######## alu_op_sequencer ########
Figure 1. Local utilization (alu_op_sequencer).
Drawn at 4 px/µm. The die is cut into 10 by 10 equal tiles; dark blue is low, red is high, 0 to 100% covered.
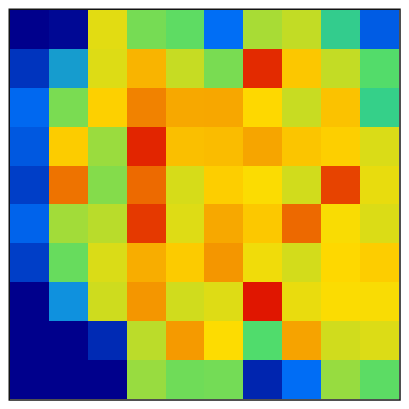

### config.mk
export PLATFORM = sky130hd
export DESIGN_NAME = alu_op_sequencer
export DESIGN_NICKNAME = d
export VERILOG_FILES = /design/src/rtl/alu_op_sequencer.sv
export SDC_FILE = /design/constraint.sdc
export NUM_CORES = 1
export LEC_CHECK = 0
export ABC_AREA = 0
export CAP_MARGIN = 25
export CORE_UTILIZATION = 55
export CTS_CLUSTER_DIAMETER = 30
export DETAILED_ROUTE_END_ITERATION = 16
export PLACE_DENSITY = 0.8
export SKIP_CTS_REPAIR_TIMING = 1
export SLEW_MARGIN = 15
export SYNTH_ARGS = -nofsm -noshare
export SYNTH_HDL_FRONTEND = slang
export SYNTH_SLANG_ARGS = --single-unit
### constraint.sdc
create_clock -name FPGA_clk -period 2.2 [get_ports FPGA_clk]
set_input_delay 0.44 -clock FPGA_clk [delete_from_list [all_inputs] [get_ports FPGA_clk]]
set_output_delay 0.44 -clock FPGA_clk [all_outputs]
set_load 0.1 [all_outputs]
### src/rtl/alu_op_sequencer.sv
// Button-driven operation sequencer for the 4-bit ALU: debounce, issue, settle, capture.
// Optional build macro ALU_OPSEQ_REPEAT_EN: an SPI operand update in IDLE re-issues the last op.
module alu_op_sequencer #(
  parameter int DEBOUNCE_CYCLES = 50000,
  parameter int SETTLE_CYCLES   = 2
) (
  input  logic       FPGA_clk,
  input  logic       FPGA_reset,
  input  logic [3:0] spi_data_in,
  input  logic       spi_data_valid,
  input  logic [1:0] sensor_code,
  input  logic [3:0] op_buttons,
  input  logic [7:0] alu_result,
  input  logic [3:0] alu_flags,
  output logic [3:0] alu_a,
  output logic [3:0] alu_b,
  output logic [1:0] alu_sel,
  output logic       busy,
  output logic       result_valid,
  output logic [7:0] result_out,
  output logic [3:0] flags_out,
  output logic       op_error
);

  localparam int DB_W = (DEBOUNCE_CYCLES > 2) ? $clog2(DEBOUNCE_CYCLES) : 1;
  localparam logic [DB_W-1:0] DB_MAX = DB_W'(DEBOUNCE_CYCLES - 1);
  localparam logic [3:0] SETTLE_INIT = 4'(SETTLE_CYCLES - 1);

  typedef enum logic [1:0] {IDLE, ISSUE, SETTLE, CAPTURE} state_t;

  state_t          state, state_nxt;
  logic [3:0]      btn_sync_p0, btn_sync_p1;
  logic [3:0]      btn_acc, btn_acc_d;
  logic [DB_W-1:0] db_cnt [4];
  logic [3:0]      press;
  logic [3:0]      a_shadow, a_issue;
  logic [3:0]      settle_cnt;
  logic            one_press, multi_press, repeat_req, start;

  function automatic logic [1:0] press_to_sel(input logic [3:0] p);
    if (p[1])      return 2'd1;
    else if (p[2]) return 2'd2;
    else if (p[3]) return 2'd3;
    else           return 2'd0;
  endfunction

  // Stage p0/p1: two-flop synchronizer on the raw button pins
  always_ff @(posedge FPGA_clk or negedge FPGA_reset) begin
    if (!FPGA_reset) begin
      btn_sync_p0 <= '0;
      btn_sync_p1 <= '0;
    end else begin
      btn_sync_p0 <= op_buttons;
      btn_sync_p1 <= btn_sync_p0;
    end
  end

  // Debounce: a new level is accepted after DEBOUNCE_CYCLES consecutive differing samples
  always_ff @(posedge FPGA_clk or negedge FPGA_reset) begin
    if (!FPGA_reset) begin
      btn_acc   <= '0;
      btn_acc_d <= '0;
      for (int i = 0; i < 4; i++) db_cnt[i] <= '0;
    end else begin
      btn_acc_d <= btn_acc;
      for (int i = 0; i < 4; i++) begin
        if (btn_sync_p1[i] == btn_acc[i]) begin
          db_cnt[i] <= '0;
        end else if (db_cnt[i] == DB_MAX) begin
          btn_acc[i] <= btn_sync_p1[i];
          db_cnt[i]  <= '0;
        end else begin
          db_cnt[i] <= db_cnt[i] + 1'b1;
        end
      end
    end
  end

  assign press       = btn_acc & ~btn_acc_d;
  assign one_press   = (press != 4'b0) && ((press & (press - 4'd1)) == 4'b0);
  assign multi_press = (press != 4'b0) && !one_press;

`ifdef ALU_OPSEQ_REPEAT_EN
  logic done_once;

  always_ff @(posedge FPGA_clk or negedge FPGA_reset) begin
    if (!FPGA_reset)           done_once <= 1'b0;
    else if (state == CAPTURE) done_once <= 1'b1;
  end

  // A fresh SPI word bypasses the shadow so a same-cycle start uses the new operand
  assign repeat_req = done_once && spi_data_valid && (press == 4'b0);
  assign a_issue    = spi_data_valid ? spi_data_in : a_shadow;
`else
  assign repeat_req = 1'b0;
  assign a_issue    = a_shadow;
`endif

  always_ff @(posedge FPGA_clk or negedge FPGA_reset) begin
    if (!FPGA_reset) state <= IDLE;
    else             state <= state_nxt;
  end

  always_comb begin
    state_nxt    = state;
    busy         = 1'b0;
    result_valid = 1'b0;
    op_error     = 1'b0;
    start        = 1'b0;
    case (state)
      IDLE: begin
        if (one_press) begin
          start     = 1'b1;
          state_nxt = ISSUE;
        end else if (multi_press) begin
          op_error = 1'b1;
        end else if (repeat_req) begin
          start     = 1'b1;
          state_nxt = ISSUE;
        end
      end
      ISSUE: begin
        busy      = 1'b1;
        state_nxt = SETTLE;
      end
      SETTLE: begin
        busy = 1'b1;
        if (settle_cnt == 4'd0) state_nxt = CAPTURE;
      end
      CAPTURE: begin
        busy         = 1'b1;
        result_valid = 1'b1;
        state_nxt    = IDLE;
      end
      default: state_nxt = IDLE;
    endcase
  end

  // Operand/result registers; capture happens on the edge entering CAPTURE so the
  // captured values are already on result_out/flags_out during the result_valid cycle
  always_ff @(posedge FPGA_clk or negedge FPGA_reset) begin
    if (!FPGA_reset) begin
      a_shadow   <= '0;
      alu_a      <= '0;
      alu_b      <= '0;
      alu_sel    <= '0;
      settle_cnt <= '0;
      result_out <= '0;
      flags_out  <= '0;
    end else begin
      if (spi_data_valid) a_shadow <= spi_data_in;
      if (start) begin
        alu_a <= a_issue;
        alu_b <= {2'b00, sensor_code};
        if (one_press) alu_sel <= press_to_sel(press);
      end
      if (state == ISSUE) begin
        settle_cnt <= SETTLE_INIT;
      end else if (state == SETTLE && settle_cnt != 4'd0) begin
        settle_cnt <= settle_cnt - 4'd1;
      end
      if (state == SETTLE && settle_cnt == 4'd0) begin
        result_out <= alu_result;
        flags_out  <= alu_flags;
      end
    end
  end

endmodule
######## mano_io_channel ########
--- config.mk ---
export PLATFORM = sky130hd
export DESIGN_NAME = mano_io_channel
export DESIGN_NICKNAME = d
export VERILOG_FILES = /design/src/rtl/mano_io_channel.sv
export SDC_FILE = /design/constraint.sdc
export NUM_CORES = 1
export LEC_CHECK = 0
export CORE_ASPECT_RATIO = 1.5
export CORE_MARGIN = 5
export CORE_UTILIZATION = 40
export DETAILED_ROUTE_END_ITERATION = 8
export PLACE_DENSITY = 0.54
export RECOVER_POWER = 100
export SLEW_MARGIN = 0
export SYNTH_ARGS = -nofsm -noshare
export SYNTH_HDL_FRONTEND = slang
export SYNTH_SLANG_ARGS = --single-unit
--- constraint.sdc ---
create_clock -name io_clock -period 3.84 [get_ports io_clock]
set_input_delay 0.96 -clock io_clock [delete_from_list [all_inputs] [get_ports io_clock]]
set_output_delay 0.96 -clock io_clock [all_outputs]
set_load 0.1 [all_outputs]
--- src/rtl/mano_io_channel.sv ---
// mano_io_channel: character I/O front end for the Mano machine (input FIFO -> INPR/FGI, OUTR/FGO -> capture)
// Ports:
//   io_clock, io_reset        rising-edge clock, synchronous active-high reset
//   io_tx_valid/data/ready    host push interface into the input FIFO
//   io_fgi, io_fgiset         machine FGI flag in, one-cycle FGI set pulse out
//   io_inpr                   character offered to INPR, held until the next pop
//   io_fgo, io_outr           machine FGO flag and OUTR in
//   io_fgoset                 one-cycle FGO set pulse (after reset and after device latency)
//   io_rx_valid/data/count    capture pulse, last captured OUTR, wrapping capture count
module mano_io_channel #(
    parameter int DATA_W     = 8,
    parameter int FIFO_DEPTH = 16,
    parameter int IN_GAP     = 4,
    parameter int OUT_LAT    = 8,
    parameter int CNT_W      = 16
) (
    input  logic              io_clock,
    input  logic              io_reset,
    input  logic              io_tx_valid,
    input  logic [DATA_W-1:0] io_tx_data,
    output logic              io_tx_ready,
    input  logic              io_fgi,
    output logic              io_fgiset,
    output logic [DATA_W-1:0] io_inpr,
    input  logic              io_fgo,
    input  logic [DATA_W-1:0] io_outr,
    output logic              io_fgoset,
    output logic              io_rx_valid,
    output logic [DATA_W-1:0] io_rx_data,
    output logic [CNT_W-1:0]  io_rx_count
);
    localparam int AW = $clog2(FIFO_DEPTH);
    localparam int GW = (IN_GAP > 0) ? $clog2(IN_GAP + 1) : 1;
    localparam int LW = $clog2(OUT_LAT + 1);
    localparam logic [1:0] IN_IDLE  = 2'd0;
    localparam logic [1:0] IN_SET   = 2'd1;
    localparam logic [1:0] IN_HOLD  = 2'd2;
    localparam logic [1:0] OUT_INIT = 2'd0;
    localparam logic [1:0] OUT_WAIT = 2'd1;
    localparam logic [1:0] OUT_IDLE = 2'd2;
    localparam logic [1:0] OUT_BUSY = 2'd3;
    logic [DATA_W-1:0] mem_q [FIFO_DEPTH];
    logic [AW-1:0]     wr_ptr_q, wr_ptr_d, rd_ptr_q, rd_ptr_d;
    logic [AW:0]       cnt_q, cnt_d;
    logic              tx_ready_q;
    logic [1:0]        in_st_q, in_st_d;
    logic [GW-1:0]     gap_q, gap_d;
    logic [DATA_W-1:0] inpr_q, inpr_d;
    logic              fgiset_q;
    logic [1:0]        out_st_q, out_st_d;
    logic [LW-1:0]     lat_q, lat_d;
    logic [DATA_W-1:0] rx_data_q, rx_data_d;
    logic [CNT_W-1:0]  rx_cnt_q, rx_cnt_d;
    logic              rx_valid_q, fgoset_q;
    logic              push, pop, fgi_done, capture, lat_done;
    assign push     = io_tx_valid & tx_ready_q;
    // The machine clearing FGI in HOLD means it has executed INP on the offered char.
    assign fgi_done = (in_st_q == IN_HOLD) & ~io_fgi;
    assign pop      = (in_st_q == IN_IDLE) & (cnt_q != '0) & ~io_fgi & (gap_q == '0);
    assign capture  = (out_st_q == OUT_IDLE) & ~io_fgo;
    assign lat_done = (out_st_q == OUT_BUSY) & (lat_q == LW'(1));
    always_comb begin
        wr_ptr_d  = push ? wr_ptr_q + 1'b1 : wr_ptr_q;
        rd_ptr_d  = pop ? rd_ptr_q + 1'b1 : rd_ptr_q;
        cnt_d     = cnt_q + (AW+1)'(push) - (AW+1)'(pop);
        in_st_d   = pop ? IN_SET :
                    ((in_st_q == IN_SET) & io_fgi) ? IN_HOLD :
                    fgi_done ? IN_IDLE : in_st_q;
        gap_d     = fgi_done ? GW'(IN_GAP) :
                    ((in_st_q == IN_IDLE) & (gap_q != '0)) ? gap_q - GW'(1) : gap_q;
        inpr_d    = pop ? mem_q[rd_ptr_q] : inpr_q;
        out_st_d  = (out_st_q == OUT_INIT) ? OUT_WAIT :
                    ((out_st_q == OUT_WAIT) & io_fgo) ? OUT_IDLE :
                    capture ? OUT_BUSY :
                    lat_done ? OUT_WAIT : out_st_q;
        lat_d     = capture ? LW'(OUT_LAT) :
                    ((out_st_q == OUT_BUSY) & ~lat_done) ? lat_q - LW'(1) : lat_q;
        rx_data_d = capture ? io_outr : rx_data_q;
        rx_cnt_d  = rx_cnt_q + CNT_W'(capture);
    end
    always_ff @(posedge io_clock)
        if (push) mem_q[wr_ptr_q] <= io_tx_data;
    always_ff @(posedge io_clock) begin
        if (io_reset) begin
            wr_ptr_q   <= '0;
            rd_ptr_q   <= '0;
            cnt_q      <= '0;
            tx_ready_q <= 1'b1;
            in_st_q    <= IN_IDLE;
            gap_q      <= '0;
            inpr_q     <= '0;
            fgiset_q   <= 1'b0;
            out_st_q   <= OUT_INIT;
            lat_q      <= '0;
            rx_data_q  <= '0;
            rx_cnt_q   <= '0;
            rx_valid_q <= 1'b0;
            fgoset_q   <= 1'b0;
        end else begin
            wr_ptr_q   <= wr_ptr_d;
            rd_ptr_q   <= rd_ptr_d;
            cnt_q      <= cnt_d;
            // Readiness follows the registered count, so a full FIFO refuses a push even alongside a pop.
            tx_ready_q <= cnt_d != (AW+1)'(FIFO_DEPTH);
            in_st_q    <= in_st_d;
            gap_q      <= gap_d;
            inpr_q     <= inpr_d;
            fgiset_q   <= pop;
            out_st_q   <= out_st_d;
            lat_q      <= lat_d;
            rx_data_q  <= rx_data_d;
            rx_cnt_q   <= rx_cnt_d;
            rx_valid_q <= capture;
            fgoset_q   <= (out_st_q == OUT_INIT) | lat_done;
        end
    end
    assign io_tx_ready = tx_ready_q;
    assign io_fgiset   = fgiset_q;
    assign io_inpr     = inpr_q;
    assign io_fgoset   = fgoset_q;
    assign io_rx_valid = rx_valid_q;
    assign io_rx_data  = rx_data_q;
    assign io_rx_count = rx_cnt_q;
endmodule

######## pipeline_stall_ctrl ########
`src/rtl/pipeline_stall_ctrl.sv`:
```
// Stall/flush controller for the 5-stage pipeline.
// Combines load-use hazard, data-memory busy and taken-branch information
// into per-stage register enables, an IF/ID flush and an ID/EX bubble.
// Keeps the multi-cycle state and saturating stall/flush statistics.
//
// state    | meaning
// ---------+-----------------------------------------------------------
// RUN      | normal flow, all requests evaluated
// LU_STALL | one-cycle load-use stall issued, hazard_req masked
// MEM_WAIT | pipeline frozen while data memory is busy
// RESUME   | first cycle after a memory wait, otherwise behaves as RUN
module pipeline_stall_ctrl #(
    parameter int CNT_W = 16
) (
    input  logic             clk,
    input  logic             reset,
    input  logic             hazard_req,
    input  logic             mem_busy,
    input  logic             branch_taken,
    input  logic             clr_stats,
    output logic             pc_en,
    output logic             ifid_en,
    output logic             idex_en,
    output logic             exmem_en,
    output logic             memwb_en,
    output logic             ifid_flush,
    output logic             idex_bubble,
    output logic [1:0]       state,
    output logic [CNT_W-1:0] stall_cycles,
    output logic [CNT_W-1:0] flush_count
);

    typedef enum logic [1:0] {
        RUN      = 2'd0,
        LU_STALL = 2'd1,
        MEM_WAIT = 2'd2,
        RESUME   = 2'd3
    } stateT;

    stateT curState;
    stateT nextState;
    logic  flushEvent;
    logic  stallEvent;

    // Priority decode: reset, then memory freeze, then branch, then load-use.
    always_comb begin
        pc_en       = 1'b1;
        ifid_en     = 1'b1;
        idex_en     = 1'b1;
        exmem_en    = 1'b1;
        memwb_en    = 1'b1;
        ifid_flush  = 1'b0;
        idex_bubble = 1'b0;
        flushEvent  = 1'b0;
        nextState   = RUN;
        if (reset) begin
            pc_en       = 1'b0;
            ifid_flush  = 1'b1;
            idex_bubble = 1'b1;
        end else if (mem_busy) begin
            pc_en     = 1'b0;
            ifid_en   = 1'b0;
            idex_en   = 1'b0;
            exmem_en  = 1'b0;
            memwb_en  = 1'b0;
            nextState = MEM_WAIT;
        end else begin
            if (branch_taken) begin
                // Any pending hazard belongs to a squashed instruction.
                ifid_flush  = 1'b1;
                idex_bubble = 1'b1;
                flushEvent  = 1'b1;
            end else if (hazard_req && (curState != LU_STALL)) begin
                pc_en       = 1'b0;
                ifid_en     = 1'b0;
                idex_bubble = 1'b1;
                nextState   = LU_STALL;
            end
            // Leaving a memory wait always passes through RESUME.
            if (curState == MEM_WAIT) begin
                nextState = RESUME;
            end
        end
    end

    assign stallEvent = !reset && !pc_en;
    assign state      = curState;

    // State register and saturating statistics counters.
    always_ff @(posedge clk) begin
        if (reset) begin
            curState     <= RUN;
            stall_cycles <= '0;
            flush_count  <= '0;
        end else begin
            curState <= nextState;
            if (clr_stats) begin
                stall_cycles <= '0;
                flush_count  <= '0;
            end else begin
                if (stallEvent && (stall_cycles != '1)) begin
                    stall_cycles <= stall_cycles + CNT_W'(1);
                end
                if (flushEvent && (flush_count != '1)) begin
                    flush_count <= flush_count + CNT_W'(1);
                end
            end
        end
    end

endmodule

```
`config.mk`:
```
export PLATFORM = sky130hd
export DESIGN_NAME = pipeline_stall_ctrl
export DESIGN_NICKNAME = d
export VERILOG_FILES = /design/src/rtl/pipeline_stall_ctrl.sv
export SDC_FILE = /design/constraint.sdc
export NUM_CORES = 1
export LEC_CHECK = 0
export CORE_MARGIN = 2
export CORE_UTILIZATION = 44
export DETAILED_ROUTE_END_ITERATION = 16
export PLACE_DENSITY = 0.8
export REMOVE_ABC_BUFFERS = 1
export SLEW_MARGIN = 25
export SYNTH_ARGS = -nofsm -noshare
export SYNTH_HDL_FRONTEND = slang
export SYNTH_SLANG_ARGS = --single-unit
```
`constraint.sdc`:
```
create_clock -name clk -period 1.57 [get_ports clk]
set_input_delay 0.314 -clock clk [delete_from_list [all_inputs] [get_ports clk]]
set_output_delay 0.314 -clock clk [all_outputs]
set_load 0.01 [all_outputs]
```
######## serdes_tx_scheduler ########
===== src/rtl/serdes_tx_scheduler.sv =====
// serdes_tx_scheduler: round-robin arbiter for two parallel-word requesters
// feeding a single UART-style serial frame generator.
// Frame: start(0), DATA_W data bits LSB-first, even parity, stop(1); idle high.
module serdes_tx_scheduler #(
  parameter int DATA_W     = 8,
  parameter int BIT_CYCLES = 4
) (
  input  logic              CLOCK_50,
  input  logic              reset,
  input  logic              req0_valid,
  input  logic [DATA_W-1:0] req0_data,
  output logic              req0_ready,
  input  logic              req1_valid,
  input  logic [DATA_W-1:0] req1_data,
  output logic              req1_ready,
  output logic              serial_out,
  output logic              busy,
  output logic              grant_id,
  output logic              frame_done
);

  localparam int TMR_W = (BIT_CYCLES > 1) ? $clog2(BIT_CYCLES) : 1;
  localparam int IDX_W = (DATA_W > 1) ? $clog2(DATA_W) : 1;
  localparam logic [TMR_W-1:0] TMR_LAST = TMR_W'(BIT_CYCLES - 1);
  localparam logic [IDX_W-1:0] IDX_LAST = IDX_W'(DATA_W - 1);

  typedef enum logic [2:0] {
    S_IDLE,
    S_START,
    S_DATA,
    S_PARITY,
    S_STOP
  } state_t;

  state_t            state_q, state_d;
  logic [TMR_W-1:0]  timer_q, timer_d;
  logic [IDX_W-1:0]  bit_idx_q, bit_idx_d;
  logic [DATA_W-1:0] shift_q, shift_d;
  logic              parity_q, parity_d;
  logic              serial_q, serial_d;
  logic              grant_q, grant_d;
  logic              last_grant_q, last_grant_d;
  logic              in_idle, win0, win1, bit_end;

  // The current serial bit has been held for its full BIT_CYCLES clocks
  assign bit_end    = (timer_q == TMR_LAST);
  assign busy       = (state_q != S_IDLE);
  assign frame_done = (state_q == S_STOP) && bit_end;
  assign serial_out = serial_q;
  assign grant_id   = grant_q;

  // Round-robin arbitration; grants are only offered in IDLE and outside reset
  always_comb begin
    in_idle    = (state_q == S_IDLE) && !reset;
    win0       = req0_valid && (!req1_valid || last_grant_q);
    win1       = req1_valid && (!req0_valid || !last_grant_q);
    req0_ready = in_idle && win0;
    req1_ready = in_idle && win1;
  end

  // Frame sequencer next-state, plus the line level for the state being entered
  always_comb begin
    state_d      = state_q;
    timer_d      = timer_q;
    bit_idx_d    = bit_idx_q;
    shift_d      = shift_q;
    parity_d     = parity_q;
    grant_d      = grant_q;
    last_grant_d = last_grant_q;
    serial_d     = 1'b1;

    if (state_q != S_IDLE) begin
      timer_d = bit_end ? '0 : timer_q + TMR_W'(1);
    end

    case (state_q)
      S_IDLE: begin
        if (req0_ready || req1_ready) begin
          // The word is captured here so the requester is free to move on
          shift_d      = req1_ready ? req1_data : req0_data;
          parity_d     = req1_ready ? ^req1_data : ^req0_data;
          grant_d      = req1_ready;
          last_grant_d = req1_ready;
          timer_d      = '0;
          bit_idx_d    = '0;
          state_d      = S_START;
        end
      end
      S_START: begin
        if (bit_end) state_d = S_DATA;
      end
      S_DATA: begin
        if (bit_end) begin
          if (bit_idx_q == IDX_LAST) begin
            state_d = S_PARITY;
          end else begin
            bit_idx_d = bit_idx_q + IDX_W'(1);
            shift_d   = shift_q >> 1;
          end
        end
      end
      S_PARITY: begin
        if (bit_end) state_d = S_STOP;
      end
      S_STOP: begin
        if (bit_end) state_d = S_IDLE;
      end
      default: state_d = S_IDLE;
    endcase

    case (state_d)
      S_START:  serial_d = 1'b0;
      S_DATA:   serial_d = shift_d[0];
      S_PARITY: serial_d = parity_q;
      default:  serial_d = 1'b1;
    endcase
  end

  // State registers; reset aborts any frame in flight and restores req0 priority
  always_ff @(posedge CLOCK_50) begin
    if (reset) begin
      state_q      <= S_IDLE;
      timer_q      <= '0;
      bit_idx_q    <= '0;
      shift_q      <= '0;
      parity_q     <= 1'b0;
      serial_q     <= 1'b1;
      grant_q      <= 1'b0;
      last_grant_q <= 1'b1;
    end else begin
      state_q      <= state_d;
      timer_q      <= timer_d;
      bit_idx_q    <= bit_idx_d;
      shift_q      <= shift_d;
      parity_q     <= parity_d;
      serial_q     <= serial_d;
      grant_q      <= grant_d;
      last_grant_q <= last_grant_d;
    end
  end

endmodule

===== config.mk =====
export PLATFORM = sky130hd
export DESIGN_NAME = serdes_tx_scheduler
export DESIGN_NICKNAME = d
export VERILOG_FILES = /design/src/rtl/serdes_tx_scheduler.sv
export SDC_FILE = /design/constraint.sdc
export NUM_CORES = 1
export LEC_CHECK = 0
export CELL_PAD_IN_SITES_DETAIL_PLACEMENT = 0
export CELL_PAD_IN_SITES_GLOBAL_PLACEMENT = 1
export CORE_UTILIZATION = 37
export DETAILED_ROUTE_END_ITERATION = 8
export GPL_TIMING_DRIVEN = 0
export PLACE_DENSITY_LB_ADDON = 0.15
export SYNTH_ARGS = -nofsm -noshare
export SYNTH_HDL_FRONTEND = slang
export SYNTH_SLANG_ARGS = --single-unit

===== constraint.sdc =====
create_clock -name CLOCK_50 -period 2.02 [get_ports CLOCK_50]
set_input_delay 0.404 -clock CLOCK_50 [delete_from_list [all_inputs] [get_ports CLOCK_50]]
set_output_delay 0.404 -clock CLOCK_50 [all_outputs]
set_load 0.01 [all_outputs]

######## wb_rr_arbiter ########
`src/rtl/wb_defs_pkg.sv`:
```
// Shared Wishbone width defaults and arbiter state encodings.
package wb_defs_pkg;

  localparam int unsigned WB_ADDR_W = 32;
  localparam int unsigned WB_DATA_W = 32;

  typedef enum logic {
    ST_IDLE = 1'b0,
    ST_BUSY = 1'b1
  } arb_state_e;

endpackage

```
`src/rtl/rr_priority_pick.sv`:
```
// Combinational round-robin pick: first set request searching upward from last+1 with wrap.
module rr_priority_pick #(
  parameter int unsigned N = 2
) (
  input  logic [N-1:0]                    req_i,
  input  logic [((N > 1) ? $clog2(N) : 1)-1:0] last_i,
  output logic [N-1:0]                    gnt_o,
  output logic [((N > 1) ? $clog2(N) : 1)-1:0] idx_o
);

  localparam int unsigned IDX_W = (N > 1) ? $clog2(N) : 1;

  always_comb begin
    int unsigned cand;
    logic        found;
    gnt_o = '0;
    idx_o = '0;
    found = 1'b0;
    cand  = 0;
    for (int unsigned k = 1; k <= N; k++) begin
      cand = (32'(last_i) + k) % N;
      if (!found && req_i[IDX_W'(cand)]) begin
        found                = 1'b1;
        gnt_o[IDX_W'(cand)]  = 1'b1;
        idx_o                = IDX_W'(cand);
      end
    end
  end

endmodule

```
`src/rtl/wb_rr_arbiter.sv`:
```
// Round-robin arbiter sharing one Wishbone B4 classic slave between NUM_MASTERS masters,
// with a watchdog that errors out cycles the slave never terminates.
module wb_rr_arbiter
  import wb_defs_pkg::*;
#(
  parameter int unsigned NUM_MASTERS = 2,
  parameter int unsigned ADDR_WIDTH  = WB_ADDR_W,
  parameter int unsigned DATA_WIDTH  = WB_DATA_W,
  parameter int unsigned TIMEOUT     = 255
) (
  input  logic                                  clock,
  input  logic                                  reset,
  input  logic [NUM_MASTERS-1:0]                m_cyc_i,
  input  logic [NUM_MASTERS-1:0]                m_stb_i,
  input  logic [NUM_MASTERS-1:0]                m_we_i,
  input  logic [NUM_MASTERS*ADDR_WIDTH-1:0]     m_adr_i,
  input  logic [NUM_MASTERS*DATA_WIDTH-1:0]     m_dat_i,
  input  logic [NUM_MASTERS*(DATA_WIDTH/8)-1:0] m_sel_i,
  output logic [DATA_WIDTH-1:0]                 m_dat_o,
  output logic [NUM_MASTERS-1:0]                m_ack_o,
  output logic [NUM_MASTERS-1:0]                m_err_o,
  output logic [NUM_MASTERS-1:0]                m_rty_o,
  output logic                                  s_cyc_o,
  output logic                                  s_stb_o,
  output logic                                  s_we_o,
  output logic [ADDR_WIDTH-1:0]                 s_adr_o,
  output logic [DATA_WIDTH-1:0]                 s_dat_o,
  output logic [DATA_WIDTH/8-1:0]               s_sel_o,
  input  logic [DATA_WIDTH-1:0]                 s_dat_i,
  input  logic                                  s_ack_i,
  input  logic                                  s_err_i,
  input  logic                                  s_rty_i,
  output logic [NUM_MASTERS-1:0]                grant_o
);

  localparam int unsigned SEL_W = DATA_WIDTH / 8;
  localparam int unsigned IDX_W = (NUM_MASTERS > 1) ? $clog2(NUM_MASTERS) : 1;
  localparam int unsigned CNT_W = $clog2(TIMEOUT + 1);

  arb_state_e             state_q, state_d;
  logic [NUM_MASTERS-1:0] grant_q, grant_d;
  logic [IDX_W-1:0]       last_q, last_d;
  logic [CNT_W-1:0]       wd_cnt_q, wd_cnt_d;

  logic [NUM_MASTERS-1:0] pick_gnt;
  logic [IDX_W-1:0]       pick_idx;
  logic                   busy;
  logic                   s_term;
  logic                   wd_fire;

  rr_priority_pick #(
    .N (NUM_MASTERS)
  ) u_pick (
    .req_i  (m_cyc_i),
    .last_i (last_q),
    .gnt_o  (pick_gnt),
    .idx_o  (pick_idx)
  );

  always_ff @(posedge clock or negedge reset) begin
    if (!reset) begin
      state_q  <= ST_IDLE;
      grant_q  <= '0;
      last_q   <= IDX_W'(NUM_MASTERS - 1);
      wd_cnt_q <= '0;
    end else begin
      state_q  <= state_d;
      grant_q  <= grant_d;
      last_q   <= last_d;
      wd_cnt_q <= wd_cnt_d;
    end
  end

  // last_q doubles as the owner index while BUSY.
  assign busy    = (state_q == ST_BUSY);
  assign s_term  = s_ack_i | s_err_i | s_rty_i;
  assign wd_fire = busy && (wd_cnt_q == CNT_W'(TIMEOUT));
  assign grant_o = grant_q;
  assign m_dat_o = s_dat_i;

  always_comb begin
    state_d  = state_q;
    grant_d  = grant_q;
    last_d   = last_q;
    wd_cnt_d = '0;
    case (state_q)
      ST_IDLE: begin
        if (|m_cyc_i) begin
          state_d = ST_BUSY;
          grant_d = pick_gnt;
          last_d  = pick_idx;
        end
      end
      ST_BUSY: begin
        if (!m_cyc_i[last_q]) begin
          state_d = ST_IDLE;
          grant_d = '0;
        end
        if (m_cyc_i[last_q] && s_stb_o && !s_term) begin
          wd_cnt_d = wd_cnt_q + CNT_W'(1);
        end
      end
      default: begin
        state_d = ST_IDLE;
        grant_d = '0;
      end
    endcase
  end

  // Slave-side mux and termination routing; an ack in the firing cycle suppresses the timeout error.
  always_comb begin
    s_cyc_o = 1'b0;
    s_stb_o = 1'b0;
    s_we_o  = 1'b0;
    s_adr_o = '0;
    s_dat_o = '0;
    s_sel_o = '0;
    m_ack_o = '0;
    m_err_o = '0;
    m_rty_o = '0;
    if (busy) begin
      s_cyc_o         = m_cyc_i[last_q];
      s_stb_o         = m_stb_i[last_q] & ~wd_fire;
      s_we_o          = m_we_i[last_q];
      s_adr_o         = m_adr_i[32'(last_q) * ADDR_WIDTH +: ADDR_WIDTH];
      s_dat_o         = m_dat_i[32'(last_q) * DATA_WIDTH +: DATA_WIDTH];
      s_sel_o         = m_sel_i[32'(last_q) * SEL_W +: SEL_W];
      m_ack_o[last_q] = s_ack_i;
      m_rty_o[last_q] = s_rty_i;
      m_err_o[last_q] = s_err_i | (wd_fire & ~s_ack_i);
    end
  end

endmodule

```
`config.mk`:
```
export PLATFORM = sky130hd
export DESIGN_NAME = wb_rr_arbiter
export DESIGN_NICKNAME = d
export VERILOG_FILES = /design/src/rtl/wb_defs_pkg.sv /design/src/rtl/rr_priority_pick.sv /design/src/rtl/wb_rr_arbiter.sv
export SDC_FILE = /design/constraint.sdc
export NUM_CORES = 1
export LEC_CHECK = 0
export ABC_AREA = 1
export CAP_MARGIN = 20
export CORE_AREA = 4 4 109 111
export CTS_BUF_LIST = sky130_fd_sc_hd__clkbuf_4 sky130_fd_sc_hd__clkbuf_8
export DETAILED_ROUTE_END_ITERATION = 8
export DIE_AREA = 0 0 113 115
export GPL_TIMING_DRIVEN = 0
export PLACE_DENSITY_LB_ADDON = 0.12
export SLEW_MARGIN = 15
export SYNTH_ARGS = -nofsm -noshare
export SYNTH_HDL_FRONTEND = slang
export SYNTH_SLANG_ARGS = --single-unit
```
`constraint.sdc`:
```
create_clock -name clock -period 3.5 [get_ports clock]
set_input_delay 0.7 -clock clock [delete_from_list [all_inputs] [get_ports clock]]
set_output_delay 0.7 -clock clock [all_outputs]
set_load 0.05 [all_outputs]
```
Figure 2. Nets reached from selected ports (alu_op_sequencer).
Drawn at 3 px/µm.
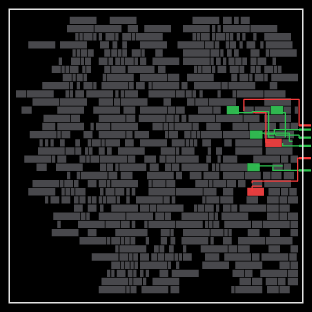
[sensor_code] red | bits: 2 | direction: input | edge: east | end cells: 2 | buffers: 2 | wire: 76.5 µm
[spi_data_in] green | bits: 4 | direction: input | edge: east | end cells: 4 | buffers: 4 | wire: 95.3 µm
IO Count: 50
PortBufs: 47

Notes on Figure 1 above:
fullest tile: 98%
emptiest ninth of the die: south-west
tiles over 75% full: 33%

==> flow_metrics.env, alu_op_sequencer <==
# physical design summary
export IMPL_rsz0062_at_grt="false"
export IMPL_cts_htree_levels=3
export IMPL_drc=0
export IMPL_num_vias=3266
export IMPL_status="complete, no violations"
export IMPL_peakVddDrop_v=0.000304
export IMPL_grt_pass1_wl_um=14400
export IMPL_top_area_cell="dfrtp_1"
export IMPL_clk_pin_slew_worst_paths_ns=0.09
export IMPL_yosys_warnings=0
export IMPL_synth_cell_type_count=40
export IMPL_die_area_um2=9470
export IMPL_postSynthAreaPerCell_um2=11.0
export IMPL_cp_depth=5
export IMPL_placed_cell_area_um2=5520
==> alu_op_sequencer: area by class of cell <==
cell class              instances  area, µm²  area share (%)
clock inverters                 4       53.8           0.932
clock buffers                  12        145            2.51
flip-flops and latches        110       2750            47.7
inverters                      14       52.6           0.910
repair buffers                 55        508            8.80
well taps                     108        135            2.34
multi-input cells             320       2120            36.8
==> alu_op_sequencer: logic make-up (layout without fill, tap and decap cells) <==
| group | count (synthesis) | in the layout |
|---|---|---|
| AOI/OAI and AO/OA | 13 | 13 |
| xor gates and xnor gates | 65 | 65 |
| adders and majority gates | 11 | 11 |
| buffers and inverters | 26 | 85 |
| DFF | 110 | 110 |
| muxes | 27 | 27 |
| other | 1 | 2 |
| and+or+nand+nor | 202 | 202 |
==> alu_op_sequencer: layout by cell type, fill, tap and decap left out, types with 4 or more instances in the layout <==
cell and n:
inv_1 14, xor2_1 21, clkdlybuf4s50_1 23, and3_1 17, dfrtp_1 110, nand2_1 31
nor2_1 86, mux2_4 6, nand4_1 10, nand2b_1 4, mux2_2 20, buf_4 29
xnor2_1 43, clkbuf_8 10, ha_1 10, nor3_1 16, nand3_1 18, a21oi_1 4
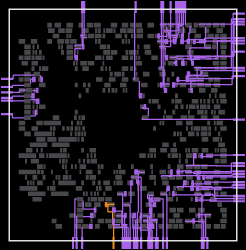
Figure 3: wb_rr_arbiter, nets reached from selected ports.
Drawn at 2 px/µm.
[m_dat_i] purple | bits: 64 | direction: input | edge: 24 east, 22 south, 12 north, 6 west | end cells: 64 | buffers: 64 | wire: 1770 µm
[s_ack_i] orange | bits: 1 | direction: input | edge: south | end cells: 1 | buffers: 1 | wire: 24.5 µm

==> flow_metrics.env, wb_rr_arbiter <==
# physical design summary
export IMPL_grt_pass1_wl_um=17300
export IMPL_dp_hpwl_um=9940
export IMPL_rsz0062_at_grt="false"
export IMPL_pg_clk_mw=0.134
export IMPL_seqPwrFrac_pct=4.6
export IMPL_ant_nets=0
export IMPL_r2r_end="grant_o[0]"
export IMPL_clk_share_pct=1.04
export IMPL_cellPowerDensity_nw_per_um2=868
export IMPL_status="complete, no violations"
export IMPL_peakVddDrop_v=0.000389
export IMPL_m1WireLength_um=4380
export IMPL_synth_area_um2=1880
export IMPL_gr_max_usage_layer="met2"
export IMPL_crit_fanout=5
export IMPL_lay_top_count="clkdlybuf4s50_1"
export IMPL_totalWireLength_um=11700
export IMPL_crit_slowest_cell="clkdlybuf4s50_1"
export IMPL_yosys_warnings=0
export IMPL_pre_cts_slack_ns=0.378
==> wb_rr_arbiter: synthesized netlist by cell type <==
cell type	n
o21ai_0	6
dfstp_2	1
nand3_2	1
nand3_1	80
nand2_1	154
dfrtp_1	11
nand4_1	1
ha_1	1
buf_2	23
nor2_2	1
a21oi_1	2
inv_1	14
xor2_1	4
nor2_1	17
inv_2	3
buf_4	32
xnor2_1	1
==> wb_rr_arbiter: logic make-up (layout without fill, tap and decap cells) <==
family                     count (synthesis)  after routing  share of synthesized area, %
xor gates and xnor gates                   5              5                          2.33
DFF                                       12             12                          16.0
and+or+nand+nor                          254            254                          56.6
AOI/OAI and AO/OA                          8              8                          2.13
buffers and inverters                     72            333                          22.3
adders and majority gates                  1              1                         0.665
==> wb_rr_arbiter: stage by stage <==
step                      utilization [%]  area, µm²  hold WS [ns]
final                                43.3       4680         0.468
after floorplan                         -       1880         0.404
after global routing                 43.3       4680         0.491
after detailed placement             42.9       4630         0.450
after global placement               42.9       4630         0.446
after CTS                            43.3       4680         0.466
==> wb_rr_arbiter: worst register-to-register path, cell delays in order (launching register included) <==
cell	delay, ns
dfstp_2	0.56
buf_2	0.24
buf_2	0.28
o21ai_0	0.15
nand2_1	0.10
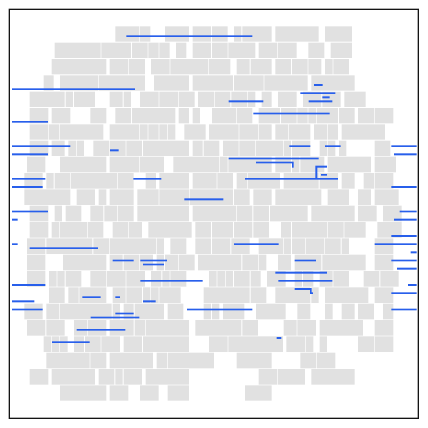
Figure 4: pipeline_stall_ctrl, signal wires on met3.
Drawn at 6 px/µm. Cells faint in the background.
main direction: horizontal
nets with wire on the layer: 50
wire length on this layer: 327 µm

==> flow_metrics.env, pipeline_stall_ctrl <==
# physical design summary
export IMPL_status="finished with violations"
export IMPL_pg_clk_mw=0.685
export IMPL_clk_share_pct=2.95
export IMPL_use_met2_pct=45.3
export IMPL_violations="negative setup slack"
export IMPL_drc=0
export IMPL_yosys_area_um2=1800
export IMPL_p_seq_mw=0.871
export IMPL_setup_viol=3
export IMPL_period_used_pct=101
export IMPL_setup_tns_ns=-0.0620
export IMPL_gr_max_usage_layer="met2"
export IMPL_num_vias=2063
export IMPL_inv_count=3
export IMPL_largest_class="logic gates"
export IMPL_p_comb_mw=0.201
export IMPL_clk_path_buf_depth=2
export IMPL_fin_ws_ns=-0.0227
[pipeline_stall_ctrl: placed cells by master (no fill, tap or decap), types with 4 or more instances in the layout]
master,instances
nor4_2,6
nor4_1,4
buf_2,4
nand4_1,10
and4_1,4
buf_4,58
nand3_1,7
dlygate4sd2_1,32
dfxtp_1,23
a21oi_1,5
xnor2_1,16
dfxtp_2,10
nand2_1,14
mux2i_1,7
buf_6,11
nor2_1,29
clkbuf_8,6
or3_1,4
nor4_4,4
[pipeline_stall_ctrl: worst max-delay path: stages (launching register included)]
cell     delay [ns]
dfxtp_1        0.36
nand4_1        0.20
buf_4          0.20
nor3_1         0.27
buf_4          0.19
nor3_2         0.05
xnor2_1        0.15
nor2_1         0.06
[pipeline_stall_ctrl: cells in the mapped netlist, types with 2 or more instances]
cell,n
dfxtp_1,34
nor2_1,29
xnor2_1,17
nand2_1,14
nor4_1,12
nand3_1,10
nand4_1,10
a21oi_1,7
mux2i_1,7
clkbuf_1,5
nor3_1,5
and4_1,4
or3_1,4
a31o_2,3
inv_1,3
o21ai_0,3
or2_2,3
a211oi_1,2
a311oi_1,2
and3_1,2
buf_4,2
ha_1,2
nand2b_1,2
nor3_2,2
nor4_4,2
nor4b_2,2
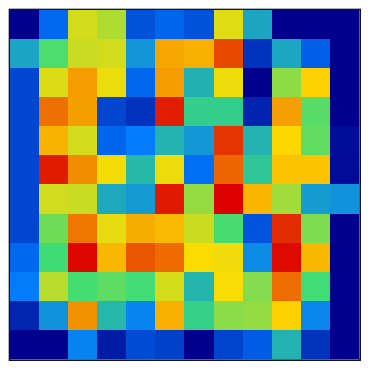
Figure 5: serdes_tx_scheduler, local utilization.
Drawn at 6 px/µm. The die is cut into 12 by 12 equal tiles; dark blue is low, red is high, 0 to 100% covered.
fullest tile: 100%
nearly empty tiles: 11%
emptiest ninth of the die: north-east

==> flow_metrics.env, serdes_tx_scheduler <==
# physical design summary
export IMPL_status="complete, no violations"
export IMPL_worstHoldStart="shift_q[4]"
export IMPL_flop_count=20
export IMPL_wl_per_cell_um=12.7
export IMPL_postSynthAreaPerCell_um2=8.80
export IMPL_dp_cells=202
export IMPL_final_cell_area_um2=1640
export IMPL_fillers=299
export IMPL_rsz0062_at_grt="true"
export IMPL_crit_fanout=7
export IMPL_synth_seq_share_pct=34.2
export IMPL_die_h_um=58.2
export IMPL_clk_share_pct=2.21
export IMPL_comb_cells=101
export IMPL_grt_antenna_before_repair=0
export IMPL_grt_max_degree=12
serdes_tx_scheduler: routing by layer:
layer	vias to the layer above	track usage, %	routed length, µm
met1	491	22.9	1360
met4	0	4.08	16
li1	562	-	-
met3	4	1.34	86
met5	-	0	0
met2	26	27.4	1310
serdes_tx_scheduler: through the flow:
step | setup TNS [ns] | hold slack [ns] | setup slack, ns
after floorplan | 0 | 0.431 | 0.408
after global placement | -4.68 | 0.442 | -0.821
after detailed placement | -5.39 | 0.446 | -0.843
after CTS | 0 | 0.460 | 0.00128
after global routing | -0.0159 | 0.484 | -0.0159
final | 0 | 0.459 | 0.0691
serdes_tx_scheduler: worst max-delay path by stage:
stage / startpoint / endpoint / slack [ns] / cells after the start
3_3_place_gp: reset / req0_ready / -0.82 / 5
4_1_cts: state_q[0] / req1_ready / 0.001 / 5
2_1_floorplan: state_q[0] / req0_ready / 0.41 / 5
6_report: state_q[1] / req0_ready / 0.07 / 6
5_1_grt: state_q[1] / req0_ready / -0.02 / 6
3_5_place_dp: reset / req0_ready / -0.84 / 5
serdes_tx_scheduler: power breakdown:
part	leakage (nW)	switching, mW	internal (mW)
registers	0.165	0.0132	0.417
logic	0.452	0.128	0.141
clock network	0.0210	0.121	0.110
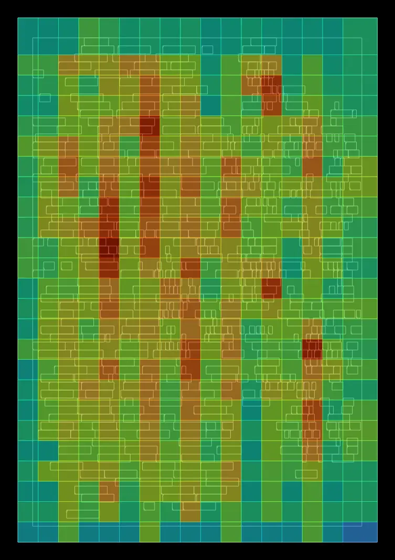
Figure 6: mano_io_channel, congestion heat map.
GR Layer Usage met1: 17.6%
fin util: 48.7%
GRT Max-Usage Layer: met2

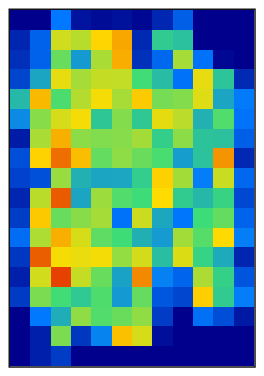
Figure 7: mano_io_channel, local utilization.
Drawn at 2 px/µm. The die is cut into 12 by 18 equal tiles; dark blue is low, red is high, 0 to 100% covered.
mean over tiles: 40%
fullest tile: 93%
emptiest ninth of the die: south-east
tiles over 75% full: 9.3%
fp util: 40.7%
area of the core: 18500 µm²

==> flow_metrics.env, mano_io_channel <==
# physical design summary
export IMPL_worst_pin_slew_ns=1.82
export IMPL_max_slew_margin_rel_pct=-21.6
export IMPL_topCellsByArea="edfxtp_1, dfxtp_1, mux4_2, ha_1, nor2_1"
export IMPL_finalHoldViolations=0
export IMPL_violations="max-capacitance violations, max-slew violations"
export IMPL_status="finished with violations"
export IMPL_cts_setup_buffers=0
export IMPL_ys_ff=188
export IMPL_met3_usage_pct=3.46
export IMPL_placed_cell_area_um2=8500
export IMPL_final_max_slew_viol_count=44
export IMPL_fin_ws_ns=0.282
export IMPL_track_usage_pct=14.9
export IMPL_clock_latency_ns=0.42
export IMPL_peakVddDrop_v=0.000313
export IMPL_tool_warnings=31
export IMPL_cp_num_buf_inv=3
export IMPL_dp_hpwl_um=10400
export IMPL_first_iter_violations=219
export IMPL_io_pins=57
export IMPL_regArea_um2=5050
export IMPL_wl_met3_um=540
export IMPL_clk_path_buf_depth=2
export IMPL_cts_sinks=188
export IMPL_drv_cap=1
mano_io_channel: through the flow:
stage          instances  util, %
2_1_floorplan        509        -
5_1_grt              847     48.7
3_3_place_gp         816     45.8
6_report             847     48.7
4_1_cts              847     49.1
3_5_place_dp         816     45.8
mano_io_channel: worst paths after layout:
path                      start       endpoint  slack, ns  cells past startpoint
setup / recovery         io_fgi    io_tx_ready       0.28                     12
setup reg to reg       cnt_q[3]    io_tx_ready       0.60                     13
hold / removal    io_rx_data[0]  io_rx_data[0]       0.45                      2
hold reg to reg   io_rx_data[0]  io_rx_data[0]       0.45                      2
mano_io_channel: area by class of cell:
cell class | count | share of cell area (%)
Multi-Input combinational cell | 276 | 25.5
Timing Repair Buffer | 83 | 7.77
Inverter | 17 | 0.707
Clock inverter | 14 | 1.93
Sequential cell | 188 | 55.9
Tap cell | 252 | 3.49
Clock buffer | 17 | 4.71
mano_io_channel: tightest hold or removal path: stages (launching register included):
cell and delay, ns:
dfxtp_1 0.31, nand2_1 0.05, a21oi_1 0.05
mano_io_channel: cells by family after synthesis:
logic type	share of synthesized area, %
buf+inv	2.55
mux	11.8
fa+ha+maj	3.09
compound gates	3.53
flops	66.9
xor+xnor	2.67
simple gates	9.42

######## fmul_result_collector ########
Figure 8. Met4 routing (fmul_result_collector).
Drawn at 3 px/µm. Supply wires on this layer in grey.
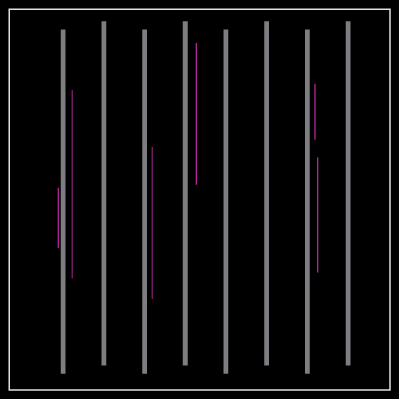

===== config.mk =====
export PLATFORM = sky130hd
export DESIGN_NAME = fmul_result_collector
export DESIGN_NICKNAME = d
export VERILOG_FILES = /design/src/rtl/fmul_result_collector.sv
export SDC_FILE = /design/constraint.sdc
export NUM_CORES = 1
export LEC_CHECK = 0
export CORE_MARGIN = 4
export CORE_UTILIZATION = 57
export CTS_CLUSTER_SIZE = 20
export DETAILED_ROUTE_END_ITERATION = 8
export DONT_BUFFER_PORTS = 1
export PLACE_DENSITY = 0.75
export SKIP_LAST_GASP = 1
export SYNTH_ARGS = -nofsm -noshare
export SYNTH_HDL_FRONTEND = slang
export SYNTH_SLANG_ARGS = --single-unit

===== constraint.sdc =====
create_clock -name CLK -period 5.8 [get_ports CLK]
set_input_delay 1.16 -clock CLK [delete_from_list [all_inputs] [get_ports CLK]]
set_output_delay 1.16 -clock CLK [all_outputs]
set_load 0.01 [all_outputs]

===== src/rtl/fmul_result_collector.sv =====
// fmul_result_collector
//   Collects results from the registered FP32 multiplier. Each accepted issue
//   is tracked through a LAT-deep valid/tag pipe. When the last stage is valid,
//   that cycle's multiplier outputs are packed into an IEEE word and written,
//   with the tag and flags, into a DEPTH-entry FIFO. A credit check guarantees
//   a FIFO slot for every operation in flight. Popped results accumulate
//   sticky IEEE exception flags.
//
// Ports
//   CLK, RST          clock (rising edge), asynchronous active-high reset
//   issue_valid/tag   operation launched into the multiplier this cycle
//   issue_ready       a FIFO slot is guaranteed for a new operation
//   Mz_in/Ez_in/Sz_in multiplier result fields, valid LAT cycles after issue
//   flags_in          {invalid, overflow, underflow, inexact, zero}
//   out_valid/ready   FIFO head handshake
//   out_data          {Sz, Ez, Mz} of the head entry
//   out_flags/out_tag flags and tag of the head entry
//   fflags            sticky {NV, OF, UF, NX}
//   fflags_clr        clears the sticky flags
//   count             FIFO occupancy
module fmul_result_collector #(
  parameter int unsigned LAT   = 2,
  parameter int unsigned DEPTH = 4,
  parameter int unsigned TAG_W = 4
) (
  input  logic                     CLK,
  input  logic                     RST,
  input  logic                     issue_valid,
  input  logic [TAG_W-1:0]         issue_tag,
  output logic                     issue_ready,
  input  logic [22:0]              Mz_in,
  input  logic [7:0]               Ez_in,
  input  logic                     Sz_in,
  input  logic [4:0]               flags_in,
  output logic                     out_valid,
  input  logic                     out_ready,
  output logic [31:0]              out_data,
  output logic [4:0]               out_flags,
  output logic [TAG_W-1:0]         out_tag,
  output logic [3:0]               fflags,
  input  logic                     fflags_clr,
  output logic [$clog2(DEPTH):0]   count
);

  localparam int unsigned AW = $clog2(DEPTH);
  localparam int unsigned CW = AW + 1;

  logic [LAT-1:0]   pipe_v;
  logic [TAG_W-1:0] pipe_tag [LAT];

  logic [AW-1:0]    wr_ptr;
  logic [AW-1:0]    rd_ptr;
  logic [31:0]      mem_data  [DEPTH];
  logic [4:0]       mem_flags [DEPTH];
  logic [TAG_W-1:0] mem_tag   [DEPTH];

  logic [31:0]      inflight;
  logic             accept;
  logic             push;
  logic             pop;

  always_comb begin
    inflight = '0;
    for (int unsigned i = 0; i < LAT; i++) begin
      inflight = inflight + 32'(pipe_v[i]);
    end
  end

  // Credits are taken from registered state only, so a pop frees its slot
  // for new issues one cycle later.
  assign issue_ready = (32'(count) + inflight) < DEPTH;
  assign accept      = issue_valid && issue_ready;

  // The credit check makes a full-FIFO push impossible; if it ever happens
  // the result is dropped rather than overwriting the head.
  assign push        = pipe_v[LAT-1] && (count != CW'(DEPTH));
  assign out_valid   = (count != '0);
  assign pop         = out_valid && out_ready;

  // Memory is reset so the head outputs read as zero out of reset.
  assign out_data    = mem_data[rd_ptr];
  assign out_flags   = mem_flags[rd_ptr];
  assign out_tag     = mem_tag[rd_ptr];

  always_ff @(posedge CLK or posedge RST) begin
    if (RST) begin
      pipe_v <= '0;
      for (int unsigned i = 0; i < LAT; i++) begin
        pipe_tag[i] <= '0;
      end
      for (int unsigned i = 0; i < DEPTH; i++) begin
        mem_data[i]  <= '0;
        mem_flags[i] <= '0;
        mem_tag[i]   <= '0;
      end
      wr_ptr <= '0;
      rd_ptr <= '0;
      count  <= '0;
      fflags <= '0;
    end else begin
      pipe_v[0]   <= accept;
      pipe_tag[0] <= issue_tag;
      for (int unsigned i = 1; i < LAT; i++) begin
        pipe_v[i]   <= pipe_v[i-1];
        pipe_tag[i] <= pipe_tag[i-1];
      end

      if (push) begin
        mem_data[wr_ptr]  <= {Sz_in, Ez_in, Mz_in};
        mem_flags[wr_ptr] <= flags_in;
        mem_tag[wr_ptr]   <= pipe_tag[LAT-1];
        wr_ptr            <= wr_ptr + 1'b1;
      end

      if (pop) begin
        rd_ptr <= rd_ptr + 1'b1;
      end

      count <= count + CW'(push) - CW'(pop);

      // Zero flag (bit 0) is never sticky; a popped result wins over a clear.
      fflags <= (fflags_clr ? 4'b0000 : fflags) |
                (pop ? mem_flags[rd_ptr][4:1] : 4'b0000);
    end
  end

endmodule

######## code_seq_arbiter ########
File: src/rtl/code_seq_arbiter.sv
// Round-robin arbiter/sequencer that shares one 4-bit Moore code detector among NREQ packet sources.
// Define CODE_SEQ_RR_EN for round-robin selection; otherwise the lowest requesting index always wins.
module code_seq_arbiter #(
  parameter int NREQ = 4,
  parameter int NIB  = 4,
  parameter int IDW  = $clog2(NREQ)
) (
  input  logic                  clk,
  input  logic                  reset,
  input  logic [NREQ-1:0]       req,
  input  logic [NREQ*NIB*4-1:0] data,
  output logic [NREQ-1:0]       gnt,
  output logic                  det_clr,
  output logic [3:0]            det_in,
  input  logic                  det_out,
  output logic                  done,
  output logic                  hit,
  output logic [IDW-1:0]        done_id
);
  localparam int PW = NIB * 4;
  localparam int CW = $clog2(NIB);

  typedef enum logic [2:0] {IDLE, CLEAR, SHIFT, SETTLE, REPORT} state_t;

  state_t         state_reg, state_next;
  logic [PW-1:0]  pkt_reg, pkt_next;
  logic [CW-1:0]  cnt_reg, cnt_next;
  logic           acc_reg, acc_next;
  logic [IDW-1:0] win_reg, win_next;
  logic [IDW-1:0] sel_idx;
  logic [IDW-1:0] cand;
  logic           sel_any;
  logic [NREQ-1:0] win_onehot;

  logic [PW-1:0] pkt_of  [NREQ];
  logic [3:0]    pkt_nib [NIB];

  genvar gi;
  generate
    for (gi = 0; gi < NREQ; gi++) begin : g_pkt_of
      assign pkt_of[gi] = data[gi*PW +: PW];
    end
    for (gi = 0; gi < NIB; gi++) begin : g_pkt_nib
      assign pkt_nib[gi] = pkt_reg[gi*4 +: 4];
    end
  endgenerate

  assign sel_any    = |req;
  assign win_onehot = NREQ'(1) << win_reg;

`ifdef CODE_SEQ_RR_EN
  logic [IDW-1:0] last_reg;

  // Scan from the slot after the previous winner; the first hit wins.
  always_comb begin
    sel_idx = '0;
    cand    = '0;
    for (int off = NREQ; off >= 1; off--) begin
      cand = IDW'((int'(last_reg) + off) % NREQ);
      if (req[cand]) sel_idx = cand;
    end
  end

  always_ff @(posedge clk) begin
    if (reset)
      last_reg <= IDW'(NREQ - 1);
    else if (state_reg == REPORT)
      last_reg <= win_reg;
  end
`else
  // Descending scan so the lowest set index is the last assignment.
  always_comb begin
    sel_idx = '0;
    cand    = '0;
    for (int i = NREQ - 1; i >= 0; i--) begin
      cand = IDW'(i);
      if (req[cand]) sel_idx = cand;
    end
  end
`endif

  always_ff @(posedge clk) begin
    if (reset) begin
      state_reg <= IDLE;
      pkt_reg   <= '0;
      cnt_reg   <= '0;
      acc_reg   <= 1'b0;
      win_reg   <= '0;
    end else begin
      state_reg <= state_next;
      pkt_reg   <= pkt_next;
      cnt_reg   <= cnt_next;
      acc_reg   <= acc_next;
      win_reg   <= win_next;
    end
  end

  always_comb begin
    state_next = state_reg;
    pkt_next   = pkt_reg;
    cnt_next   = cnt_reg;
    acc_next   = acc_reg;
    win_next   = win_reg;
    gnt        = '0;
    det_clr    = 1'b0;
    det_in     = 4'h0;
    done       = 1'b0;
    hit        = 1'b0;
    done_id    = '0;
    case (state_reg)
      IDLE: begin
        if (sel_any) begin
          win_next   = sel_idx;
          pkt_next   = pkt_of[sel_idx];
          state_next = CLEAR;
        end
      end
      CLEAR: begin
        gnt        = win_onehot;
        det_clr    = 1'b1;
        acc_next   = 1'b0;
        cnt_next   = '0;
        state_next = SHIFT;
      end
      SHIFT: begin
        gnt    = win_onehot;
        det_in = pkt_nib[cnt_reg];
        // During nibble 0 the detector output still shows the clear.
        if (cnt_reg != '0) acc_next = acc_reg | det_out;
        if (cnt_reg == CW'(NIB - 1))
          state_next = SETTLE;
        else
          cnt_next = cnt_reg + 1'b1;
      end
      SETTLE: begin
        gnt        = win_onehot;
        acc_next   = acc_reg | det_out;
        state_next = REPORT;
      end
      REPORT: begin
        done       = 1'b1;
        hit        = acc_reg;
        done_id    = win_reg;
        state_next = IDLE;
      end
      default: state_next = IDLE;
    endcase
  end
endmodule
File: config.mk
export PLATFORM = sky130hd
export DESIGN_NAME = code_seq_arbiter
export DESIGN_NICKNAME = d
export VERILOG_FILES = /design/src/rtl/code_seq_arbiter.sv
export SDC_FILE = /design/constraint.sdc
export NUM_CORES = 1
export LEC_CHECK = 0
export ABC_AREA = 1
export CORE_MARGIN = 5
export CORE_UTILIZATION = 44
export CTS_CLUSTER_SIZE = 20
export DETAILED_ROUTE_END_ITERATION = 12
export GPL_ROUTABILITY_DRIVEN = 0
export MAX_ROUTING_LAYER = met4
export PLACE_DENSITY_LB_ADDON = 0.12
export SYNTH_ARGS = -nofsm -noshare
export SYNTH_HDL_FRONTEND = slang
export SYNTH_SLANG_ARGS = --single-unit
File: constraint.sdc
create_clock -name clk -period 1.6 [get_ports clk]
set_input_delay 0.32 -clock clk [delete_from_list [all_inputs] [get_ports clk]]
set_output_delay 0.32 -clock clk [all_outputs]
set_load 0.02 [all_outputs]
######## memory_controller_flat ########
File: src/rtl/memory_controller_pkg.sv
// Shared constants, state encoding and counter-load helper for the 4x8 memory controller.
package memory_controller_pkg;

   localparam int ADDR_W  = 2;
   localparam int DATA_W  = 8;
   localparam int DEPTH   = 4;
   localparam int PHASE_W = 4;

   typedef enum logic [2:0] {
      IDLE,
      SETUP,
      STROBE,
      HOLD,
      SETTLE,
      RESP
   } mc_state_t;

   // Phase counters load N-1 and the phase ends when the count reaches zero.
   function automatic logic [PHASE_W-1:0] phase_load(input int n);
      return PHASE_W'(n - 1);
   endfunction

endpackage

File: src/rtl/memory_controller_if.sv
// Command/response handshake plus the memory_system port bundle owned by the controller.
interface memory_controller_if;
   import memory_controller_pkg::*;

   // A transfer completes on a rising edge where valid and ready are both 1;
   // the sender holds valid and its payload stable until that edge.
   logic              cmd_valid;
   logic              cmd_ready;
   logic              cmd_write;
   logic [ADDR_W-1:0] cmd_addr;
   logic [DATA_W-1:0] cmd_wdata;
   logic              rsp_valid;
   logic              rsp_ready;
   logic [DATA_W-1:0] rsp_rdata;
   logic [DATA_W-1:0] mem_data;
   logic              mem_store;
   logic [ADDR_W-1:0] mem_addr;
   logic [DATA_W-1:0] mem_memory;
   logic              busy;

   modport master (
      output cmd_valid, cmd_write, cmd_addr, cmd_wdata, rsp_ready, mem_memory,
      input  cmd_ready, rsp_valid, rsp_rdata, mem_data, mem_store, mem_addr, busy
   );

   modport slave (
      input  cmd_valid, cmd_write, cmd_addr, cmd_wdata, rsp_ready, mem_memory,
      output cmd_ready, rsp_valid, rsp_rdata, mem_data, mem_store, mem_addr, busy
   );

endinterface

File: src/rtl/memory_controller_phase_timer.sv
// Loadable down-counter shared by the STROBE and SETTLE phases; done while the count is zero.
module phase_timer
   import memory_controller_pkg::*;
(
   input  logic               clk,
   input  logic               rst_n,
   input  logic               load,
   input  logic [PHASE_W-1:0] load_val,
   output logic               done
);

   logic [PHASE_W-1:0] cnt;

   always_ff @(posedge clk or negedge rst_n) begin
      if (!rst_n) begin
         cnt <= '0;
      end else if (load) begin
         cnt <= load_val;
      end else if (cnt != '0) begin
         cnt <= cnt - 1'b1;
      end
   end

   assign done = (cnt == '0);

endmodule

File: src/rtl/memory_controller.sv
// Sequential initiator for the 4x8 memory_system: one command in flight, one response per command.
module memory_controller
   import memory_controller_pkg::*;
#(
   parameter int STROBE_CYCLES = 1,
   parameter int SETTLE_CYCLES = 1
)
(
   input  logic                clk,
   input  logic                rst_n,
   memory_controller_if.slave  bus,
   output mc_state_t           state_dbg
);

   mc_state_t          state, state_next;
   logic               write_q;
   logic [ADDR_W-1:0]  addr_q;
   logic [DATA_W-1:0]  data_q;
   logic [DATA_W-1:0]  rdata_q;
   logic               store_q;
   logic               accept;
   logic               capture;
   logic               timer_load;
   logic [PHASE_W-1:0] timer_val;
   logic               timer_done;

   phase_timer u_phase_timer (
      .clk      (clk),
      .rst_n    (rst_n),
      .load     (timer_load),
      .load_val (timer_val),
      .done     (timer_done)
   );

   always_comb begin
      state_next = state;
      accept     = 1'b0;
      capture    = 1'b0;
      timer_load = 1'b0;
      timer_val  = '0;
      case (state)
         IDLE: begin
            if (bus.cmd_valid) begin
               accept     = 1'b1;
               state_next = SETUP;
            end
         end
         SETUP: begin
            timer_load = 1'b1;
            if (write_q) begin
               timer_val  = phase_load(STROBE_CYCLES);
               state_next = STROBE;
            end else begin
               timer_val  = phase_load(SETTLE_CYCLES);
               state_next = SETTLE;
            end
         end
         STROBE: begin
            if (timer_done) state_next = HOLD;
         end
         HOLD: begin
            timer_load = 1'b1;
            timer_val  = phase_load(SETTLE_CYCLES);
            state_next = SETTLE;
         end
         SETTLE: begin
            if (timer_done) begin
               capture    = 1'b1;
               state_next = RESP;
            end
         end
         RESP: begin
            if (bus.rsp_ready) state_next = IDLE;
         end
         default: state_next = IDLE;
      endcase
   end

   // Store is a flop decoded from the next state so it is glitch-free and tracks STROBE exactly.
   always_ff @(posedge clk or negedge rst_n) begin
      if (!rst_n) begin
         state   <= IDLE;
         write_q <= 1'b0;
         addr_q  <= '0;
         data_q  <= '0;
         rdata_q <= '0;
         store_q <= 1'b0;
      end else begin
         state   <= state_next;
         store_q <= (state_next == STROBE);
         if (accept) begin
            write_q <= bus.cmd_write;
            addr_q  <= bus.cmd_addr;
            data_q  <= bus.cmd_wdata;
         end
         if (capture) rdata_q <= bus.mem_memory;
      end
   end

   assign bus.cmd_ready = (state == IDLE);
   assign bus.rsp_valid = (state == RESP);
   assign bus.busy      = (state != IDLE);
   assign bus.rsp_rdata = rdata_q;
   assign bus.mem_addr  = addr_q;
   assign bus.mem_data  = data_q;
   assign bus.mem_store = store_q;
   assign state_dbg     = state;

endmodule
File: src/flat_wrapper.sv
// flat-port wrapper written by rule: the top's interface ports become plain ports
module memory_controller_flat import memory_controller_pkg::*;
#(
   parameter int STROBE_CYCLES = 1,
   parameter int SETTLE_CYCLES = 1
)
  (clk, rst_n, state_dbg, bus_cmd_valid, bus_cmd_write, bus_cmd_addr, bus_cmd_wdata, bus_rsp_ready, bus_mem_memory, bus_cmd_ready, bus_rsp_valid, bus_rsp_rdata, bus_mem_data, bus_mem_store, bus_mem_addr, bus_busy);
  memory_controller_if bus_i ();
  input  logic clk;
  input  logic rst_n;
  output mc_state_t state_dbg;
  input wire logic [$bits(bus_i.cmd_valid)-1:0] bus_cmd_valid;
  input wire logic [$bits(bus_i.cmd_write)-1:0] bus_cmd_write;
  input wire logic [$bits(bus_i.cmd_addr)-1:0] bus_cmd_addr;
  input wire logic [$bits(bus_i.cmd_wdata)-1:0] bus_cmd_wdata;
  input wire logic [$bits(bus_i.rsp_ready)-1:0] bus_rsp_ready;
  input wire logic [$bits(bus_i.mem_memory)-1:0] bus_mem_memory;
  output wire logic [$bits(bus_i.cmd_ready)-1:0] bus_cmd_ready;
  output wire logic [$bits(bus_i.rsp_valid)-1:0] bus_rsp_valid;
  output wire logic [$bits(bus_i.rsp_rdata)-1:0] bus_rsp_rdata;
  output wire logic [$bits(bus_i.mem_data)-1:0] bus_mem_data;
  output wire logic [$bits(bus_i.mem_store)-1:0] bus_mem_store;
  output wire logic [$bits(bus_i.mem_addr)-1:0] bus_mem_addr;
  output wire logic [$bits(bus_i.busy)-1:0] bus_busy;
  assign bus_i.cmd_valid = bus_cmd_valid;
  assign bus_i.cmd_write = bus_cmd_write;
  assign bus_i.cmd_addr = bus_cmd_addr;
  assign bus_i.cmd_wdata = bus_cmd_wdata;
  assign bus_i.rsp_ready = bus_rsp_ready;
  assign bus_i.mem_memory = bus_mem_memory;
  assign bus_cmd_ready = bus_i.cmd_ready;
  assign bus_rsp_valid = bus_i.rsp_valid;
  assign bus_rsp_rdata = bus_i.rsp_rdata;
  assign bus_mem_data = bus_i.mem_data;
  assign bus_mem_store = bus_i.mem_store;
  assign bus_mem_addr = bus_i.mem_addr;
  assign bus_busy = bus_i.busy;
  memory_controller #(.STROBE_CYCLES(STROBE_CYCLES), .SETTLE_CYCLES(SETTLE_CYCLES)) u_core (.clk(clk), .rst_n(rst_n), .bus(bus_i), .state_dbg(state_dbg));
endmodule
File: config.mk
export PLATFORM = sky130hd
export DESIGN_NAME = memory_controller_flat
export DESIGN_NICKNAME = d
export VERILOG_FILES = /design/src/rtl/memory_controller_pkg.sv /design/src/rtl/memory_controller_if.sv /design/src/rtl/memory_controller_phase_timer.sv /design/src/rtl/memory_controller.sv /design/src/flat_wrapper.sv
export SDC_FILE = /design/constraint.sdc
export NUM_CORES = 1
export LEC_CHECK = 0
export CORE_MARGIN = 2
export CORE_UTILIZATION = 44
export CTS_BUF_LIST = sky130_fd_sc_hd__clkbuf_8
export DETAILED_ROUTE_END_ITERATION = 8
export PLACE_DENSITY = 0.84
export SYNTH_ARGS = -nofsm -noshare
export SYNTH_HDL_FRONTEND = slang
export SYNTH_SLANG_ARGS = --single-unit
File: constraint.sdc
create_clock -name clk -period 2.3 [get_ports clk]
set_input_delay 0.69 -clock clk [delete_from_list [all_inputs] [get_ports clk]]
set_output_delay 0.69 -clock clk [all_outputs]
set_load 0.05 [all_outputs]
######## mmio_bus_ctrl_flat ########
===== config.mk =====
export PLATFORM = sky130hd
export DESIGN_NAME = mmio_bus_ctrl_flat
export DESIGN_NICKNAME = d
export VERILOG_FILES = /design/src/rtl/mmio_bus_ctrl_if.sv /design/src/rtl/mmio_bus_ctrl.sv /design/src/flat_wrapper.sv
export SDC_FILE = /design/constraint.sdc
export NUM_CORES = 1
export LEC_CHECK = 0
export CAP_MARGIN = 20
export CELL_PAD_IN_SITES_DETAIL_PLACEMENT = 1
export CELL_PAD_IN_SITES_GLOBAL_PLACEMENT = 1
export CORE_AREA = 5 5 174 176
export DETAILED_ROUTE_END_ITERATION = 8
export DIE_AREA = 0 0 179 181
export DONT_BUFFER_PORTS = 1
export MAX_ROUTING_LAYER = met4
export PLACE_DENSITY = 0.55
export SETUP_SLACK_MARGIN = 0.05
export SLEW_MARGIN = 0
export SYNTH_ARGS = -nofsm -noshare
export SYNTH_HDL_FRONTEND = slang
export SYNTH_SLANG_ARGS = --single-unit

===== constraint.sdc =====
create_clock -name sys_clk -period 2.5 [get_ports sys_clk]
set_input_delay 0.375 -clock sys_clk [delete_from_list [all_inputs] [get_ports sys_clk]]
set_output_delay 0.375 -clock sys_clk [all_outputs]
set_load 0.005 [all_outputs]

===== src/rtl/mmio_bus_ctrl_if.sv =====
// mmio_bus_ctrl_if: CPU-side request/response and shared MMIO slave bus.
// Ports (signals):
//   cpu_req/cpu_we/cpu_addr/cpu_wdata       CPU memory stage -> controller
//   cpu_ready/cpu_rdata/cpu_err             controller -> CPU (one-cycle completion)
//   slv_addr/slv_wdata/slv_read/slv_write   controller -> slaves (one-hot strobes)
//   slv_work/slv_done/slv_rdata             slaves -> controller (slot i data at [32i+31:32i])
// Modports: master = controller, slave = CPU + peripherals side.
interface mmio_bus_ctrl_if #(parameter int N_SLAVES = 8);
  logic cpu_req;
  logic cpu_we;
  logic [31:0] cpu_addr;
  logic [31:0] cpu_wdata;
  logic cpu_ready;
  logic [31:0] cpu_rdata;
  logic cpu_err;
  logic [31:0] slv_addr;
  logic [31:0] slv_wdata;
  logic [N_SLAVES-1:0] slv_read;
  logic [N_SLAVES-1:0] slv_write;
  logic [N_SLAVES-1:0] slv_work;
  logic [N_SLAVES-1:0] slv_done;
  logic [32*N_SLAVES-1:0] slv_rdata;
  modport master (
    input cpu_req, cpu_we, cpu_addr, cpu_wdata, slv_work, slv_done, slv_rdata,
    output cpu_ready, cpu_rdata, cpu_err, slv_addr, slv_wdata, slv_read, slv_write
  );
  modport slave (
    output cpu_req, cpu_we, cpu_addr, cpu_wdata, slv_work, slv_done, slv_rdata,
    input cpu_ready, cpu_rdata, cpu_err, slv_addr, slv_wdata, slv_read, slv_write
  );
endinterface


===== src/rtl/mmio_bus_ctrl.sv =====
// mmio_bus_ctrl: sequences one CPU load/store at a time onto the MMIO slave that claims it.
// Ports: sys_clk (clock), rst_n (sync active-low reset), bus (mmio_bus_ctrl_if.master).
// Parameters: N_SLAVES slave slots; TIMEOUT_CYCLES WAIT limit (>=1).
// Optional macro MMIO_TIMEOUT_EN: abort a WAIT after TIMEOUT_CYCLES cycles with err=1.
module mmio_bus_ctrl #(
  parameter int N_SLAVES = 8,
  parameter int TIMEOUT_CYCLES = 255
) (
  input logic sys_clk,
  input logic rst_n,
  mmio_bus_ctrl_if.master bus
);
  localparam int SW = N_SLAVES > 1 ? $clog2(N_SLAVES) : 1;
  typedef enum logic [1:0] {IDLE, WAIT, RESP} state_t;
  if (TIMEOUT_CYCLES < 1) begin : g_bad_timeout
    $error("TIMEOUT_CYCLES must be >= 1");
  end
  state_t state, state_nx;
  logic [SW-1:0] sel_q, hit_idx;
  logic we_q, err_q, err_nx, one_hot, sel_done, expired;
  logic [31:0] addr_q, wdata_q, rdata_q, rdata_nx;
  always_comb begin
    hit_idx = '0;
    for (int i = 0; i < N_SLAVES; i++)
      if (bus.slv_work[i]) hit_idx = SW'(i);
  end
  assign one_hot = bus.slv_work != '0 && (bus.slv_work & (bus.slv_work - 1'b1)) == '0;
  assign sel_done = bus.slv_done[sel_q];
`ifdef MMIO_TIMEOUT_EN
  localparam int CW = $clog2(TIMEOUT_CYCLES + 1);
  logic [CW-1:0] cnt_q;
  // Counter is zero on WAIT entry; the edge that would make it TIMEOUT_CYCLES aborts.
  always_ff @(posedge sys_clk)
    cnt_q <= (!rst_n || state != WAIT) ? '0 : cnt_q + 1'b1;
  assign expired = cnt_q == CW'(TIMEOUT_CYCLES - 1);
`else
  assign expired = 1'b0;
`endif
  always_ff @(posedge sys_clk)
    if (!rst_n) begin
      state <= IDLE;
      rdata_q <= '0;
      err_q <= 1'b0;
    end else begin
      state <= state_nx;
      rdata_q <= rdata_nx;
      err_q <= err_nx;
      // Request fields are captured every IDLE cycle, so they freeze at acceptance.
      if (state == IDLE) begin
        sel_q <= hit_idx;
        we_q <= bus.cpu_we;
        addr_q <= bus.cpu_addr;
        wdata_q <= bus.cpu_wdata;
      end
    end
  always_comb begin
    state_nx = state;
    rdata_nx = rdata_q;
    err_nx = err_q;
    if (state == IDLE && bus.cpu_req) begin
      state_nx = one_hot ? WAIT : RESP;
      rdata_nx = '0;
      err_nx = !one_hot;
    end else if (state == WAIT && (sel_done || expired)) begin
      // A done on the expiry edge still wins over the timeout.
      state_nx = RESP;
      rdata_nx = (sel_done && !we_q) ? bus.slv_rdata[32*sel_q +: 32] : '0;
      err_nx = !sel_done;
    end else if (state == RESP) begin
      state_nx = IDLE;
      rdata_nx = '0;
      err_nx = 1'b0;
    end
  end
  always_comb begin
    bus.slv_read = '0;
    bus.slv_write = '0;
    if (state == WAIT) begin
      if (we_q) bus.slv_write[sel_q] = 1'b1;
      else bus.slv_read[sel_q] = 1'b1;
    end
    bus.slv_addr = state == IDLE ? bus.cpu_addr : addr_q;
    bus.slv_wdata = state == IDLE ? bus.cpu_wdata : wdata_q;
    bus.cpu_ready = state == RESP;
    bus.cpu_rdata = rdata_q;
    bus.cpu_err = err_q;
  end
endmodule

===== src/flat_wrapper.sv =====
// flat-port wrapper written by rule: the top's interface ports become plain ports
module mmio_bus_ctrl_flat 
#(
  parameter int N_SLAVES = 8,
  parameter int TIMEOUT_CYCLES = 255
)
  (sys_clk, rst_n, bus_cpu_req, bus_cpu_we, bus_cpu_addr, bus_cpu_wdata, bus_slv_work, bus_slv_done, bus_slv_rdata, bus_cpu_ready, bus_cpu_rdata, bus_cpu_err, bus_slv_addr, bus_slv_wdata, bus_slv_read, bus_slv_write);
  mmio_bus_ctrl_if #(.N_SLAVES(N_SLAVES)) bus_i ();
  input logic sys_clk;
  input logic rst_n;
  input wire logic [$bits(bus_i.cpu_req)-1:0] bus_cpu_req;
  input wire logic [$bits(bus_i.cpu_we)-1:0] bus_cpu_we;
  input wire logic [$bits(bus_i.cpu_addr)-1:0] bus_cpu_addr;
  input wire logic [$bits(bus_i.cpu_wdata)-1:0] bus_cpu_wdata;
  input wire logic [$bits(bus_i.slv_work)-1:0] bus_slv_work;
  input wire logic [$bits(bus_i.slv_done)-1:0] bus_slv_done;
  input wire logic [$bits(bus_i.slv_rdata)-1:0] bus_slv_rdata;
  output wire logic [$bits(bus_i.cpu_ready)-1:0] bus_cpu_ready;
  output wire logic [$bits(bus_i.cpu_rdata)-1:0] bus_cpu_rdata;
  output wire logic [$bits(bus_i.cpu_err)-1:0] bus_cpu_err;
  output wire logic [$bits(bus_i.slv_addr)-1:0] bus_slv_addr;
  output wire logic [$bits(bus_i.slv_wdata)-1:0] bus_slv_wdata;
  output wire logic [$bits(bus_i.slv_read)-1:0] bus_slv_read;
  output wire logic [$bits(bus_i.slv_write)-1:0] bus_slv_write;
  assign bus_i.cpu_req = bus_cpu_req;
  assign bus_i.cpu_we = bus_cpu_we;
  assign bus_i.cpu_addr = bus_cpu_addr;
  assign bus_i.cpu_wdata = bus_cpu_wdata;
  assign bus_i.slv_work = bus_slv_work;
  assign bus_i.slv_done = bus_slv_done;
  assign bus_i.slv_rdata = bus_slv_rdata;
  assign bus_cpu_ready = bus_i.cpu_ready;
  assign bus_cpu_rdata = bus_i.cpu_rdata;
  assign bus_cpu_err = bus_i.cpu_err;
  assign bus_slv_addr = bus_i.slv_addr;
  assign bus_slv_wdata = bus_i.slv_wdata;
  assign bus_slv_read = bus_i.slv_read;
  assign bus_slv_write = bus_i.slv_write;
  mmio_bus_ctrl #(.N_SLAVES(N_SLAVES), .TIMEOUT_CYCLES(TIMEOUT_CYCLES)) u_core (.sys_clk(sys_clk), .rst_n(rst_n), .bus(bus_i));
endmodule

Figure 9. Signal wires on met3 (code_seq_arbiter).
Drawn at 6 px/µm. Cells faint in the background.
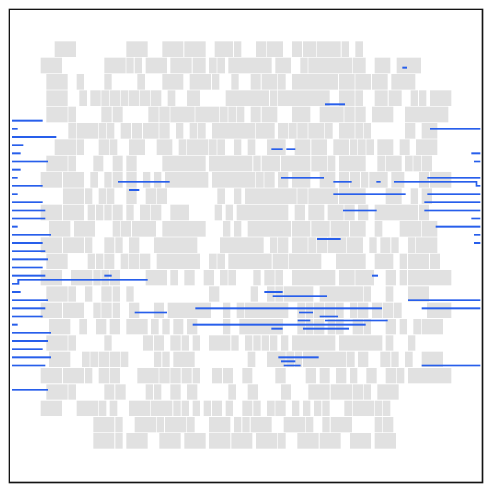
wire length on this layer: 412 µm
nets with wire on the layer: 66

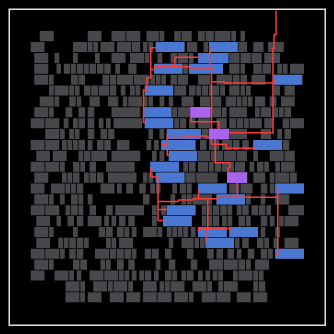
Figure 10: code_seq_arbiter, clock distribution.
Drawn at 4 px/µm.
[clock-net drivers] purple | count: 3
[flip-flops] blue | count: 24
[clock wires] red | length: 293 µm
routed clock nets: 4
power in the clock group: 0.413 mW
Clock power frac: 17.1%
Clock Skew: 0.00570 ns
Worst-Skew Late Latency: 0.27 ns

==> flow_metrics.env, code_seq_arbiter <==
# physical design summary
export IMPL_path_cells="buf_8, a21oi_2, o21ai_1, a21oi_2, buf_4"
export IMPL_cts_hold_buf=0
export IMPL_crit_fanout=9
export IMPL_fin_ws_ns=-0.0752
export IMPL_r2r_start="cnt_reg[0]"
export IMPL_wl_per_cell_um=11.6
export IMPL_status="finished with violations"
export IMPL_grt_pass1_vias=2337
export IMPL_arrival_ns=1.36
export IMPL_rsz0062_at_grt="true"
export IMPL_endpoint="det_in[2]"
export IMPL_violations="negative setup slack"
export IMPL_postSynthAreaPerCell_um2=5.66
export IMPL_crit_slowest_cell="dfxtp_4"
export IMPL_max_slew_margin_rel_pct=82.7
export IMPL_top_area_cell="dfxtp_1"
export IMPL_synthSimpleGateAreaFrac_pct=41.2
export IMPL_setup_viol=3
export IMPL_power_frac_comb_pct=50.7
export IMPL_drive_above_1_share_pct=20.5
export IMPL_synthMuxAreaShare_pct=0
export IMPL_ys_ff=24
code_seq_arbiter: area by class of cell:
type,instances,area (µm²)
clock buffer,4,55.1
fill,424,1360
inverter,107,414
multi-input combinational,218,1160
sequential,24,493
tap,54,67.6
timing repair buffer,116,1110
code_seq_arbiter: power by group through the flow:
| stage | clock, mW | sequential (mW) | combinational, mW |
|---|---|---|---|
| 2_1_floorplan | 0 | 0.756 | 0.644 |
| 3_3_place_gp | 0 | 0.766 | 1.08 |
| 3_5_place_dp | 0 | 0.770 | 1.10 |
| 4_1_cts | 0.415 | 0.767 | 1.15 |
| 5_1_grt | 0.436 | 0.786 | 1.37 |
| 6_report | 0.413 | 0.777 | 1.23 |
code_seq_arbiter: stage by stage:
step | instance area [µm²] | setup WS, ns | power [mW]
after floorplan | 2070 | 0.0624 | 1.40
after CTS | 3210 | -0.00301 | 2.33
after global placement | 3140 | -0.208 | 1.85
after global routing | 3300 | -0.116 | 2.59
final | 3300 | -0.0752 | 2.42
after detailed placement | 3140 | -0.280 | 1.87
code_seq_arbiter: layer usage:
metal	vias to the layer above	part of all wire [%]
met2	92	47
li1	1314	-
met1	1069	44
met5	-	0
met4	0	2.1
met3	12	6.8
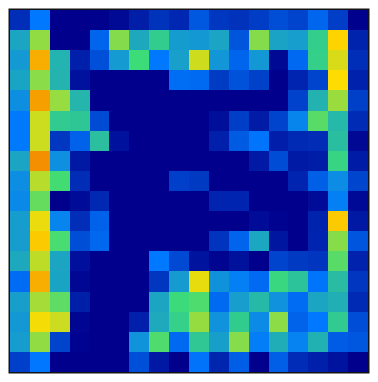
Figure 11: mmio_bus_ctrl_flat, local utilization.
Drawn at 2 px/µm. The die is cut into 18 by 18 equal tiles; dark blue is low, red is high, 0 to 100% covered.
tiles over 75% full: 2.2%
mean over tiles: 21%
emptiest ninth of the die: centre
nearly empty tiles: 30%
fullest tile: 84%

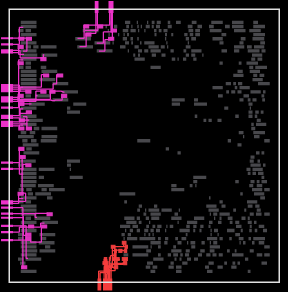
Figure 12: mmio_bus_ctrl_flat, nets reached from selected ports.
Drawn at 1.5 px/µm.
[bus_slv_addr] magenta | bits: 32 | direction: output | edge: 27 west, 5 north | end cells: 32 | buffers: 0 | wire: 884 µm
[bus_slv_work] red | bits: 8 | direction: input | edge: south | end cells: 20 | buffers: 0 | wire: 238 µm
IO Count: 454
PortBufs: 0

==> flow_metrics.env, mmio_bus_ctrl_flat <==
# physical design summary
export IMPL_m1WireLength_um=9500
export IMPL_synthSimpleGateAreaFrac_pct=7.47
export IMPL_min_path_type="input port to register"
export IMPL_crit_fanout=14
export IMPL_synth_logic_top_family="multiplexers"
export IMPL_crit_slowest_cell="edfxtp_1"
export IMPL_clk_share_pct=4.07
export IMPL_grt_pass1_wl_um=38700
export IMPL_postSynthAreaPerCell_um2=12.0
export IMPL_wl_met3_um=3110
export IMPL_track_usage_pct=16.6
export IMPL_synth_area_um2=6330
export IMPL_final_max_slew_viol_count=0
export IMPL_tool_warnings=26
export IMPL_ys_dominant_reg_cell="edfxtp_1"
export IMPL_layout_cells_non_filler=919
export IMPL_synth_xor_xnor_area_share_pct=0.138
export IMPL_r2r_start="u_core.sel_q[2]"
export IMPL_cp_depth=3
export IMPL_drive_above_1_share_pct=31.4
export IMPL_buf_share_pct=3.26
export IMPL_status="complete, no violations"
export IMPL_r2r_end="u_core.bus.cpu_rdata[6]"
export IMPL_largest_class="logic gates"
export IMPL_final_cell_mix="mux2_2, edfxtp_1, dfxtp_1"
export IMPL_cts_setup_buffers=0
export IMPL_max_slew_margin_rel_pct=51.4
export IMPL_yosys_area_um2=6330
-- mmio_bus_ctrl_flat: cell families after synthesis --
group                  Yosys count
AND/OR/NAND/NOR                 89
buffers and inverters           50
XOR/XNOR                         1
flip-flops                     103
multiplexers                   138
AND-OR/OR-AND                  146
-- mmio_bus_ctrl_flat: synth_stat cells, drive strengths merged (7+ instances only) --
cell type,instances,share of area [%]
o221ai,27,3.7
a221oi,7,0.97
o2bb2ai,14,1.9
o21ai,9,0.77
buf,32,3.1
nor2,32,1.9
mux2,96,17
a22o,7,0.97
a21oi,7,0.55
dfxtp,35,11
mux4,16,5.7
clkbuf,11,0.67
mux2i,26,4.1
o22ai,35,3.8
nand2b,9,0.89
nand2,18,1.2
edfxtp,68,32
nor2b,7,0.69
-- mmio_bus_ctrl_flat: power breakdown --
group,switching [mW],total (mW),leakage [nW],internal [mW]
clock,0.736,1.44,0.139,0.702
combinational,0.344,0.642,1.25,0.298
sequential,0.0340,1.95,0.944,1.92
-- mmio_bus_ctrl_flat: registers in the layout (all words and copies together), names as in the netlist --
signal                flops
u_core.bus.cpu_err        1
u_core.we_q               1
u_core.addr_q            32
u_core.bus.cpu_rdata     32
u_core.state              2
u_core.sel_q              3
u_core.wdata_q           32
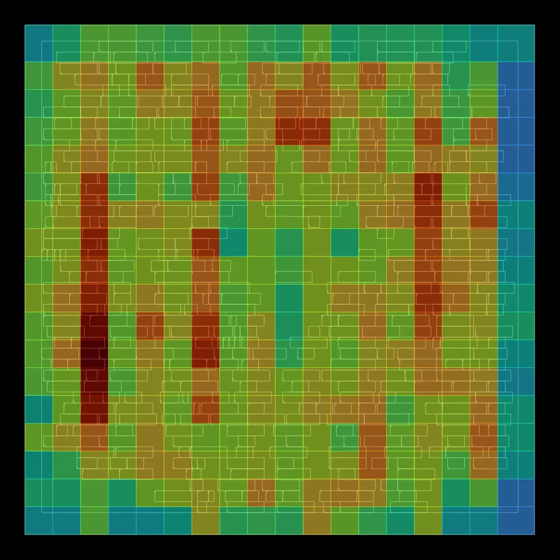
Figure 13: fmul_result_collector, congestion heat map.
GR Layer Usage met1: 24.5%
fin util: 63.0%
WL per Instance: 22.4 µm
GRT Max-Usage Layer: met2
met2 Resource Use GR: 34.0%

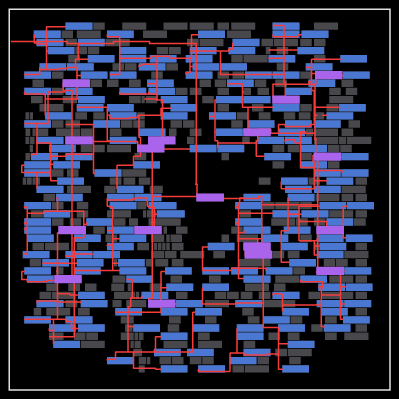
Figure 14: fmul_result_collector, clock distribution.
Drawn at 3 px/µm.
[clock-net drivers] purple | count: 17
[flip-flops] blue | count: 185
[clock wires] red | length: 2070 µm
flops lie: spread over the die
Clock Skew: 0.00806 ns
power in the clock group: 1.24 mW
Clock power frac: 22.7%

## Picture notes: Figure 8
wire length on this layer: 236 µm
longest straight run: 62.6 µm
share of all routed wire: 1.6%
main direction: vertical

==> flow_metrics.env, fmul_result_collector <==
# physical design summary
export IMPL_worstSetupPathType="register to output port"
export IMPL_die_h_um=126
export IMPL_clk_pin_slew_worst_paths_ns=0.07
export IMPL_inv_count=10
export IMPL_synth_seq_share_pct=57.9
export IMPL_clock_buffers=21
export IMPL_finalHoldViolations=0
export IMPL_crit_fanout=28
export IMPL_worstPathRequired_ns=4.64
export IMPL_top_layer="met4"
export IMPL_rows=43
export IMPL_lay_top_count="dfrtp_1"
export IMPL_fp_util_pct=57.8
export IMPL_status="complete, no violations"
export IMPL_endpoint="out_data[1]"
export IMPL_seq_share_pct=53.1
export IMPL_setup_tns_ns=0
export IMPL_fillers=968
export IMPL_clock_latency_ns=0.43
export IMPL_finalWeightedCongestion=0.732
export IMPL_ant_nets=0
export IMPL_p_seq_mw=2.41
export IMPL_layout_cells_non_filler=661
export IMPL_final_max_slew_viol_count=0
export IMPL_dp_cells=629
export IMPL_min_delay_path_depth=0
export IMPL_comb_share_pct=35.7
export IMPL_min_to="pipe_tag[1]"
export IMPL_synth_nets=524
## fmul_result_collector: sequential cells by signal, summed over array words and instances, names as in the netlist
| register | cells |
|---|---|
| count | 3 |
| fflags | 4 |
| mem_data | 128 |
| mem_flags | 20 |
| mem_tag | 16 |
| pipe_tag | 8 |
| pipe_v | 2 |
| rd_ptr | 2 |
| wr_ptr | 2 |
## fmul_result_collector: synthesized netlist by cell type (all sizes together), types with 2 or more instances
library cell and count:
nand2 11, nor2 5, xnor2 3, mux2 165, or3 2, buf 26, ha 8, inv 10
dfrtp 185, o21ai 4, mux4 41
## fmul_result_collector: logic make-up (layout without fill, tap and decap cells)
| kind of cell | Yosys count | count (layout) |
|---|---|---|
| AOI/OAI and AO/OA | 8 | 8 |
| xor gates and xnor gates | 4 | 4 |
| adders and majority gates | 9 | 9 |
| buffers and inverters | 37 | 49 |
| DFF | 185 | 185 |
| muxes | 206 | 206 |
| and+or+nand+nor | 20 | 20 |
## fmul_result_collector: routing by layer
metal	global-route usage, %	vias to the layer above
met4	6.69	0
met1	24.5	2127
met5	0	-
met2	34.0	81
met3	5.47	19
li1	-	1710
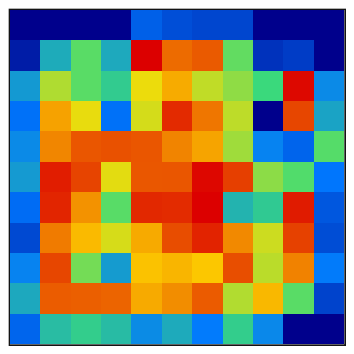
Figure 15: memory_controller_flat, local utilization.
Drawn at 6 px/µm. The die is cut into 11 by 11 equal tiles; dark blue is low, red is high, 0 to 100% covered.
densest ninth of the die: centre
mean over tiles: 55%
nearly empty tiles: 9.1%
fin util: 70.4%
area of the core: 2500 µm²
fp util: 47.1%

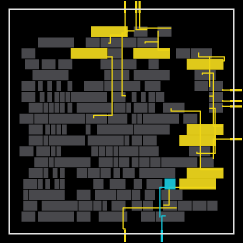
Figure 16: memory_controller_flat, nets reached from selected ports.
Drawn at 4 px/µm.
[bus_cmd_ready] cyan | bits: 1 | direction: output | edge: south | end cells: 1 | buffers: 1 | wire: 14.2 µm
[bus_rsp_rdata] yellow | bits: 8 | direction: output | edge: 4 east, 3 north, 1 south | end cells: 8 | buffers: 8 | wire: 219 µm

==> flow_metrics.env, memory_controller_flat <==
# physical design summary
export IMPL_ys_ff=27
export IMPL_syn_inst=108
export IMPL_ys_sh_aoi_pct=4.57
export IMPL_drv_cap=0
export IMPL_final_max_slew_viol_count=0
export IMPL_p_comb_mw=1.89
export IMPL_dp_hpwl_um=2030
export IMPL_flop_count=27
export IMPL_placed_cell_area_um2=1710
export IMPL_clock_latency_ns=0.26
export IMPL_num_vias=916
export IMPL_arrival_ns=2.37
export IMPL_die_w_um=55.7
export IMPL_drc=0
export IMPL_synth_cell_type_count=24
export IMPL_worstPathRequired_ns=2.45
export IMPL_port_buffers=47
export IMPL_final_cell_area_um2=1760
export IMPL_top_area_share_pct=57.4
export IMPL_status="complete, no violations"
export IMPL_postSynthAreaPerCell_um2=10.9
export IMPL_grt_pass1_vias=947
export IMPL_clk_share_pct=2.63
export IMPL_cts_tree="done"
export IMPL_setup_tns_ns=0
-- memory_controller_flat: metal layers --
metal | global-route usage, % | vias to the layer above | share of wire (%) | wire length [µm]
met5 | 0 | - | 0 | 0
met4 | 6.97 | 0 | 1.1 | 29
met3 | 5.12 | 4 | 6.9 | 182
met2 | 30.8 | 40 | 53 | 1390
met1 | 20.6 | 420 | 39 | 1030
li1 | - | 452 | - | -
-- memory_controller_flat: sequential cells by signal (all words and copies together), names as in the netlist --
register	cells
u_core.write_q	1
u_core.bus.mem_data	8
u_core.bus.rsp_rdata	8
u_core.state_dbg	3
u_core.bus.mem_addr	2
u_core.u_phase_timer.cnt	4
u_core.bus.mem_store	1
-- memory_controller_flat: through the flow --
| stage | total power [mW] | setup slack [ns] |
|---|---|---|
| floorplan | 2.11 | 0.0497 |
| global placement | 2.70 | 0.120 |
| detailed placement | 2.75 | 0.0801 |
| CTS | 3.01 | 0.0823 |
| global route | 3.13 | 0.00521 |
| finish | 2.99 | 0.0872 |
-- memory_controller_flat: cell families after synthesis --
group | count (synthesis)
AOI/OAI and AO/OA | 9
xor gates and xnor gates | 2
adders and majority gates | 1
buffers and inverters | 10
DFF | 27
muxes | 9
and+or+nand+nor | 50

######## secuenciador_unidad_logica ########
Figure 17. Signal wires on met3 (secuenciador_unidad_logica).
Drawn at 6 px/µm. Cells faint in the background.
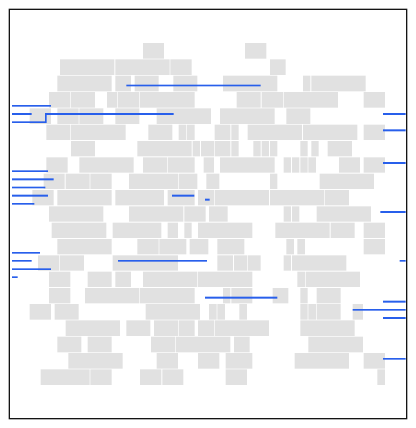

[src/rtl/secuenciador_unidad_logica.sv]
// secuenciador_unidad_logica
// Bit-serial logic/arithmetic unit. A single 1-bit slice is applied to the
// captured operands LSB first, one bit per clock. The result is shifted in
// from the MSB side and published only when the last bit is done.
//
// Configuration macro: SECUENCIADOR_SUMA_EN
//   defined   : code 11 = serial ADD with carry chain, cout = final carry
//   undefined : code 11 = XNOR, no carry register, cout tied to 0
//
// Ports
//   clk        in   system clock, rising edge
//   rst_n      in   asynchronous active-low reset
//   inicio     in   start request, sampled only in IDLE
//   a, b       in   operands (WIDTH), captured on an accepted start
//   op1, op2   in   operation select {op2,op1}: 00 AND, 01 OR, 10 XOR, 11 ADD/XNOR
//   resultado  out  registered result, updated only when entering FIN
//   cout       out  registered final carry
//   ocupado    out  high in CALC and FIN
//   listo      out  one-cycle pulse in FIN
//
// state | meaning
// IDLE  | waiting for inicio, outputs held
// CALC  | one operand bit processed per cycle, WIDTH cycles
// FIN   | result valid, listo high for this one cycle
module secuenciador_unidad_logica #(
  parameter int WIDTH = 8
) (
  input  logic             clk,
  input  logic             rst_n,
  input  logic             inicio,
  input  logic [WIDTH-1:0] a,
  input  logic [WIDTH-1:0] b,
  input  logic             op1,
  input  logic             op2,
  output logic [WIDTH-1:0] resultado,
  output logic             cout,
  output logic             ocupado,
  output logic             listo
);

  localparam int CW = (WIDTH > 1) ? $clog2(WIDTH) : 1;

  typedef enum logic [1:0] {IDLE, CALC, FIN} estado_t;

  estado_t          r_estado;
  logic [CW-1:0]    r_cnt;
  logic [WIDTH-1:0] r_a;
  logic [WIDTH-1:0] r_b;
  logic [1:0]       r_op;
  // Only WIDTH-1 bits are kept; the bit computed in the last CALC cycle goes
  // straight into resultado together with these.
  logic [WIDTH-2:0] r_shift;

  logic             w_a_bit;
  logic             w_b_bit;
  logic             w_bit;
  logic             w_carry_sig;
  logic [WIDTH-1:0] w_next;
  logic             w_ultimo;

`ifdef SECUENCIADOR_SUMA_EN
  logic r_carry;
`endif

  assign w_a_bit  = r_a[r_cnt];
  assign w_b_bit  = r_b[r_cnt];
  assign w_next   = {w_bit, r_shift};
  assign w_ultimo = (r_cnt == CW'(WIDTH - 1));

  always_comb begin
    w_bit       = 1'b0;
    w_carry_sig = 1'b0;
    case (r_op)
      2'b00: w_bit = w_a_bit & w_b_bit;
      2'b01: w_bit = w_a_bit | w_b_bit;
      2'b10: w_bit = w_a_bit ^ w_b_bit;
      default: begin
`ifdef SECUENCIADOR_SUMA_EN
        w_bit       = w_a_bit ^ w_b_bit ^ r_carry;
        w_carry_sig = (w_a_bit & w_b_bit) | (r_carry & (w_a_bit ^ w_b_bit));
`else
        w_bit       = ~(w_a_bit ^ w_b_bit);
`endif
      end
    endcase
  end

`ifndef SECUENCIADOR_SUMA_EN
  assign cout = 1'b0;
`endif

  always_ff @(posedge clk or negedge rst_n) begin
    if (!rst_n) begin
      r_estado  <= IDLE;
      r_cnt     <= '0;
      r_a       <= '0;
      r_b       <= '0;
      r_op      <= 2'b00;
      r_shift   <= '0;
      resultado <= '0;
      ocupado   <= 1'b0;
      listo     <= 1'b0;
`ifdef SECUENCIADOR_SUMA_EN
      r_carry   <= 1'b0;
      cout      <= 1'b0;
`endif
    end else begin
      listo <= 1'b0;
      case (r_estado)
        IDLE: begin
          if (inicio) begin
            r_a      <= a;
            r_b      <= b;
            r_op     <= {op2, op1};
            r_cnt    <= '0;
            ocupado  <= 1'b1;
            r_estado <= CALC;
`ifdef SECUENCIADOR_SUMA_EN
            r_carry  <= 1'b0;
`endif
          end
        end
        CALC: begin
          r_shift <= w_next[WIDTH-1:1];
          r_cnt   <= r_cnt + CW'(1);
`ifdef SECUENCIADOR_SUMA_EN
          r_carry <= w_carry_sig;
`endif
          if (w_ultimo) begin
            resultado <= w_next;
            listo     <= 1'b1;
            r_estado  <= FIN;
`ifdef SECUENCIADOR_SUMA_EN
            cout      <= w_carry_sig;
`endif
          end
        end
        FIN: begin
          ocupado  <= 1'b0;
          r_estado <= IDLE;
        end
        default: begin
          ocupado  <= 1'b0;
          r_estado <= IDLE;
        end
      endcase
    end
  end

endmodule

[config.mk]
export PLATFORM = sky130hd
export DESIGN_NAME = secuenciador_unidad_logica
export DESIGN_NICKNAME = d
export VERILOG_FILES = /design/src/rtl/secuenciador_unidad_logica.sv
export SDC_FILE = /design/constraint.sdc
export NUM_CORES = 1
export LEC_CHECK = 0
export CAP_MARGIN = 20
export CORE_AREA = 3 3 63 65
export DETAILED_ROUTE_END_ITERATION = 8
export DIE_AREA = 0 0 66 68
export HOLD_SLACK_MARGIN = 0.06
export PLACE_DENSITY = 0.75
export SYNTH_ARGS = -nofsm -noshare
export SYNTH_HDL_FRONTEND = slang
export SYNTH_SLANG_ARGS = --single-unit
[constraint.sdc]
create_clock -name clk -period 4 [get_ports clk]
set_input_delay 0.8 -clock clk [delete_from_list [all_inputs] [get_ports clk]]
set_output_delay 0.8 -clock clk [all_outputs]
set_load 0.05 [all_outputs]
######## alu_req_arbiter ########
===== config.mk =====
export PLATFORM = sky130hd
export DESIGN_NAME = alu_req_arbiter
export DESIGN_NICKNAME = d
export VERILOG_FILES = /design/src/rtl/alu_pkg.sv /design/src/rtl/alu_core.sv /design/src/rtl/alu_req_arbiter.sv
export SDC_FILE = /design/constraint.sdc
export NUM_CORES = 1
export LEC_CHECK = 0
export CORE_UTILIZATION = 40
export DETAILED_ROUTE_END_ITERATION = 10
export GPL_TIMING_DRIVEN = 0
export PLACE_DENSITY = 0.72
export SLEW_MARGIN = 25
export SYNTH_ARGS = -nofsm -noshare
export SYNTH_HDL_FRONTEND = slang
export SYNTH_SLANG_ARGS = --single-unit

===== constraint.sdc =====
create_clock -name clk -period 7.8 [get_ports clk]
set_input_delay 0.78 -clock clk [delete_from_list [all_inputs] [get_ports clk]]
set_output_delay 0.78 -clock clk [all_outputs]
set_load 0.02 [all_outputs]

===== src/rtl/alu_pkg.sv =====
// alu_pkg: shared ALU function codes, condition-code type and arbiter FSM states
package alu_pkg;
  typedef enum logic [1:0] {ALU_ADD = 2'b00, ALU_SUB = 2'b01, ALU_AND = 2'b10, ALU_XOR = 2'b11} alu_fun_t;
  typedef struct packed {
    logic zf;
    logic sf;
    logic of;
  } cc_t;
  localparam cc_t CC_RESET = 3'b100;
  typedef enum logic [1:0] {IDLE, EXEC, RESP} state_t;
endpackage


===== src/rtl/alu_core.sv =====
// alu_core: combinational Y86-64 ALU producing result and signed overflow
module alu_core
  import alu_pkg::*;
#(
  parameter int WIDTH = 64
) (
  input  alu_fun_t         fun,
  input  logic [WIDTH-1:0] a,
  input  logic [WIDTH-1:0] b,
  output logic [WIDTH-1:0] res,
  output logic             of
);
  localparam int M = WIDTH - 1;
  always_comb begin
    res = fun == ALU_ADD ? a + b : fun == ALU_SUB ? a - b : fun == ALU_AND ? a & b : a ^ b;
    of  = fun == ALU_ADD ? (a[M] == b[M]) && (res[M] != a[M]) :
          fun == ALU_SUB ? (a[M] != b[M]) && (res[M] != a[M]) : 1'b0;
  end
endmodule


===== src/rtl/alu_req_arbiter.sv =====
// alu_req_arbiter: round-robin sharing of one ALU between two requesters, with CC register
module alu_req_arbiter
  import alu_pkg::*;
#(
  parameter int         WIDTH    = 64,
  parameter logic [2:0] CC_RESET = alu_pkg::CC_RESET
) (
  input  logic             clk,
  input  logic             rst,
  input  logic             req0_valid,
  output logic             req0_ready,
  input  logic [1:0]       req0_fun,
  input  logic [WIDTH-1:0] req0_a,
  input  logic [WIDTH-1:0] req0_b,
  input  logic             req0_setcc,
  input  logic             req1_valid,
  output logic             req1_ready,
  input  logic [1:0]       req1_fun,
  input  logic [WIDTH-1:0] req1_a,
  input  logic [WIDTH-1:0] req1_b,
  input  logic             req1_setcc,
  output logic             rsp_valid,
  input  logic             rsp_ready,
  output logic             rsp_id,
  output logic [WIDTH-1:0] rsp_val,
  output logic             cc_zf,
  output logic             cc_sf,
  output logic             cc_of,
  output logic             busy
);
  state_t           state;
  logic             rr_last, setcc_q, id_q, g1, of;
  alu_fun_t         fun_q;
  logic [WIDTH-1:0] a_q, b_q, res;
  cc_t              cc;
  // req1 wins when it is the only one valid, or on a tie when req0 went last
  assign g1         = req1_valid && (!req0_valid || !rr_last);
  assign req0_ready = state == IDLE && req0_valid && !g1;
  assign req1_ready = state == IDLE && g1;
  assign busy       = state != IDLE;
  assign {cc_zf, cc_sf, cc_of} = cc;
  alu_core #(.WIDTH(WIDTH)) u_alu (.fun(fun_q), .a(a_q), .b(b_q), .res(res), .of(of));
  always_ff @(posedge clk or posedge rst) begin
    if (rst) begin
      state     <= IDLE;
      rr_last   <= 1'b1;
      fun_q     <= ALU_ADD;
      a_q       <= '0;
      b_q       <= '0;
      setcc_q   <= 1'b0;
      id_q      <= 1'b0;
      rsp_valid <= 1'b0;
      rsp_id    <= 1'b0;
      rsp_val   <= '0;
      cc        <= cc_t'(CC_RESET);
    end else begin
      case (state)
        IDLE: if (req0_valid || req1_valid) begin
          fun_q   <= alu_fun_t'(g1 ? req1_fun : req0_fun);
          a_q     <= g1 ? req1_a : req0_a;
          b_q     <= g1 ? req1_b : req0_b;
          setcc_q <= g1 ? req1_setcc : req0_setcc;
          id_q    <= g1;
          rr_last <= g1;
          state   <= EXEC;
        end
        EXEC: begin
          rsp_val   <= res;
          rsp_id    <= id_q;
          rsp_valid <= 1'b1;
          if (setcc_q) cc <= '{zf: res == '0, sf: res[WIDTH-1], of: of};
          state     <= RESP;
        end
        RESP: if (rsp_ready) begin
          rsp_valid <= 1'b0;
          state     <= IDLE;
        end
        default: state <= IDLE;
      endcase
    end
  end
endmodule


######## neuron_mac_seq ########
$ cat src/rtl/neuron_mac_seq.sv
// rtl/neuron_mac_seq.sv - neuron multiply-accumulate sequencer
// Walks both memories once per START and emits one saturated result with a valid/ready handshake.
module neuron_mac_seq #(
  parameter int N_IN   = 28,
  parameter int ADDR_W = 5,
  parameter int DATA_W = 16,
  parameter int FRAC   = 8,
  parameter int ACC_W  = 40,
  parameter int RELU   = 1
) (
  input  logic              CLK,
  input  logic              RST_N,
  input  logic              START,
  input  logic [DATA_W-1:0] BIAS,
  output logic              BUSY,
  output logic [ADDR_W-1:0] MEM_ADDR,
  output logic              MEM_EN,
  input  logic [DATA_W-1:0] W_DO,
  input  logic [DATA_W-1:0] X_DO,
  output logic [DATA_W-1:0] DOUT,
  output logic              OUT_VALID,
  input  logic              OUT_READY
);

  typedef enum logic [1:0] {S_IDLE, S_RUN, S_LAST, S_OUT} state_t;

  localparam logic [ADDR_W-1:0] ADDR_LAST = ADDR_W'(N_IN - 1);
  localparam logic signed [ACC_W-1:0] SAT_MAX = (ACC_W'(1) <<< (DATA_W - 1)) - ACC_W'(1);
  localparam logic signed [ACC_W-1:0] SAT_MIN = -(ACC_W'(1) <<< (DATA_W - 1));

  state_t                    state_q, state_d;
  logic [ADDR_W-1:0]         addr_q, addr_d;
  logic                      en_q, en_d;
  logic                      busy_q, busy_d;
  logic [DATA_W-1:0]         dout_q, dout_d;
  logic                      valid_q, valid_d;
  logic signed [ACC_W-1:0]   acc_q, acc_d;

  logic signed [2*DATA_W-1:0] prod;
  logic signed [ACC_W-1:0]    prod_ext;
  logic signed [ACC_W-1:0]    bias_ext;
  logic signed [ACC_W-1:0]    shifted;
  logic [DATA_W-1:0]          result;

  always_comb begin
    prod     = $signed(W_DO) * $signed(X_DO);
    prod_ext = {{(ACC_W-2*DATA_W){prod[2*DATA_W-1]}}, prod};
    bias_ext = $signed({{(ACC_W-DATA_W){BIAS[DATA_W-1]}}, BIAS}) <<< FRAC;
    shifted  = acc_q >>> FRAC;
    // Saturate first, then the optional ReLU clamp on the in-range value.
    if (shifted > SAT_MAX) begin
      result = SAT_MAX[DATA_W-1:0];
    end else if (shifted < SAT_MIN) begin
      result = (RELU != 0) ? '0 : SAT_MIN[DATA_W-1:0];
    end else if ((RELU != 0) && shifted[ACC_W-1]) begin
      result = '0;
    end else begin
      result = shifted[DATA_W-1:0];
    end
  end

  always_comb begin
    state_d = state_q;
    addr_d  = addr_q;
    en_d    = en_q;
    busy_d  = busy_q;
    dout_d  = dout_q;
    valid_d = valid_q;
    acc_d   = acc_q;
    if (valid_q && OUT_READY) begin
      valid_d = 1'b0;
    end
    case (state_q)
      S_IDLE: begin
        if (START && !valid_q) begin
          acc_d   = bias_ext;
          addr_d  = '0;
          en_d    = 1'b1;
          busy_d  = 1'b1;
          state_d = (N_IN == 1) ? S_LAST : S_RUN;
        end
      end
      S_RUN: begin
        acc_d = acc_q + prod_ext;
        if (addr_q < ADDR_LAST) begin
          addr_d = addr_q + 1'b1;
        end
        // Once the last address is issued, its product arrives in LAST.
        if (addr_d == ADDR_LAST) begin
          state_d = S_LAST;
        end
      end
      S_LAST: begin
        acc_d   = acc_q + prod_ext;
        en_d    = 1'b0;
        state_d = S_OUT;
      end
      S_OUT: begin
        dout_d  = result;
        valid_d = 1'b1;
        busy_d  = 1'b0;
        state_d = S_IDLE;
      end
      default: state_d = S_IDLE;
    endcase
  end

  always_ff @(posedge CLK or negedge RST_N) begin
    if (!RST_N) begin
      state_q <= S_IDLE;
      addr_q  <= '0;
      en_q    <= 1'b0;
      busy_q  <= 1'b0;
      dout_q  <= '0;
      valid_q <= 1'b0;
      acc_q   <= '0;
    end else begin
      state_q <= state_d;
      addr_q  <= addr_d;
      en_q    <= en_d;
      busy_q  <= busy_d;
      dout_q  <= dout_d;
      valid_q <= valid_d;
      acc_q   <= acc_d;
    end
  end

  assign MEM_ADDR  = addr_q;
  assign MEM_EN    = en_q;
  assign BUSY      = busy_q;
  assign DOUT      = dout_q;
  assign OUT_VALID = valid_q;

endmodule
$ cat config.mk
export PLATFORM = sky130hd
export DESIGN_NAME = neuron_mac_seq
export DESIGN_NICKNAME = d
export VERILOG_FILES = /design/src/rtl/neuron_mac_seq.sv
export SDC_FILE = /design/constraint.sdc
export NUM_CORES = 1
export LEC_CHECK = 0
export CORE_UTILIZATION = 60
export CTS_BUF_LIST = sky130_fd_sc_hd__clkbuf_4 sky130_fd_sc_hd__clkbuf_8
export CTS_CLUSTER_SIZE = 25
export DETAILED_ROUTE_END_ITERATION = 6
export GPL_ROUTABILITY_DRIVEN = 0
export PLACE_DENSITY = 0.88
export SLEW_MARGIN = 25
export SYNTH_ARGS = -nofsm -noshare
export SYNTH_HDL_FRONTEND = slang
export SYNTH_SLANG_ARGS = --single-unit
export TNS_END_PERCENT = 10
$ cat constraint.sdc
create_clock -name CLK -period 12.9 [get_ports CLK]
set_clock_uncertainty 0.15 [all_clocks]
set_input_delay 2.58 -clock CLK [delete_from_list [all_inputs] [get_ports CLK]]
set_output_delay 2.58 -clock CLK [all_outputs]
set_load 0.01 [all_outputs]
Figure 18. Nets reached from selected ports (neuron_mac_seq).
Drawn at 1.5 px/µm.
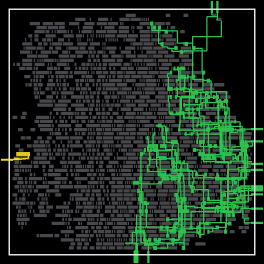
[X_DO] green | bits: 16 | direction: input | edge: 10 east, 4 south, 2 north | end cells: 242 | buffers: 16 | wire: 3290 µm
[OUT_VALID] yellow | bits: 1 | direction: output | edge: west | end cells: 1 | buffers: 1 | wire: 20.2 µm
PortBufs: 75
IO Count: 76

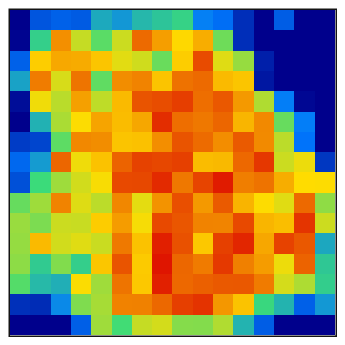
Figure 19: neuron_mac_seq, local utilization.
Drawn at 2 px/µm. The die is cut into 16 by 16 equal tiles; dark blue is low, red is high, 0 to 100% covered.
nearly empty tiles: 10%
fullest tile: 98%
tiles over 75% full: 47%
emptiest ninth of the die: north-east
mean over tiles: 62%
fin util: 66.1%
fp util: 61.4%
area of the core: 25300 µm²

==> flow_metrics.env, neuron_mac_seq <==
# physical design summary
export IMPL_final_cell_area_um2=16700
export IMPL_ctsRootBufferMaster="clkbuf_8"
export IMPL_topCellsByArea="fa_1, dfrtp_1, inv_1, ha_1, and2_1"
export IMPL_worstSetupEndpointType="register"
export IMPL_status="complete, no violations"
export IMPL_cts_tree="done"
export IMPL_clock_latency_ns=0.36
export IMPL_cts_hold_buf=0
export IMPL_min_path_type="register to register"
export IMPL_synth_cell_type_count=73
export IMPL_crit_fanout=16
export IMPL_grt_pass1_vias=12600
export IMPL_cts_setup_buffers=0
export IMPL_use_met2_pct=49.2
export IMPL_pre_cts_slack_ns=3.18
export IMPL_top_layer="met4"
export IMPL_cp_depth=23
export IMPL_finalCriticalPeriod_ns=9.41
export IMPL_min_to="DOUT[10]"
export IMPL_fin_ws_ns=3.49
[neuron_mac_seq: cell type report]
type                    instances  share of cell area (%)
flip-flops and latches         66                    9.90
repair buffers                 80                    4.69
clock inverters                 3                   0.240
inverters                     421                    9.47
clock buffers                  13                   0.922
multi-input cells            1125                    72.3
well taps                     330                    2.47
[neuron_mac_seq: flip-flops by register name (all words and copies together), names as in the netlist]
name	count
OUT_VALID	1
acc_q	40
MEM_ADDR	5
BUSY	1
DOUT	16
state_q	2
MEM_EN	1
[neuron_mac_seq: logic make-up after synthesis]
kind of cell,after synthesis,synth area share (%)
AND-OR/OR-AND,209,9.00
XOR/XNOR,35,1.98
adder cells (fa/ha/maj),451,52.4
buffers and inverters,476,11.6
flip-flops,66,10.7
multiplexers,15,1.00
AND/OR/NAND/NOR,415,13.4
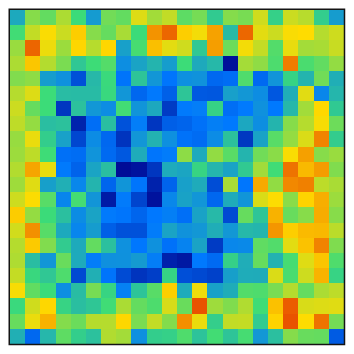
Figure 20: alu_req_arbiter, local utilization.
Drawn at 1.5 px/µm. The die is cut into 22 by 22 equal tiles; dark blue is low, red is high, 0 to 100% covered.
fullest tile: 91%
mean over tiles: 48%
emptiest ninth of the die: centre

==> flow_metrics.env, alu_req_arbiter <==
# physical design summary
export IMPL_status="complete, no violations"
export IMPL_track_usage_pct=38.0
export IMPL_met3_usage_pct=7.15
export IMPL_synthSimpleGateAreaFrac_pct=21.2
export IMPL_r2r_slack_ns=1.70
export IMPL_core_area_um2=47800
export IMPL_port_buffers=338
export IMPL_crit_slowest_cell="a211oi_1"
export IMPL_cts_hold_buf=0
export IMPL_die_area_um2=49500
export IMPL_edf_count=0
export IMPL_worst_pin_slew_ns=1.21
export IMPL_fa_ha_area_share_pct=8.44
export IMPL_lay_top_count="nand2_1"
export IMPL_dp_cells=3522
==> alu_req_arbiter: layout make-up <==
type | instances | area share [%]
Clock inverter | 14 | 0.743
Tap cell | 615 | 3.13
Multi-Input combinational cell | 2054 | 53.6
Buffer | 161 | 2.54
Timing Repair Buffer | 342 | 14.1
Inverter | 147 | 2.27
Sequential cell | 204 | 20.8
Clock buffer | 31 | 2.80
Antenna cell | 4 | 0.0407
==> alu_req_arbiter: metal layers <==
metal	part of all wire [%]	up-vias
met5	0.082	-
met3	9.2	196
li1	-	10100
met2	43	1167
met4	3.6	12
met1	44	11100
==> alu_req_arbiter: tightest hold or removal path, stage by stage (launching register included) <==
cell and delay [ns]:
dfrtp_1 0.34, nand2_1 0.05, nand2_1 0.05
==> alu_req_arbiter: sequential cells by signal (all words and copies together), names as in the netlist, 2 cells and up <==
name     cells
fun_q        2
state        2
b_q         64
rsp_val     64
a_q         64
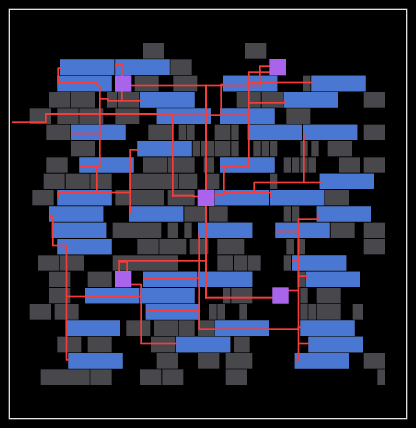
Figure 21: secuenciador_unidad_logica, clock distribution.
Drawn at 6 px/µm.
[clock wires] red | length: 468 µm
[flip-flops] blue | count: 40
[clock-net drivers] purple | count: 5
flops lie: spread over the die

## Picture notes: Figure 17
nets with wire on the layer: 22
longest straight run: 22.1 µm
wire length on this layer: 164 µm
main direction: horizontal
share of all routed wire: 5.8%
vias: 1040
Total Routed Length: 2850 µm
met3 Resource Use GR: 6.08%

==> flow_metrics.env, secuenciador_unidad_logica <==
# physical design summary
export IMPL_lay_top_count="dfrtp_1"
export IMPL_grt_overflow=0
export IMPL_ys_dominant_reg_cell="dfrtp_1"
export IMPL_rows=21
export IMPL_port_buffers=30
export IMPL_setup_viol=0
export IMPL_synth_nets=153
export IMPL_die_area_um2=4490
export IMPL_clk_pin_slew_worst_paths_ns=0.12
export IMPL_slowest_delay_ns=0.80
export IMPL_via_per_inst=5.05
export IMPL_status="complete, no violations"
export IMPL_synthMuxAreaShare_pct=23.3
export IMPL_finish_utilization_pct=62.3
export IMPL_crit_slowest_cell="clkdlybuf4s50_1"
export IMPL_wl_met2_um=1540
export IMPL_cp_top_family="buffers and inverters"
export IMPL_syn2layout_area_growth_pct=22.7
export IMPL_synth_logic_top_family="multiplexers"
==> secuenciador_unidad_logica: per-stage QoR <==
step | setup WS, ns
detailed placement | 1.73
finish | 1.68
global placement | 1.78
floorplan | 1.99
global route | 1.48
CTS | 1.64
==> secuenciador_unidad_logica: worst register-to-register path, cell delays in order, from the launching register on <==
cell and delay [ns]:
dfrtp_1 0.56, mux4_2 0.57, mux2i_1 0.24, inv_1 0.08
ha_1 0.17, or2_2 0.26, a21oi_1 0.19, o31ai_1 0.09
==> secuenciador_unidad_logica: sequential cells by signal, summed over array words and instances, names as in the netlist <==
signal     count
r_shift        7
r_op           2
r_a            8
resultado      8
r_cnt          3
r_b            8
r_estado       2
listo          1
ocupado        1
==> secuenciador_unidad_logica: area by class of cell <==
type | count | area [µm²]
repair buffers | 31 | 303
flip-flops and latches | 40 | 1000
inverters | 6 | 22.5
clock buffers | 6 | 41.3
multi-input cells | 75 | 653
clock inverters | 2 | 35.0
well taps | 46 | 57.6
fillers | 270 | 1280

==> screenshots <==
Congestion heat map.
panel A
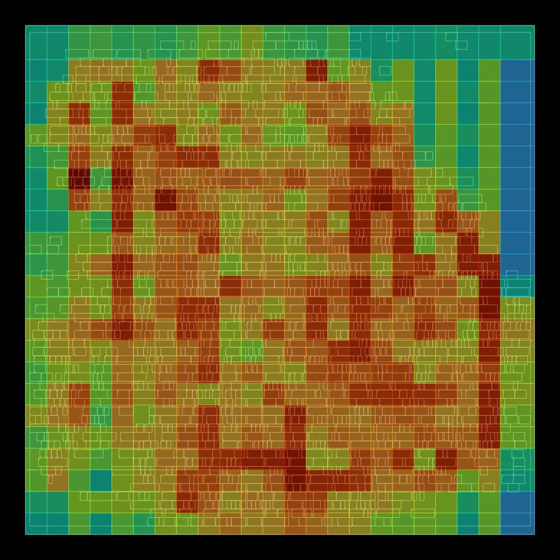
panel B
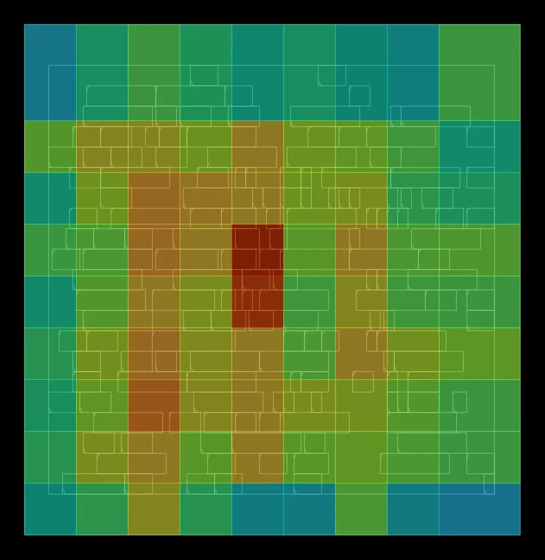
panel C
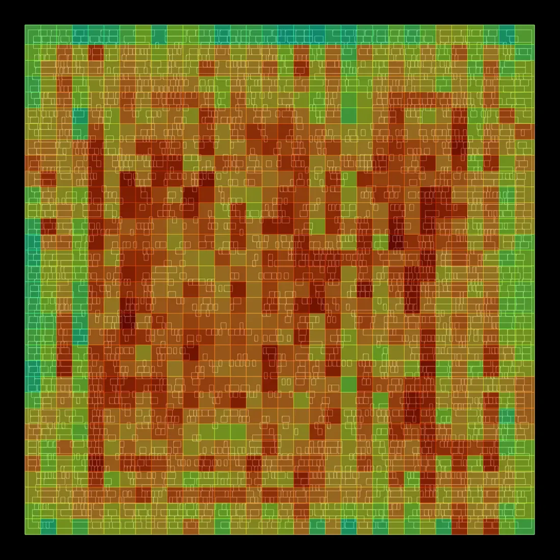
- least wire per cell: panel B
- lowest utilization: panel C
For neuron_mac_seq, see panel A.
For alu_req_arbiter, see panel C.
For secuenciador_unidad_logica, see panel B.


######## roll_decimator_flat ########
File: src/rtl/roll_decimator_if.sv
// Sample-stream bundle between the acquisition path and the roll decimator:
// window control, sample input and the reduced display sample output.
interface roll_decimator_if #(
  parameter int DATA_W  = 12,
  parameter int SHIFT_W = 4
);
  logic              clear;
  logic              in_valid;
  logic [DATA_W-1:0] in_data;
  logic [SHIFT_W-1:0] shift;
  logic [1:0]        mode;
  logic              out_valid;
  logic [DATA_W-1:0] out_data;

  // Producer side: drives samples and configuration, observes output.
  modport master (
    output clear, in_valid, in_data, shift, mode,
    input  out_valid, out_data
  );

  // Decimator side.
  modport slave (
    input  clear, in_valid, in_data, shift, mode,
    output out_valid, out_data
  );
endinterface

File: src/rtl/roll_decimator.sv
// Roll-mode decimator: reduces every 2^shift accepted samples to one display
// sample by averaging, peak-max, peak-min or plain decimation.
module roll_decimator #(
  parameter int DATA_W    = 12,
  parameter int SHIFT_MAX = 15,
  parameter int SHIFT_W   = 4
) (
  input  logic             clk,
  input  logic             rst_n,
  roll_decimator_if.slave  bus
);
  // Wide enough that a full 2^SHIFT_MAX window of full-scale samples fits.
  localparam int ACC_W = DATA_W + SHIFT_MAX;

  logic [SHIFT_MAX-1:0] cnt;
  logic [ACC_W-1:0]     acc;
  logic [DATA_W-1:0]    pk_max;
  logic [DATA_W-1:0]    pk_min;
  logic [SHIFT_W-1:0]   shift_q;
  logic [1:0]           mode_q;

  logic [SHIFT_W-1:0]   shift_c;
  logic                 cfg_change;
  logic [SHIFT_W-1:0]   eff_shift;
  logic [1:0]           eff_mode;
  logic [SHIFT_MAX-1:0] eff_cnt;
  logic [ACC_W-1:0]     eff_acc;
  logic [DATA_W-1:0]    eff_max;
  logic [DATA_W-1:0]    eff_min;
  logic [SHIFT_MAX-1:0] win_mask;
  logic                 is_last;
  logic [ACC_W-1:0]     acc_sum;
  logic [DATA_W-1:0]    new_max;
  logic [DATA_W-1:0]    new_min;
  logic [DATA_W-1:0]    cand;

  // Clamp the requested ratio and detect a configuration change this cycle.
  always_comb begin
    shift_c    = (bus.shift > SHIFT_W'(SHIFT_MAX)) ? SHIFT_W'(SHIFT_MAX) : bus.shift;
    cfg_change = (shift_c != shift_q) || (bus.mode != mode_q);
  end

  // On a configuration change the incoming sample opens a fresh window under
  // the new settings, so evaluate it against a restarted state; the same
  // datapath then serves both the normal and the reconfigured case.
  always_comb begin
    eff_shift = cfg_change ? shift_c  : shift_q;
    eff_mode  = cfg_change ? bus.mode : mode_q;
    eff_cnt   = cfg_change ? '0       : cnt;
    eff_acc   = cfg_change ? '0       : acc;
    eff_max   = cfg_change ? '0       : pk_max;
    eff_min   = cfg_change ? '1       : pk_min;
    win_mask  = ~({SHIFT_MAX{1'b1}} << eff_shift);
    is_last   = (eff_cnt == win_mask);
    acc_sum   = eff_acc + ACC_W'(bus.in_data);
    new_max   = (bus.in_data > eff_max) ? bus.in_data : eff_max;
    new_min   = (bus.in_data < eff_min) ? bus.in_data : eff_min;
    case (eff_mode)
      2'b00:   cand = DATA_W'(acc_sum >> eff_shift);
      2'b01:   cand = new_max;
      2'b10:   cand = new_min;
      default: cand = bus.in_data;
    endcase
  end

  // Window state, configuration registers and the registered output strobe.
  always_ff @(posedge clk) begin
    if (!rst_n) begin
      cnt           <= '0;
      acc           <= '0;
      pk_max        <= '0;
      pk_min        <= '1;
      shift_q       <= '0;
      mode_q        <= 2'b00;
      bus.out_valid <= 1'b0;
      bus.out_data  <= '0;
    end else begin
      bus.out_valid <= 1'b0;
      if (bus.clear) begin
        // Drop the partial window and any sample arriving with the clear.
        cnt    <= '0;
        acc    <= '0;
        pk_max <= '0;
        pk_min <= '1;
      end else begin
        if (cfg_change) begin
          shift_q <= shift_c;
          mode_q  <= bus.mode;
          cnt     <= '0;
          acc     <= '0;
          pk_max  <= '0;
          pk_min  <= '1;
        end
        if (bus.in_valid) begin
          if (is_last) begin
            bus.out_data  <= cand;
            bus.out_valid <= 1'b1;
            cnt           <= '0;
            acc           <= '0;
            pk_max        <= '0;
            pk_min        <= '1;
          end else begin
            cnt    <= eff_cnt + 1'b1;
            acc    <= acc_sum;
            pk_max <= new_max;
            pk_min <= new_min;
          end
        end
      end
    end
  end
endmodule

File: src/flat_wrapper.sv
// flat-port wrapper written by rule: the top's interface ports become plain ports
module roll_decimator_flat 
#(
  parameter int DATA_W    = 12,
  parameter int SHIFT_MAX = 15,
  parameter int SHIFT_W   = 4
)
  (clk, rst_n, bus_clear, bus_in_valid, bus_in_data, bus_shift, bus_mode, bus_out_valid, bus_out_data);
  roll_decimator_if #(.DATA_W(DATA_W), .SHIFT_W(SHIFT_W)) bus_i ();
  input  logic clk;
  input  logic rst_n;
  input wire logic [$bits(bus_i.clear)-1:0] bus_clear;
  input wire logic [$bits(bus_i.in_valid)-1:0] bus_in_valid;
  input wire logic [$bits(bus_i.in_data)-1:0] bus_in_data;
  input wire logic [$bits(bus_i.shift)-1:0] bus_shift;
  input wire logic [$bits(bus_i.mode)-1:0] bus_mode;
  output wire logic [$bits(bus_i.out_valid)-1:0] bus_out_valid;
  output wire logic [$bits(bus_i.out_data)-1:0] bus_out_data;
  assign bus_i.clear = bus_clear;
  assign bus_i.in_valid = bus_in_valid;
  assign bus_i.in_data = bus_in_data;
  assign bus_i.shift = bus_shift;
  assign bus_i.mode = bus_mode;
  assign bus_out_valid = bus_i.out_valid;
  assign bus_out_data = bus_i.out_data;
  roll_decimator #(.DATA_W(DATA_W), .SHIFT_MAX(SHIFT_MAX), .SHIFT_W(SHIFT_W)) u_core (.clk(clk), .rst_n(rst_n), .bus(bus_i));
endmodule
File: config.mk
export PLATFORM = sky130hd
export DESIGN_NAME = roll_decimator_flat
export DESIGN_NICKNAME = d
export VERILOG_FILES = /design/src/rtl/roll_decimator_if.sv /design/src/rtl/roll_decimator.sv /design/src/flat_wrapper.sv
export SDC_FILE = /design/constraint.sdc
export NUM_CORES = 1
export LEC_CHECK = 0
export CAP_MARGIN = 25
export CORE_MARGIN = 2
export CORE_UTILIZATION = 55
export DETAILED_ROUTE_END_ITERATION = 6
export PLACE_DENSITY = 0.73
export RECOVER_POWER = 100
export SYNTH_ARGS = -nofsm -noshare
export SYNTH_HDL_FRONTEND = slang
export SYNTH_SLANG_ARGS = --single-unit
File: constraint.sdc
create_clock -name clk -period 6.29 [get_ports clk]
set_input_delay 1.258 -clock clk [delete_from_list [all_inputs] [get_ports clk]]
set_output_delay 1.258 -clock clk [all_outputs]
set_load 0.01 [all_outputs]
==> flow_metrics.env <==
# physical design summary
export IMPL_status="complete, no violations"
export IMPL_layout_cells_non_filler=1309
export IMPL_endpoint="u_core.bus.out_data[6]"
export IMPL_wl_per_cell_um=23.1
export IMPL_fin_nets=1179
export IMPL_p_clk_share_pct=39.0
export IMPL_drive_above_1_share_pct=8.53
export IMPL_grt_pass1_wl_um=47300
export IMPL_first_iter_violations=1233
export IMPL_cellPowerDensity_nw_per_um2=155
export IMPL_dp_hpwl_um=22000
export IMPL_synth_cell_type_count=94
export IMPL_synth_seq_share_pct=21.0
export IMPL_p_comb_mw=0.288
export IMPL_syn_inst=1117
==> cell families (layout without fill, tap and decap cells) <==
family / after synthesis / in the layout / share of synthesized area, %
AND-OR/OR-AND: 341 / 341 / 29.7
XOR/XNOR: 32 / 32 / 3.64
adder cells (fa/ha/maj): 38 / 38 / 5.93
buffers and inverters: 111 / 119 / 5.93
flip-flops: 85 / 85 / 21.0
multiplexers: 32 / 32 / 4.46
AND/OR/NAND/NOR: 478 / 478 / 29.3
==> critical path, stage by stage <==
cell and delay [ns]:
dlygate4sd3_1 0.57, xnor2_1 0.23, and2_1 0.60, and3_1 0.27, ha_1 0.29, a21oi_1 0.35, nor2_1 0.14, o41ai_1 0.50
a21boi_0 0.22, nor3_1 0.49, a31oi_1 0.08, clkbuf_1 0.27, mux4_2 0.56, o32ai_1 0.19, a22o_1 0.17
==> layout make-up <==
class / count / area [µm²] / area share (%)
Multi-Input combinational cell: 921 / 5920 / 66.5
Sequential cell: 85 / 1700 / 19.1
Timing Repair Buffer: 78 / 666 / 7.48
Clock buffer: 12 / 256 / 2.88
Tap cell: 184 / 230 / 2.59
Inverter: 25 / 93.8 / 1.05
Clock inverter: 4 / 31.3 / 0.351
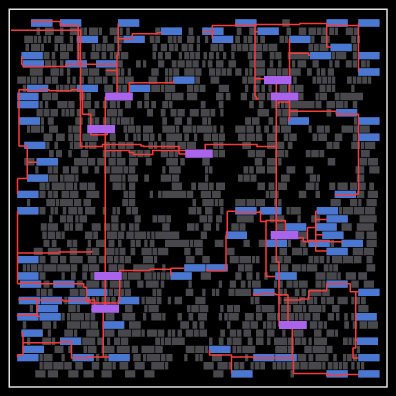
Figure 22: roll_decimator_flat, clock distribution.
Drawn at 3 px/µm.
[clock wires] red | length: 1320 µm
[clock-net drivers] purple | count: 9
[flip-flops] blue | count: 85
flops lie: spread over the die
Worst-Skew Late Latency: 0.36 ns
power in the clock group: 0.537 mW

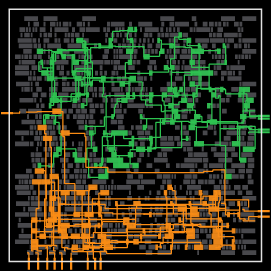
Figure 23: roll_decimator_flat, nets reached from selected ports.
Drawn at 2 px/µm.
[bus_in_data] orange | bits: 12 | direction: input | edge: 9 south, 2 east, 1 west | end cells: 87 | buffers: 18 | wire: 2040 µm
[bus_shift] green | bits: 4 | direction: input | edge: east | end cells: 136 | buffers: 8 | wire: 1760 µm
IO Count: 35
PortBufs: 34



## Gallery

Met4 routing.
image #1
Drawn at 2 px/µm. Supply wires on this layer in grey.
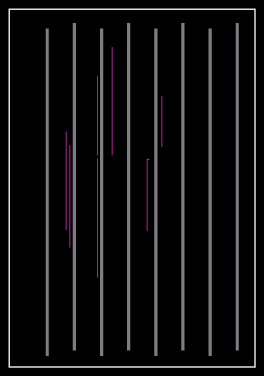
image #2
Drawn at 4 px/µm. Supply wires on this layer in grey.
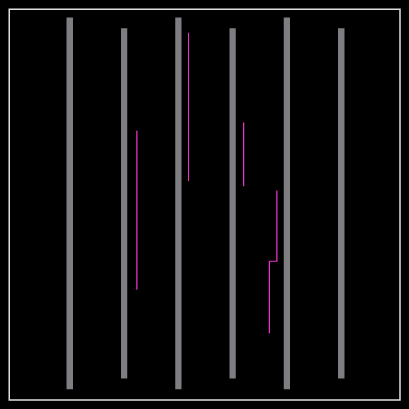
image #3
Drawn at 1.5 px/µm. Supply wires on this layer in grey.
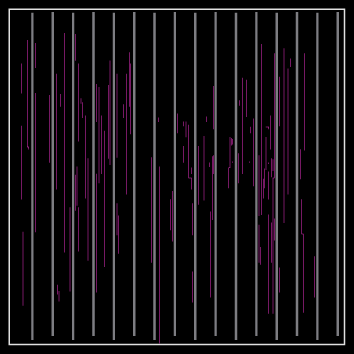
image #4
Drawn at 2 px/µm. Supply wires on this layer in grey.
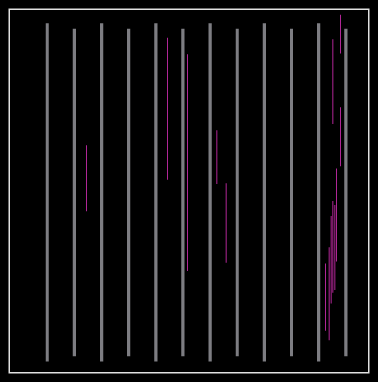
image #5
Drawn at 2 px/µm. Supply wires on this layer in grey.
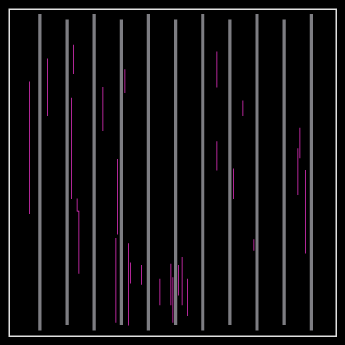
image #6
Drawn at 3 px/µm. Supply wires on this layer in grey.
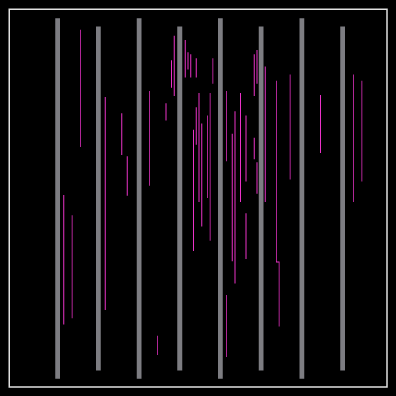
- largest die: image #3
- smallest die: image #2
- mano_io_channel = image #1
- alu_req_arbiter = image #3
- mmio_bus_ctrl_flat = image #4
- roll_decimator_flat = image #6
- alu_op_sequencer = image #2
- neuron_mac_seq = image #5


==> gallery <==
Congestion heat map.
shot_01.png
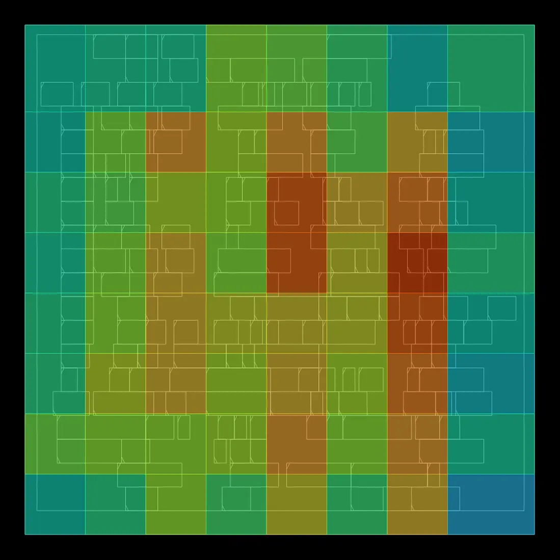
shot_02.png
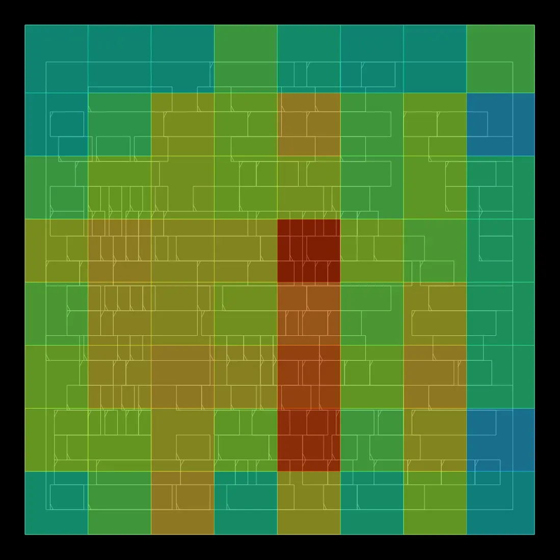
shot_03.png
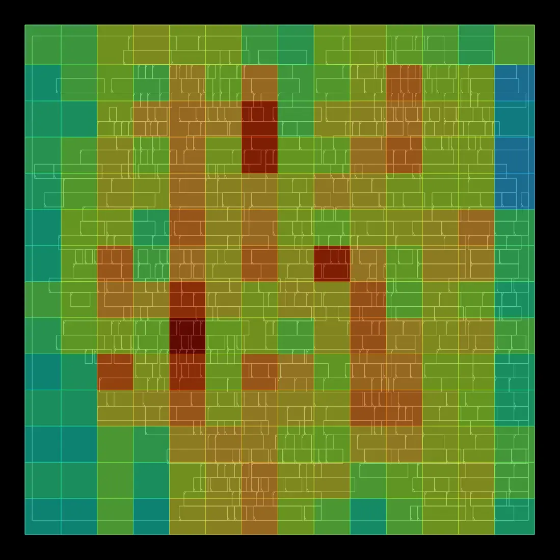
shot_04.png
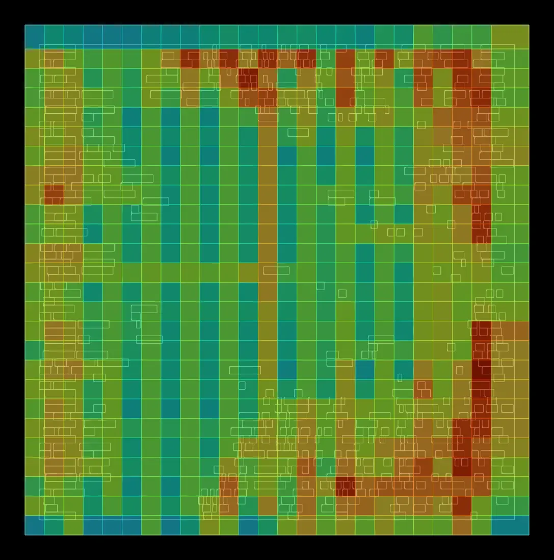
shot_05.png
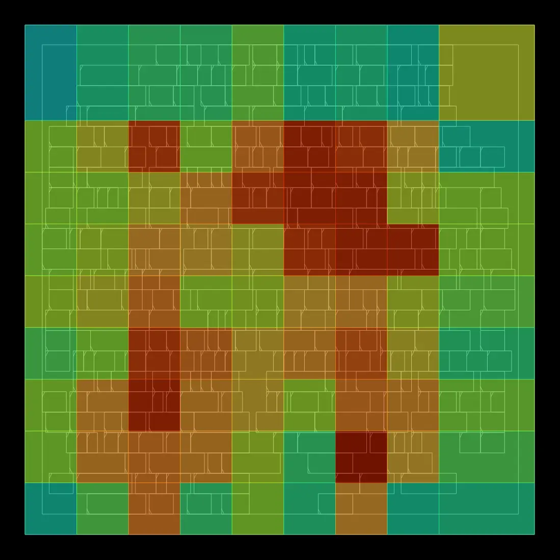
shot_06.png
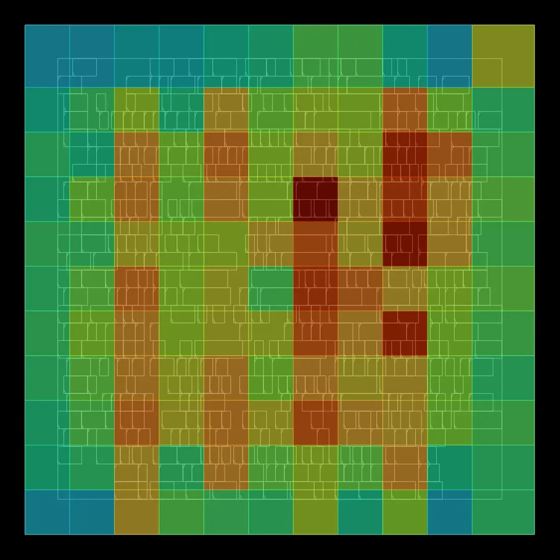
shot_01.png -> serdes_tx_scheduler
shot_03.png -> alu_op_sequencer
shot_04.png -> mmio_bus_ctrl_flat
shot_02.png -> memory_controller_flat
shot_06.png -> code_seq_arbiter
shot_05.png -> pipeline_stall_ctrl
The one with the most wire per cell is shot_04.png.

Power and IR drop assume default switching activity.
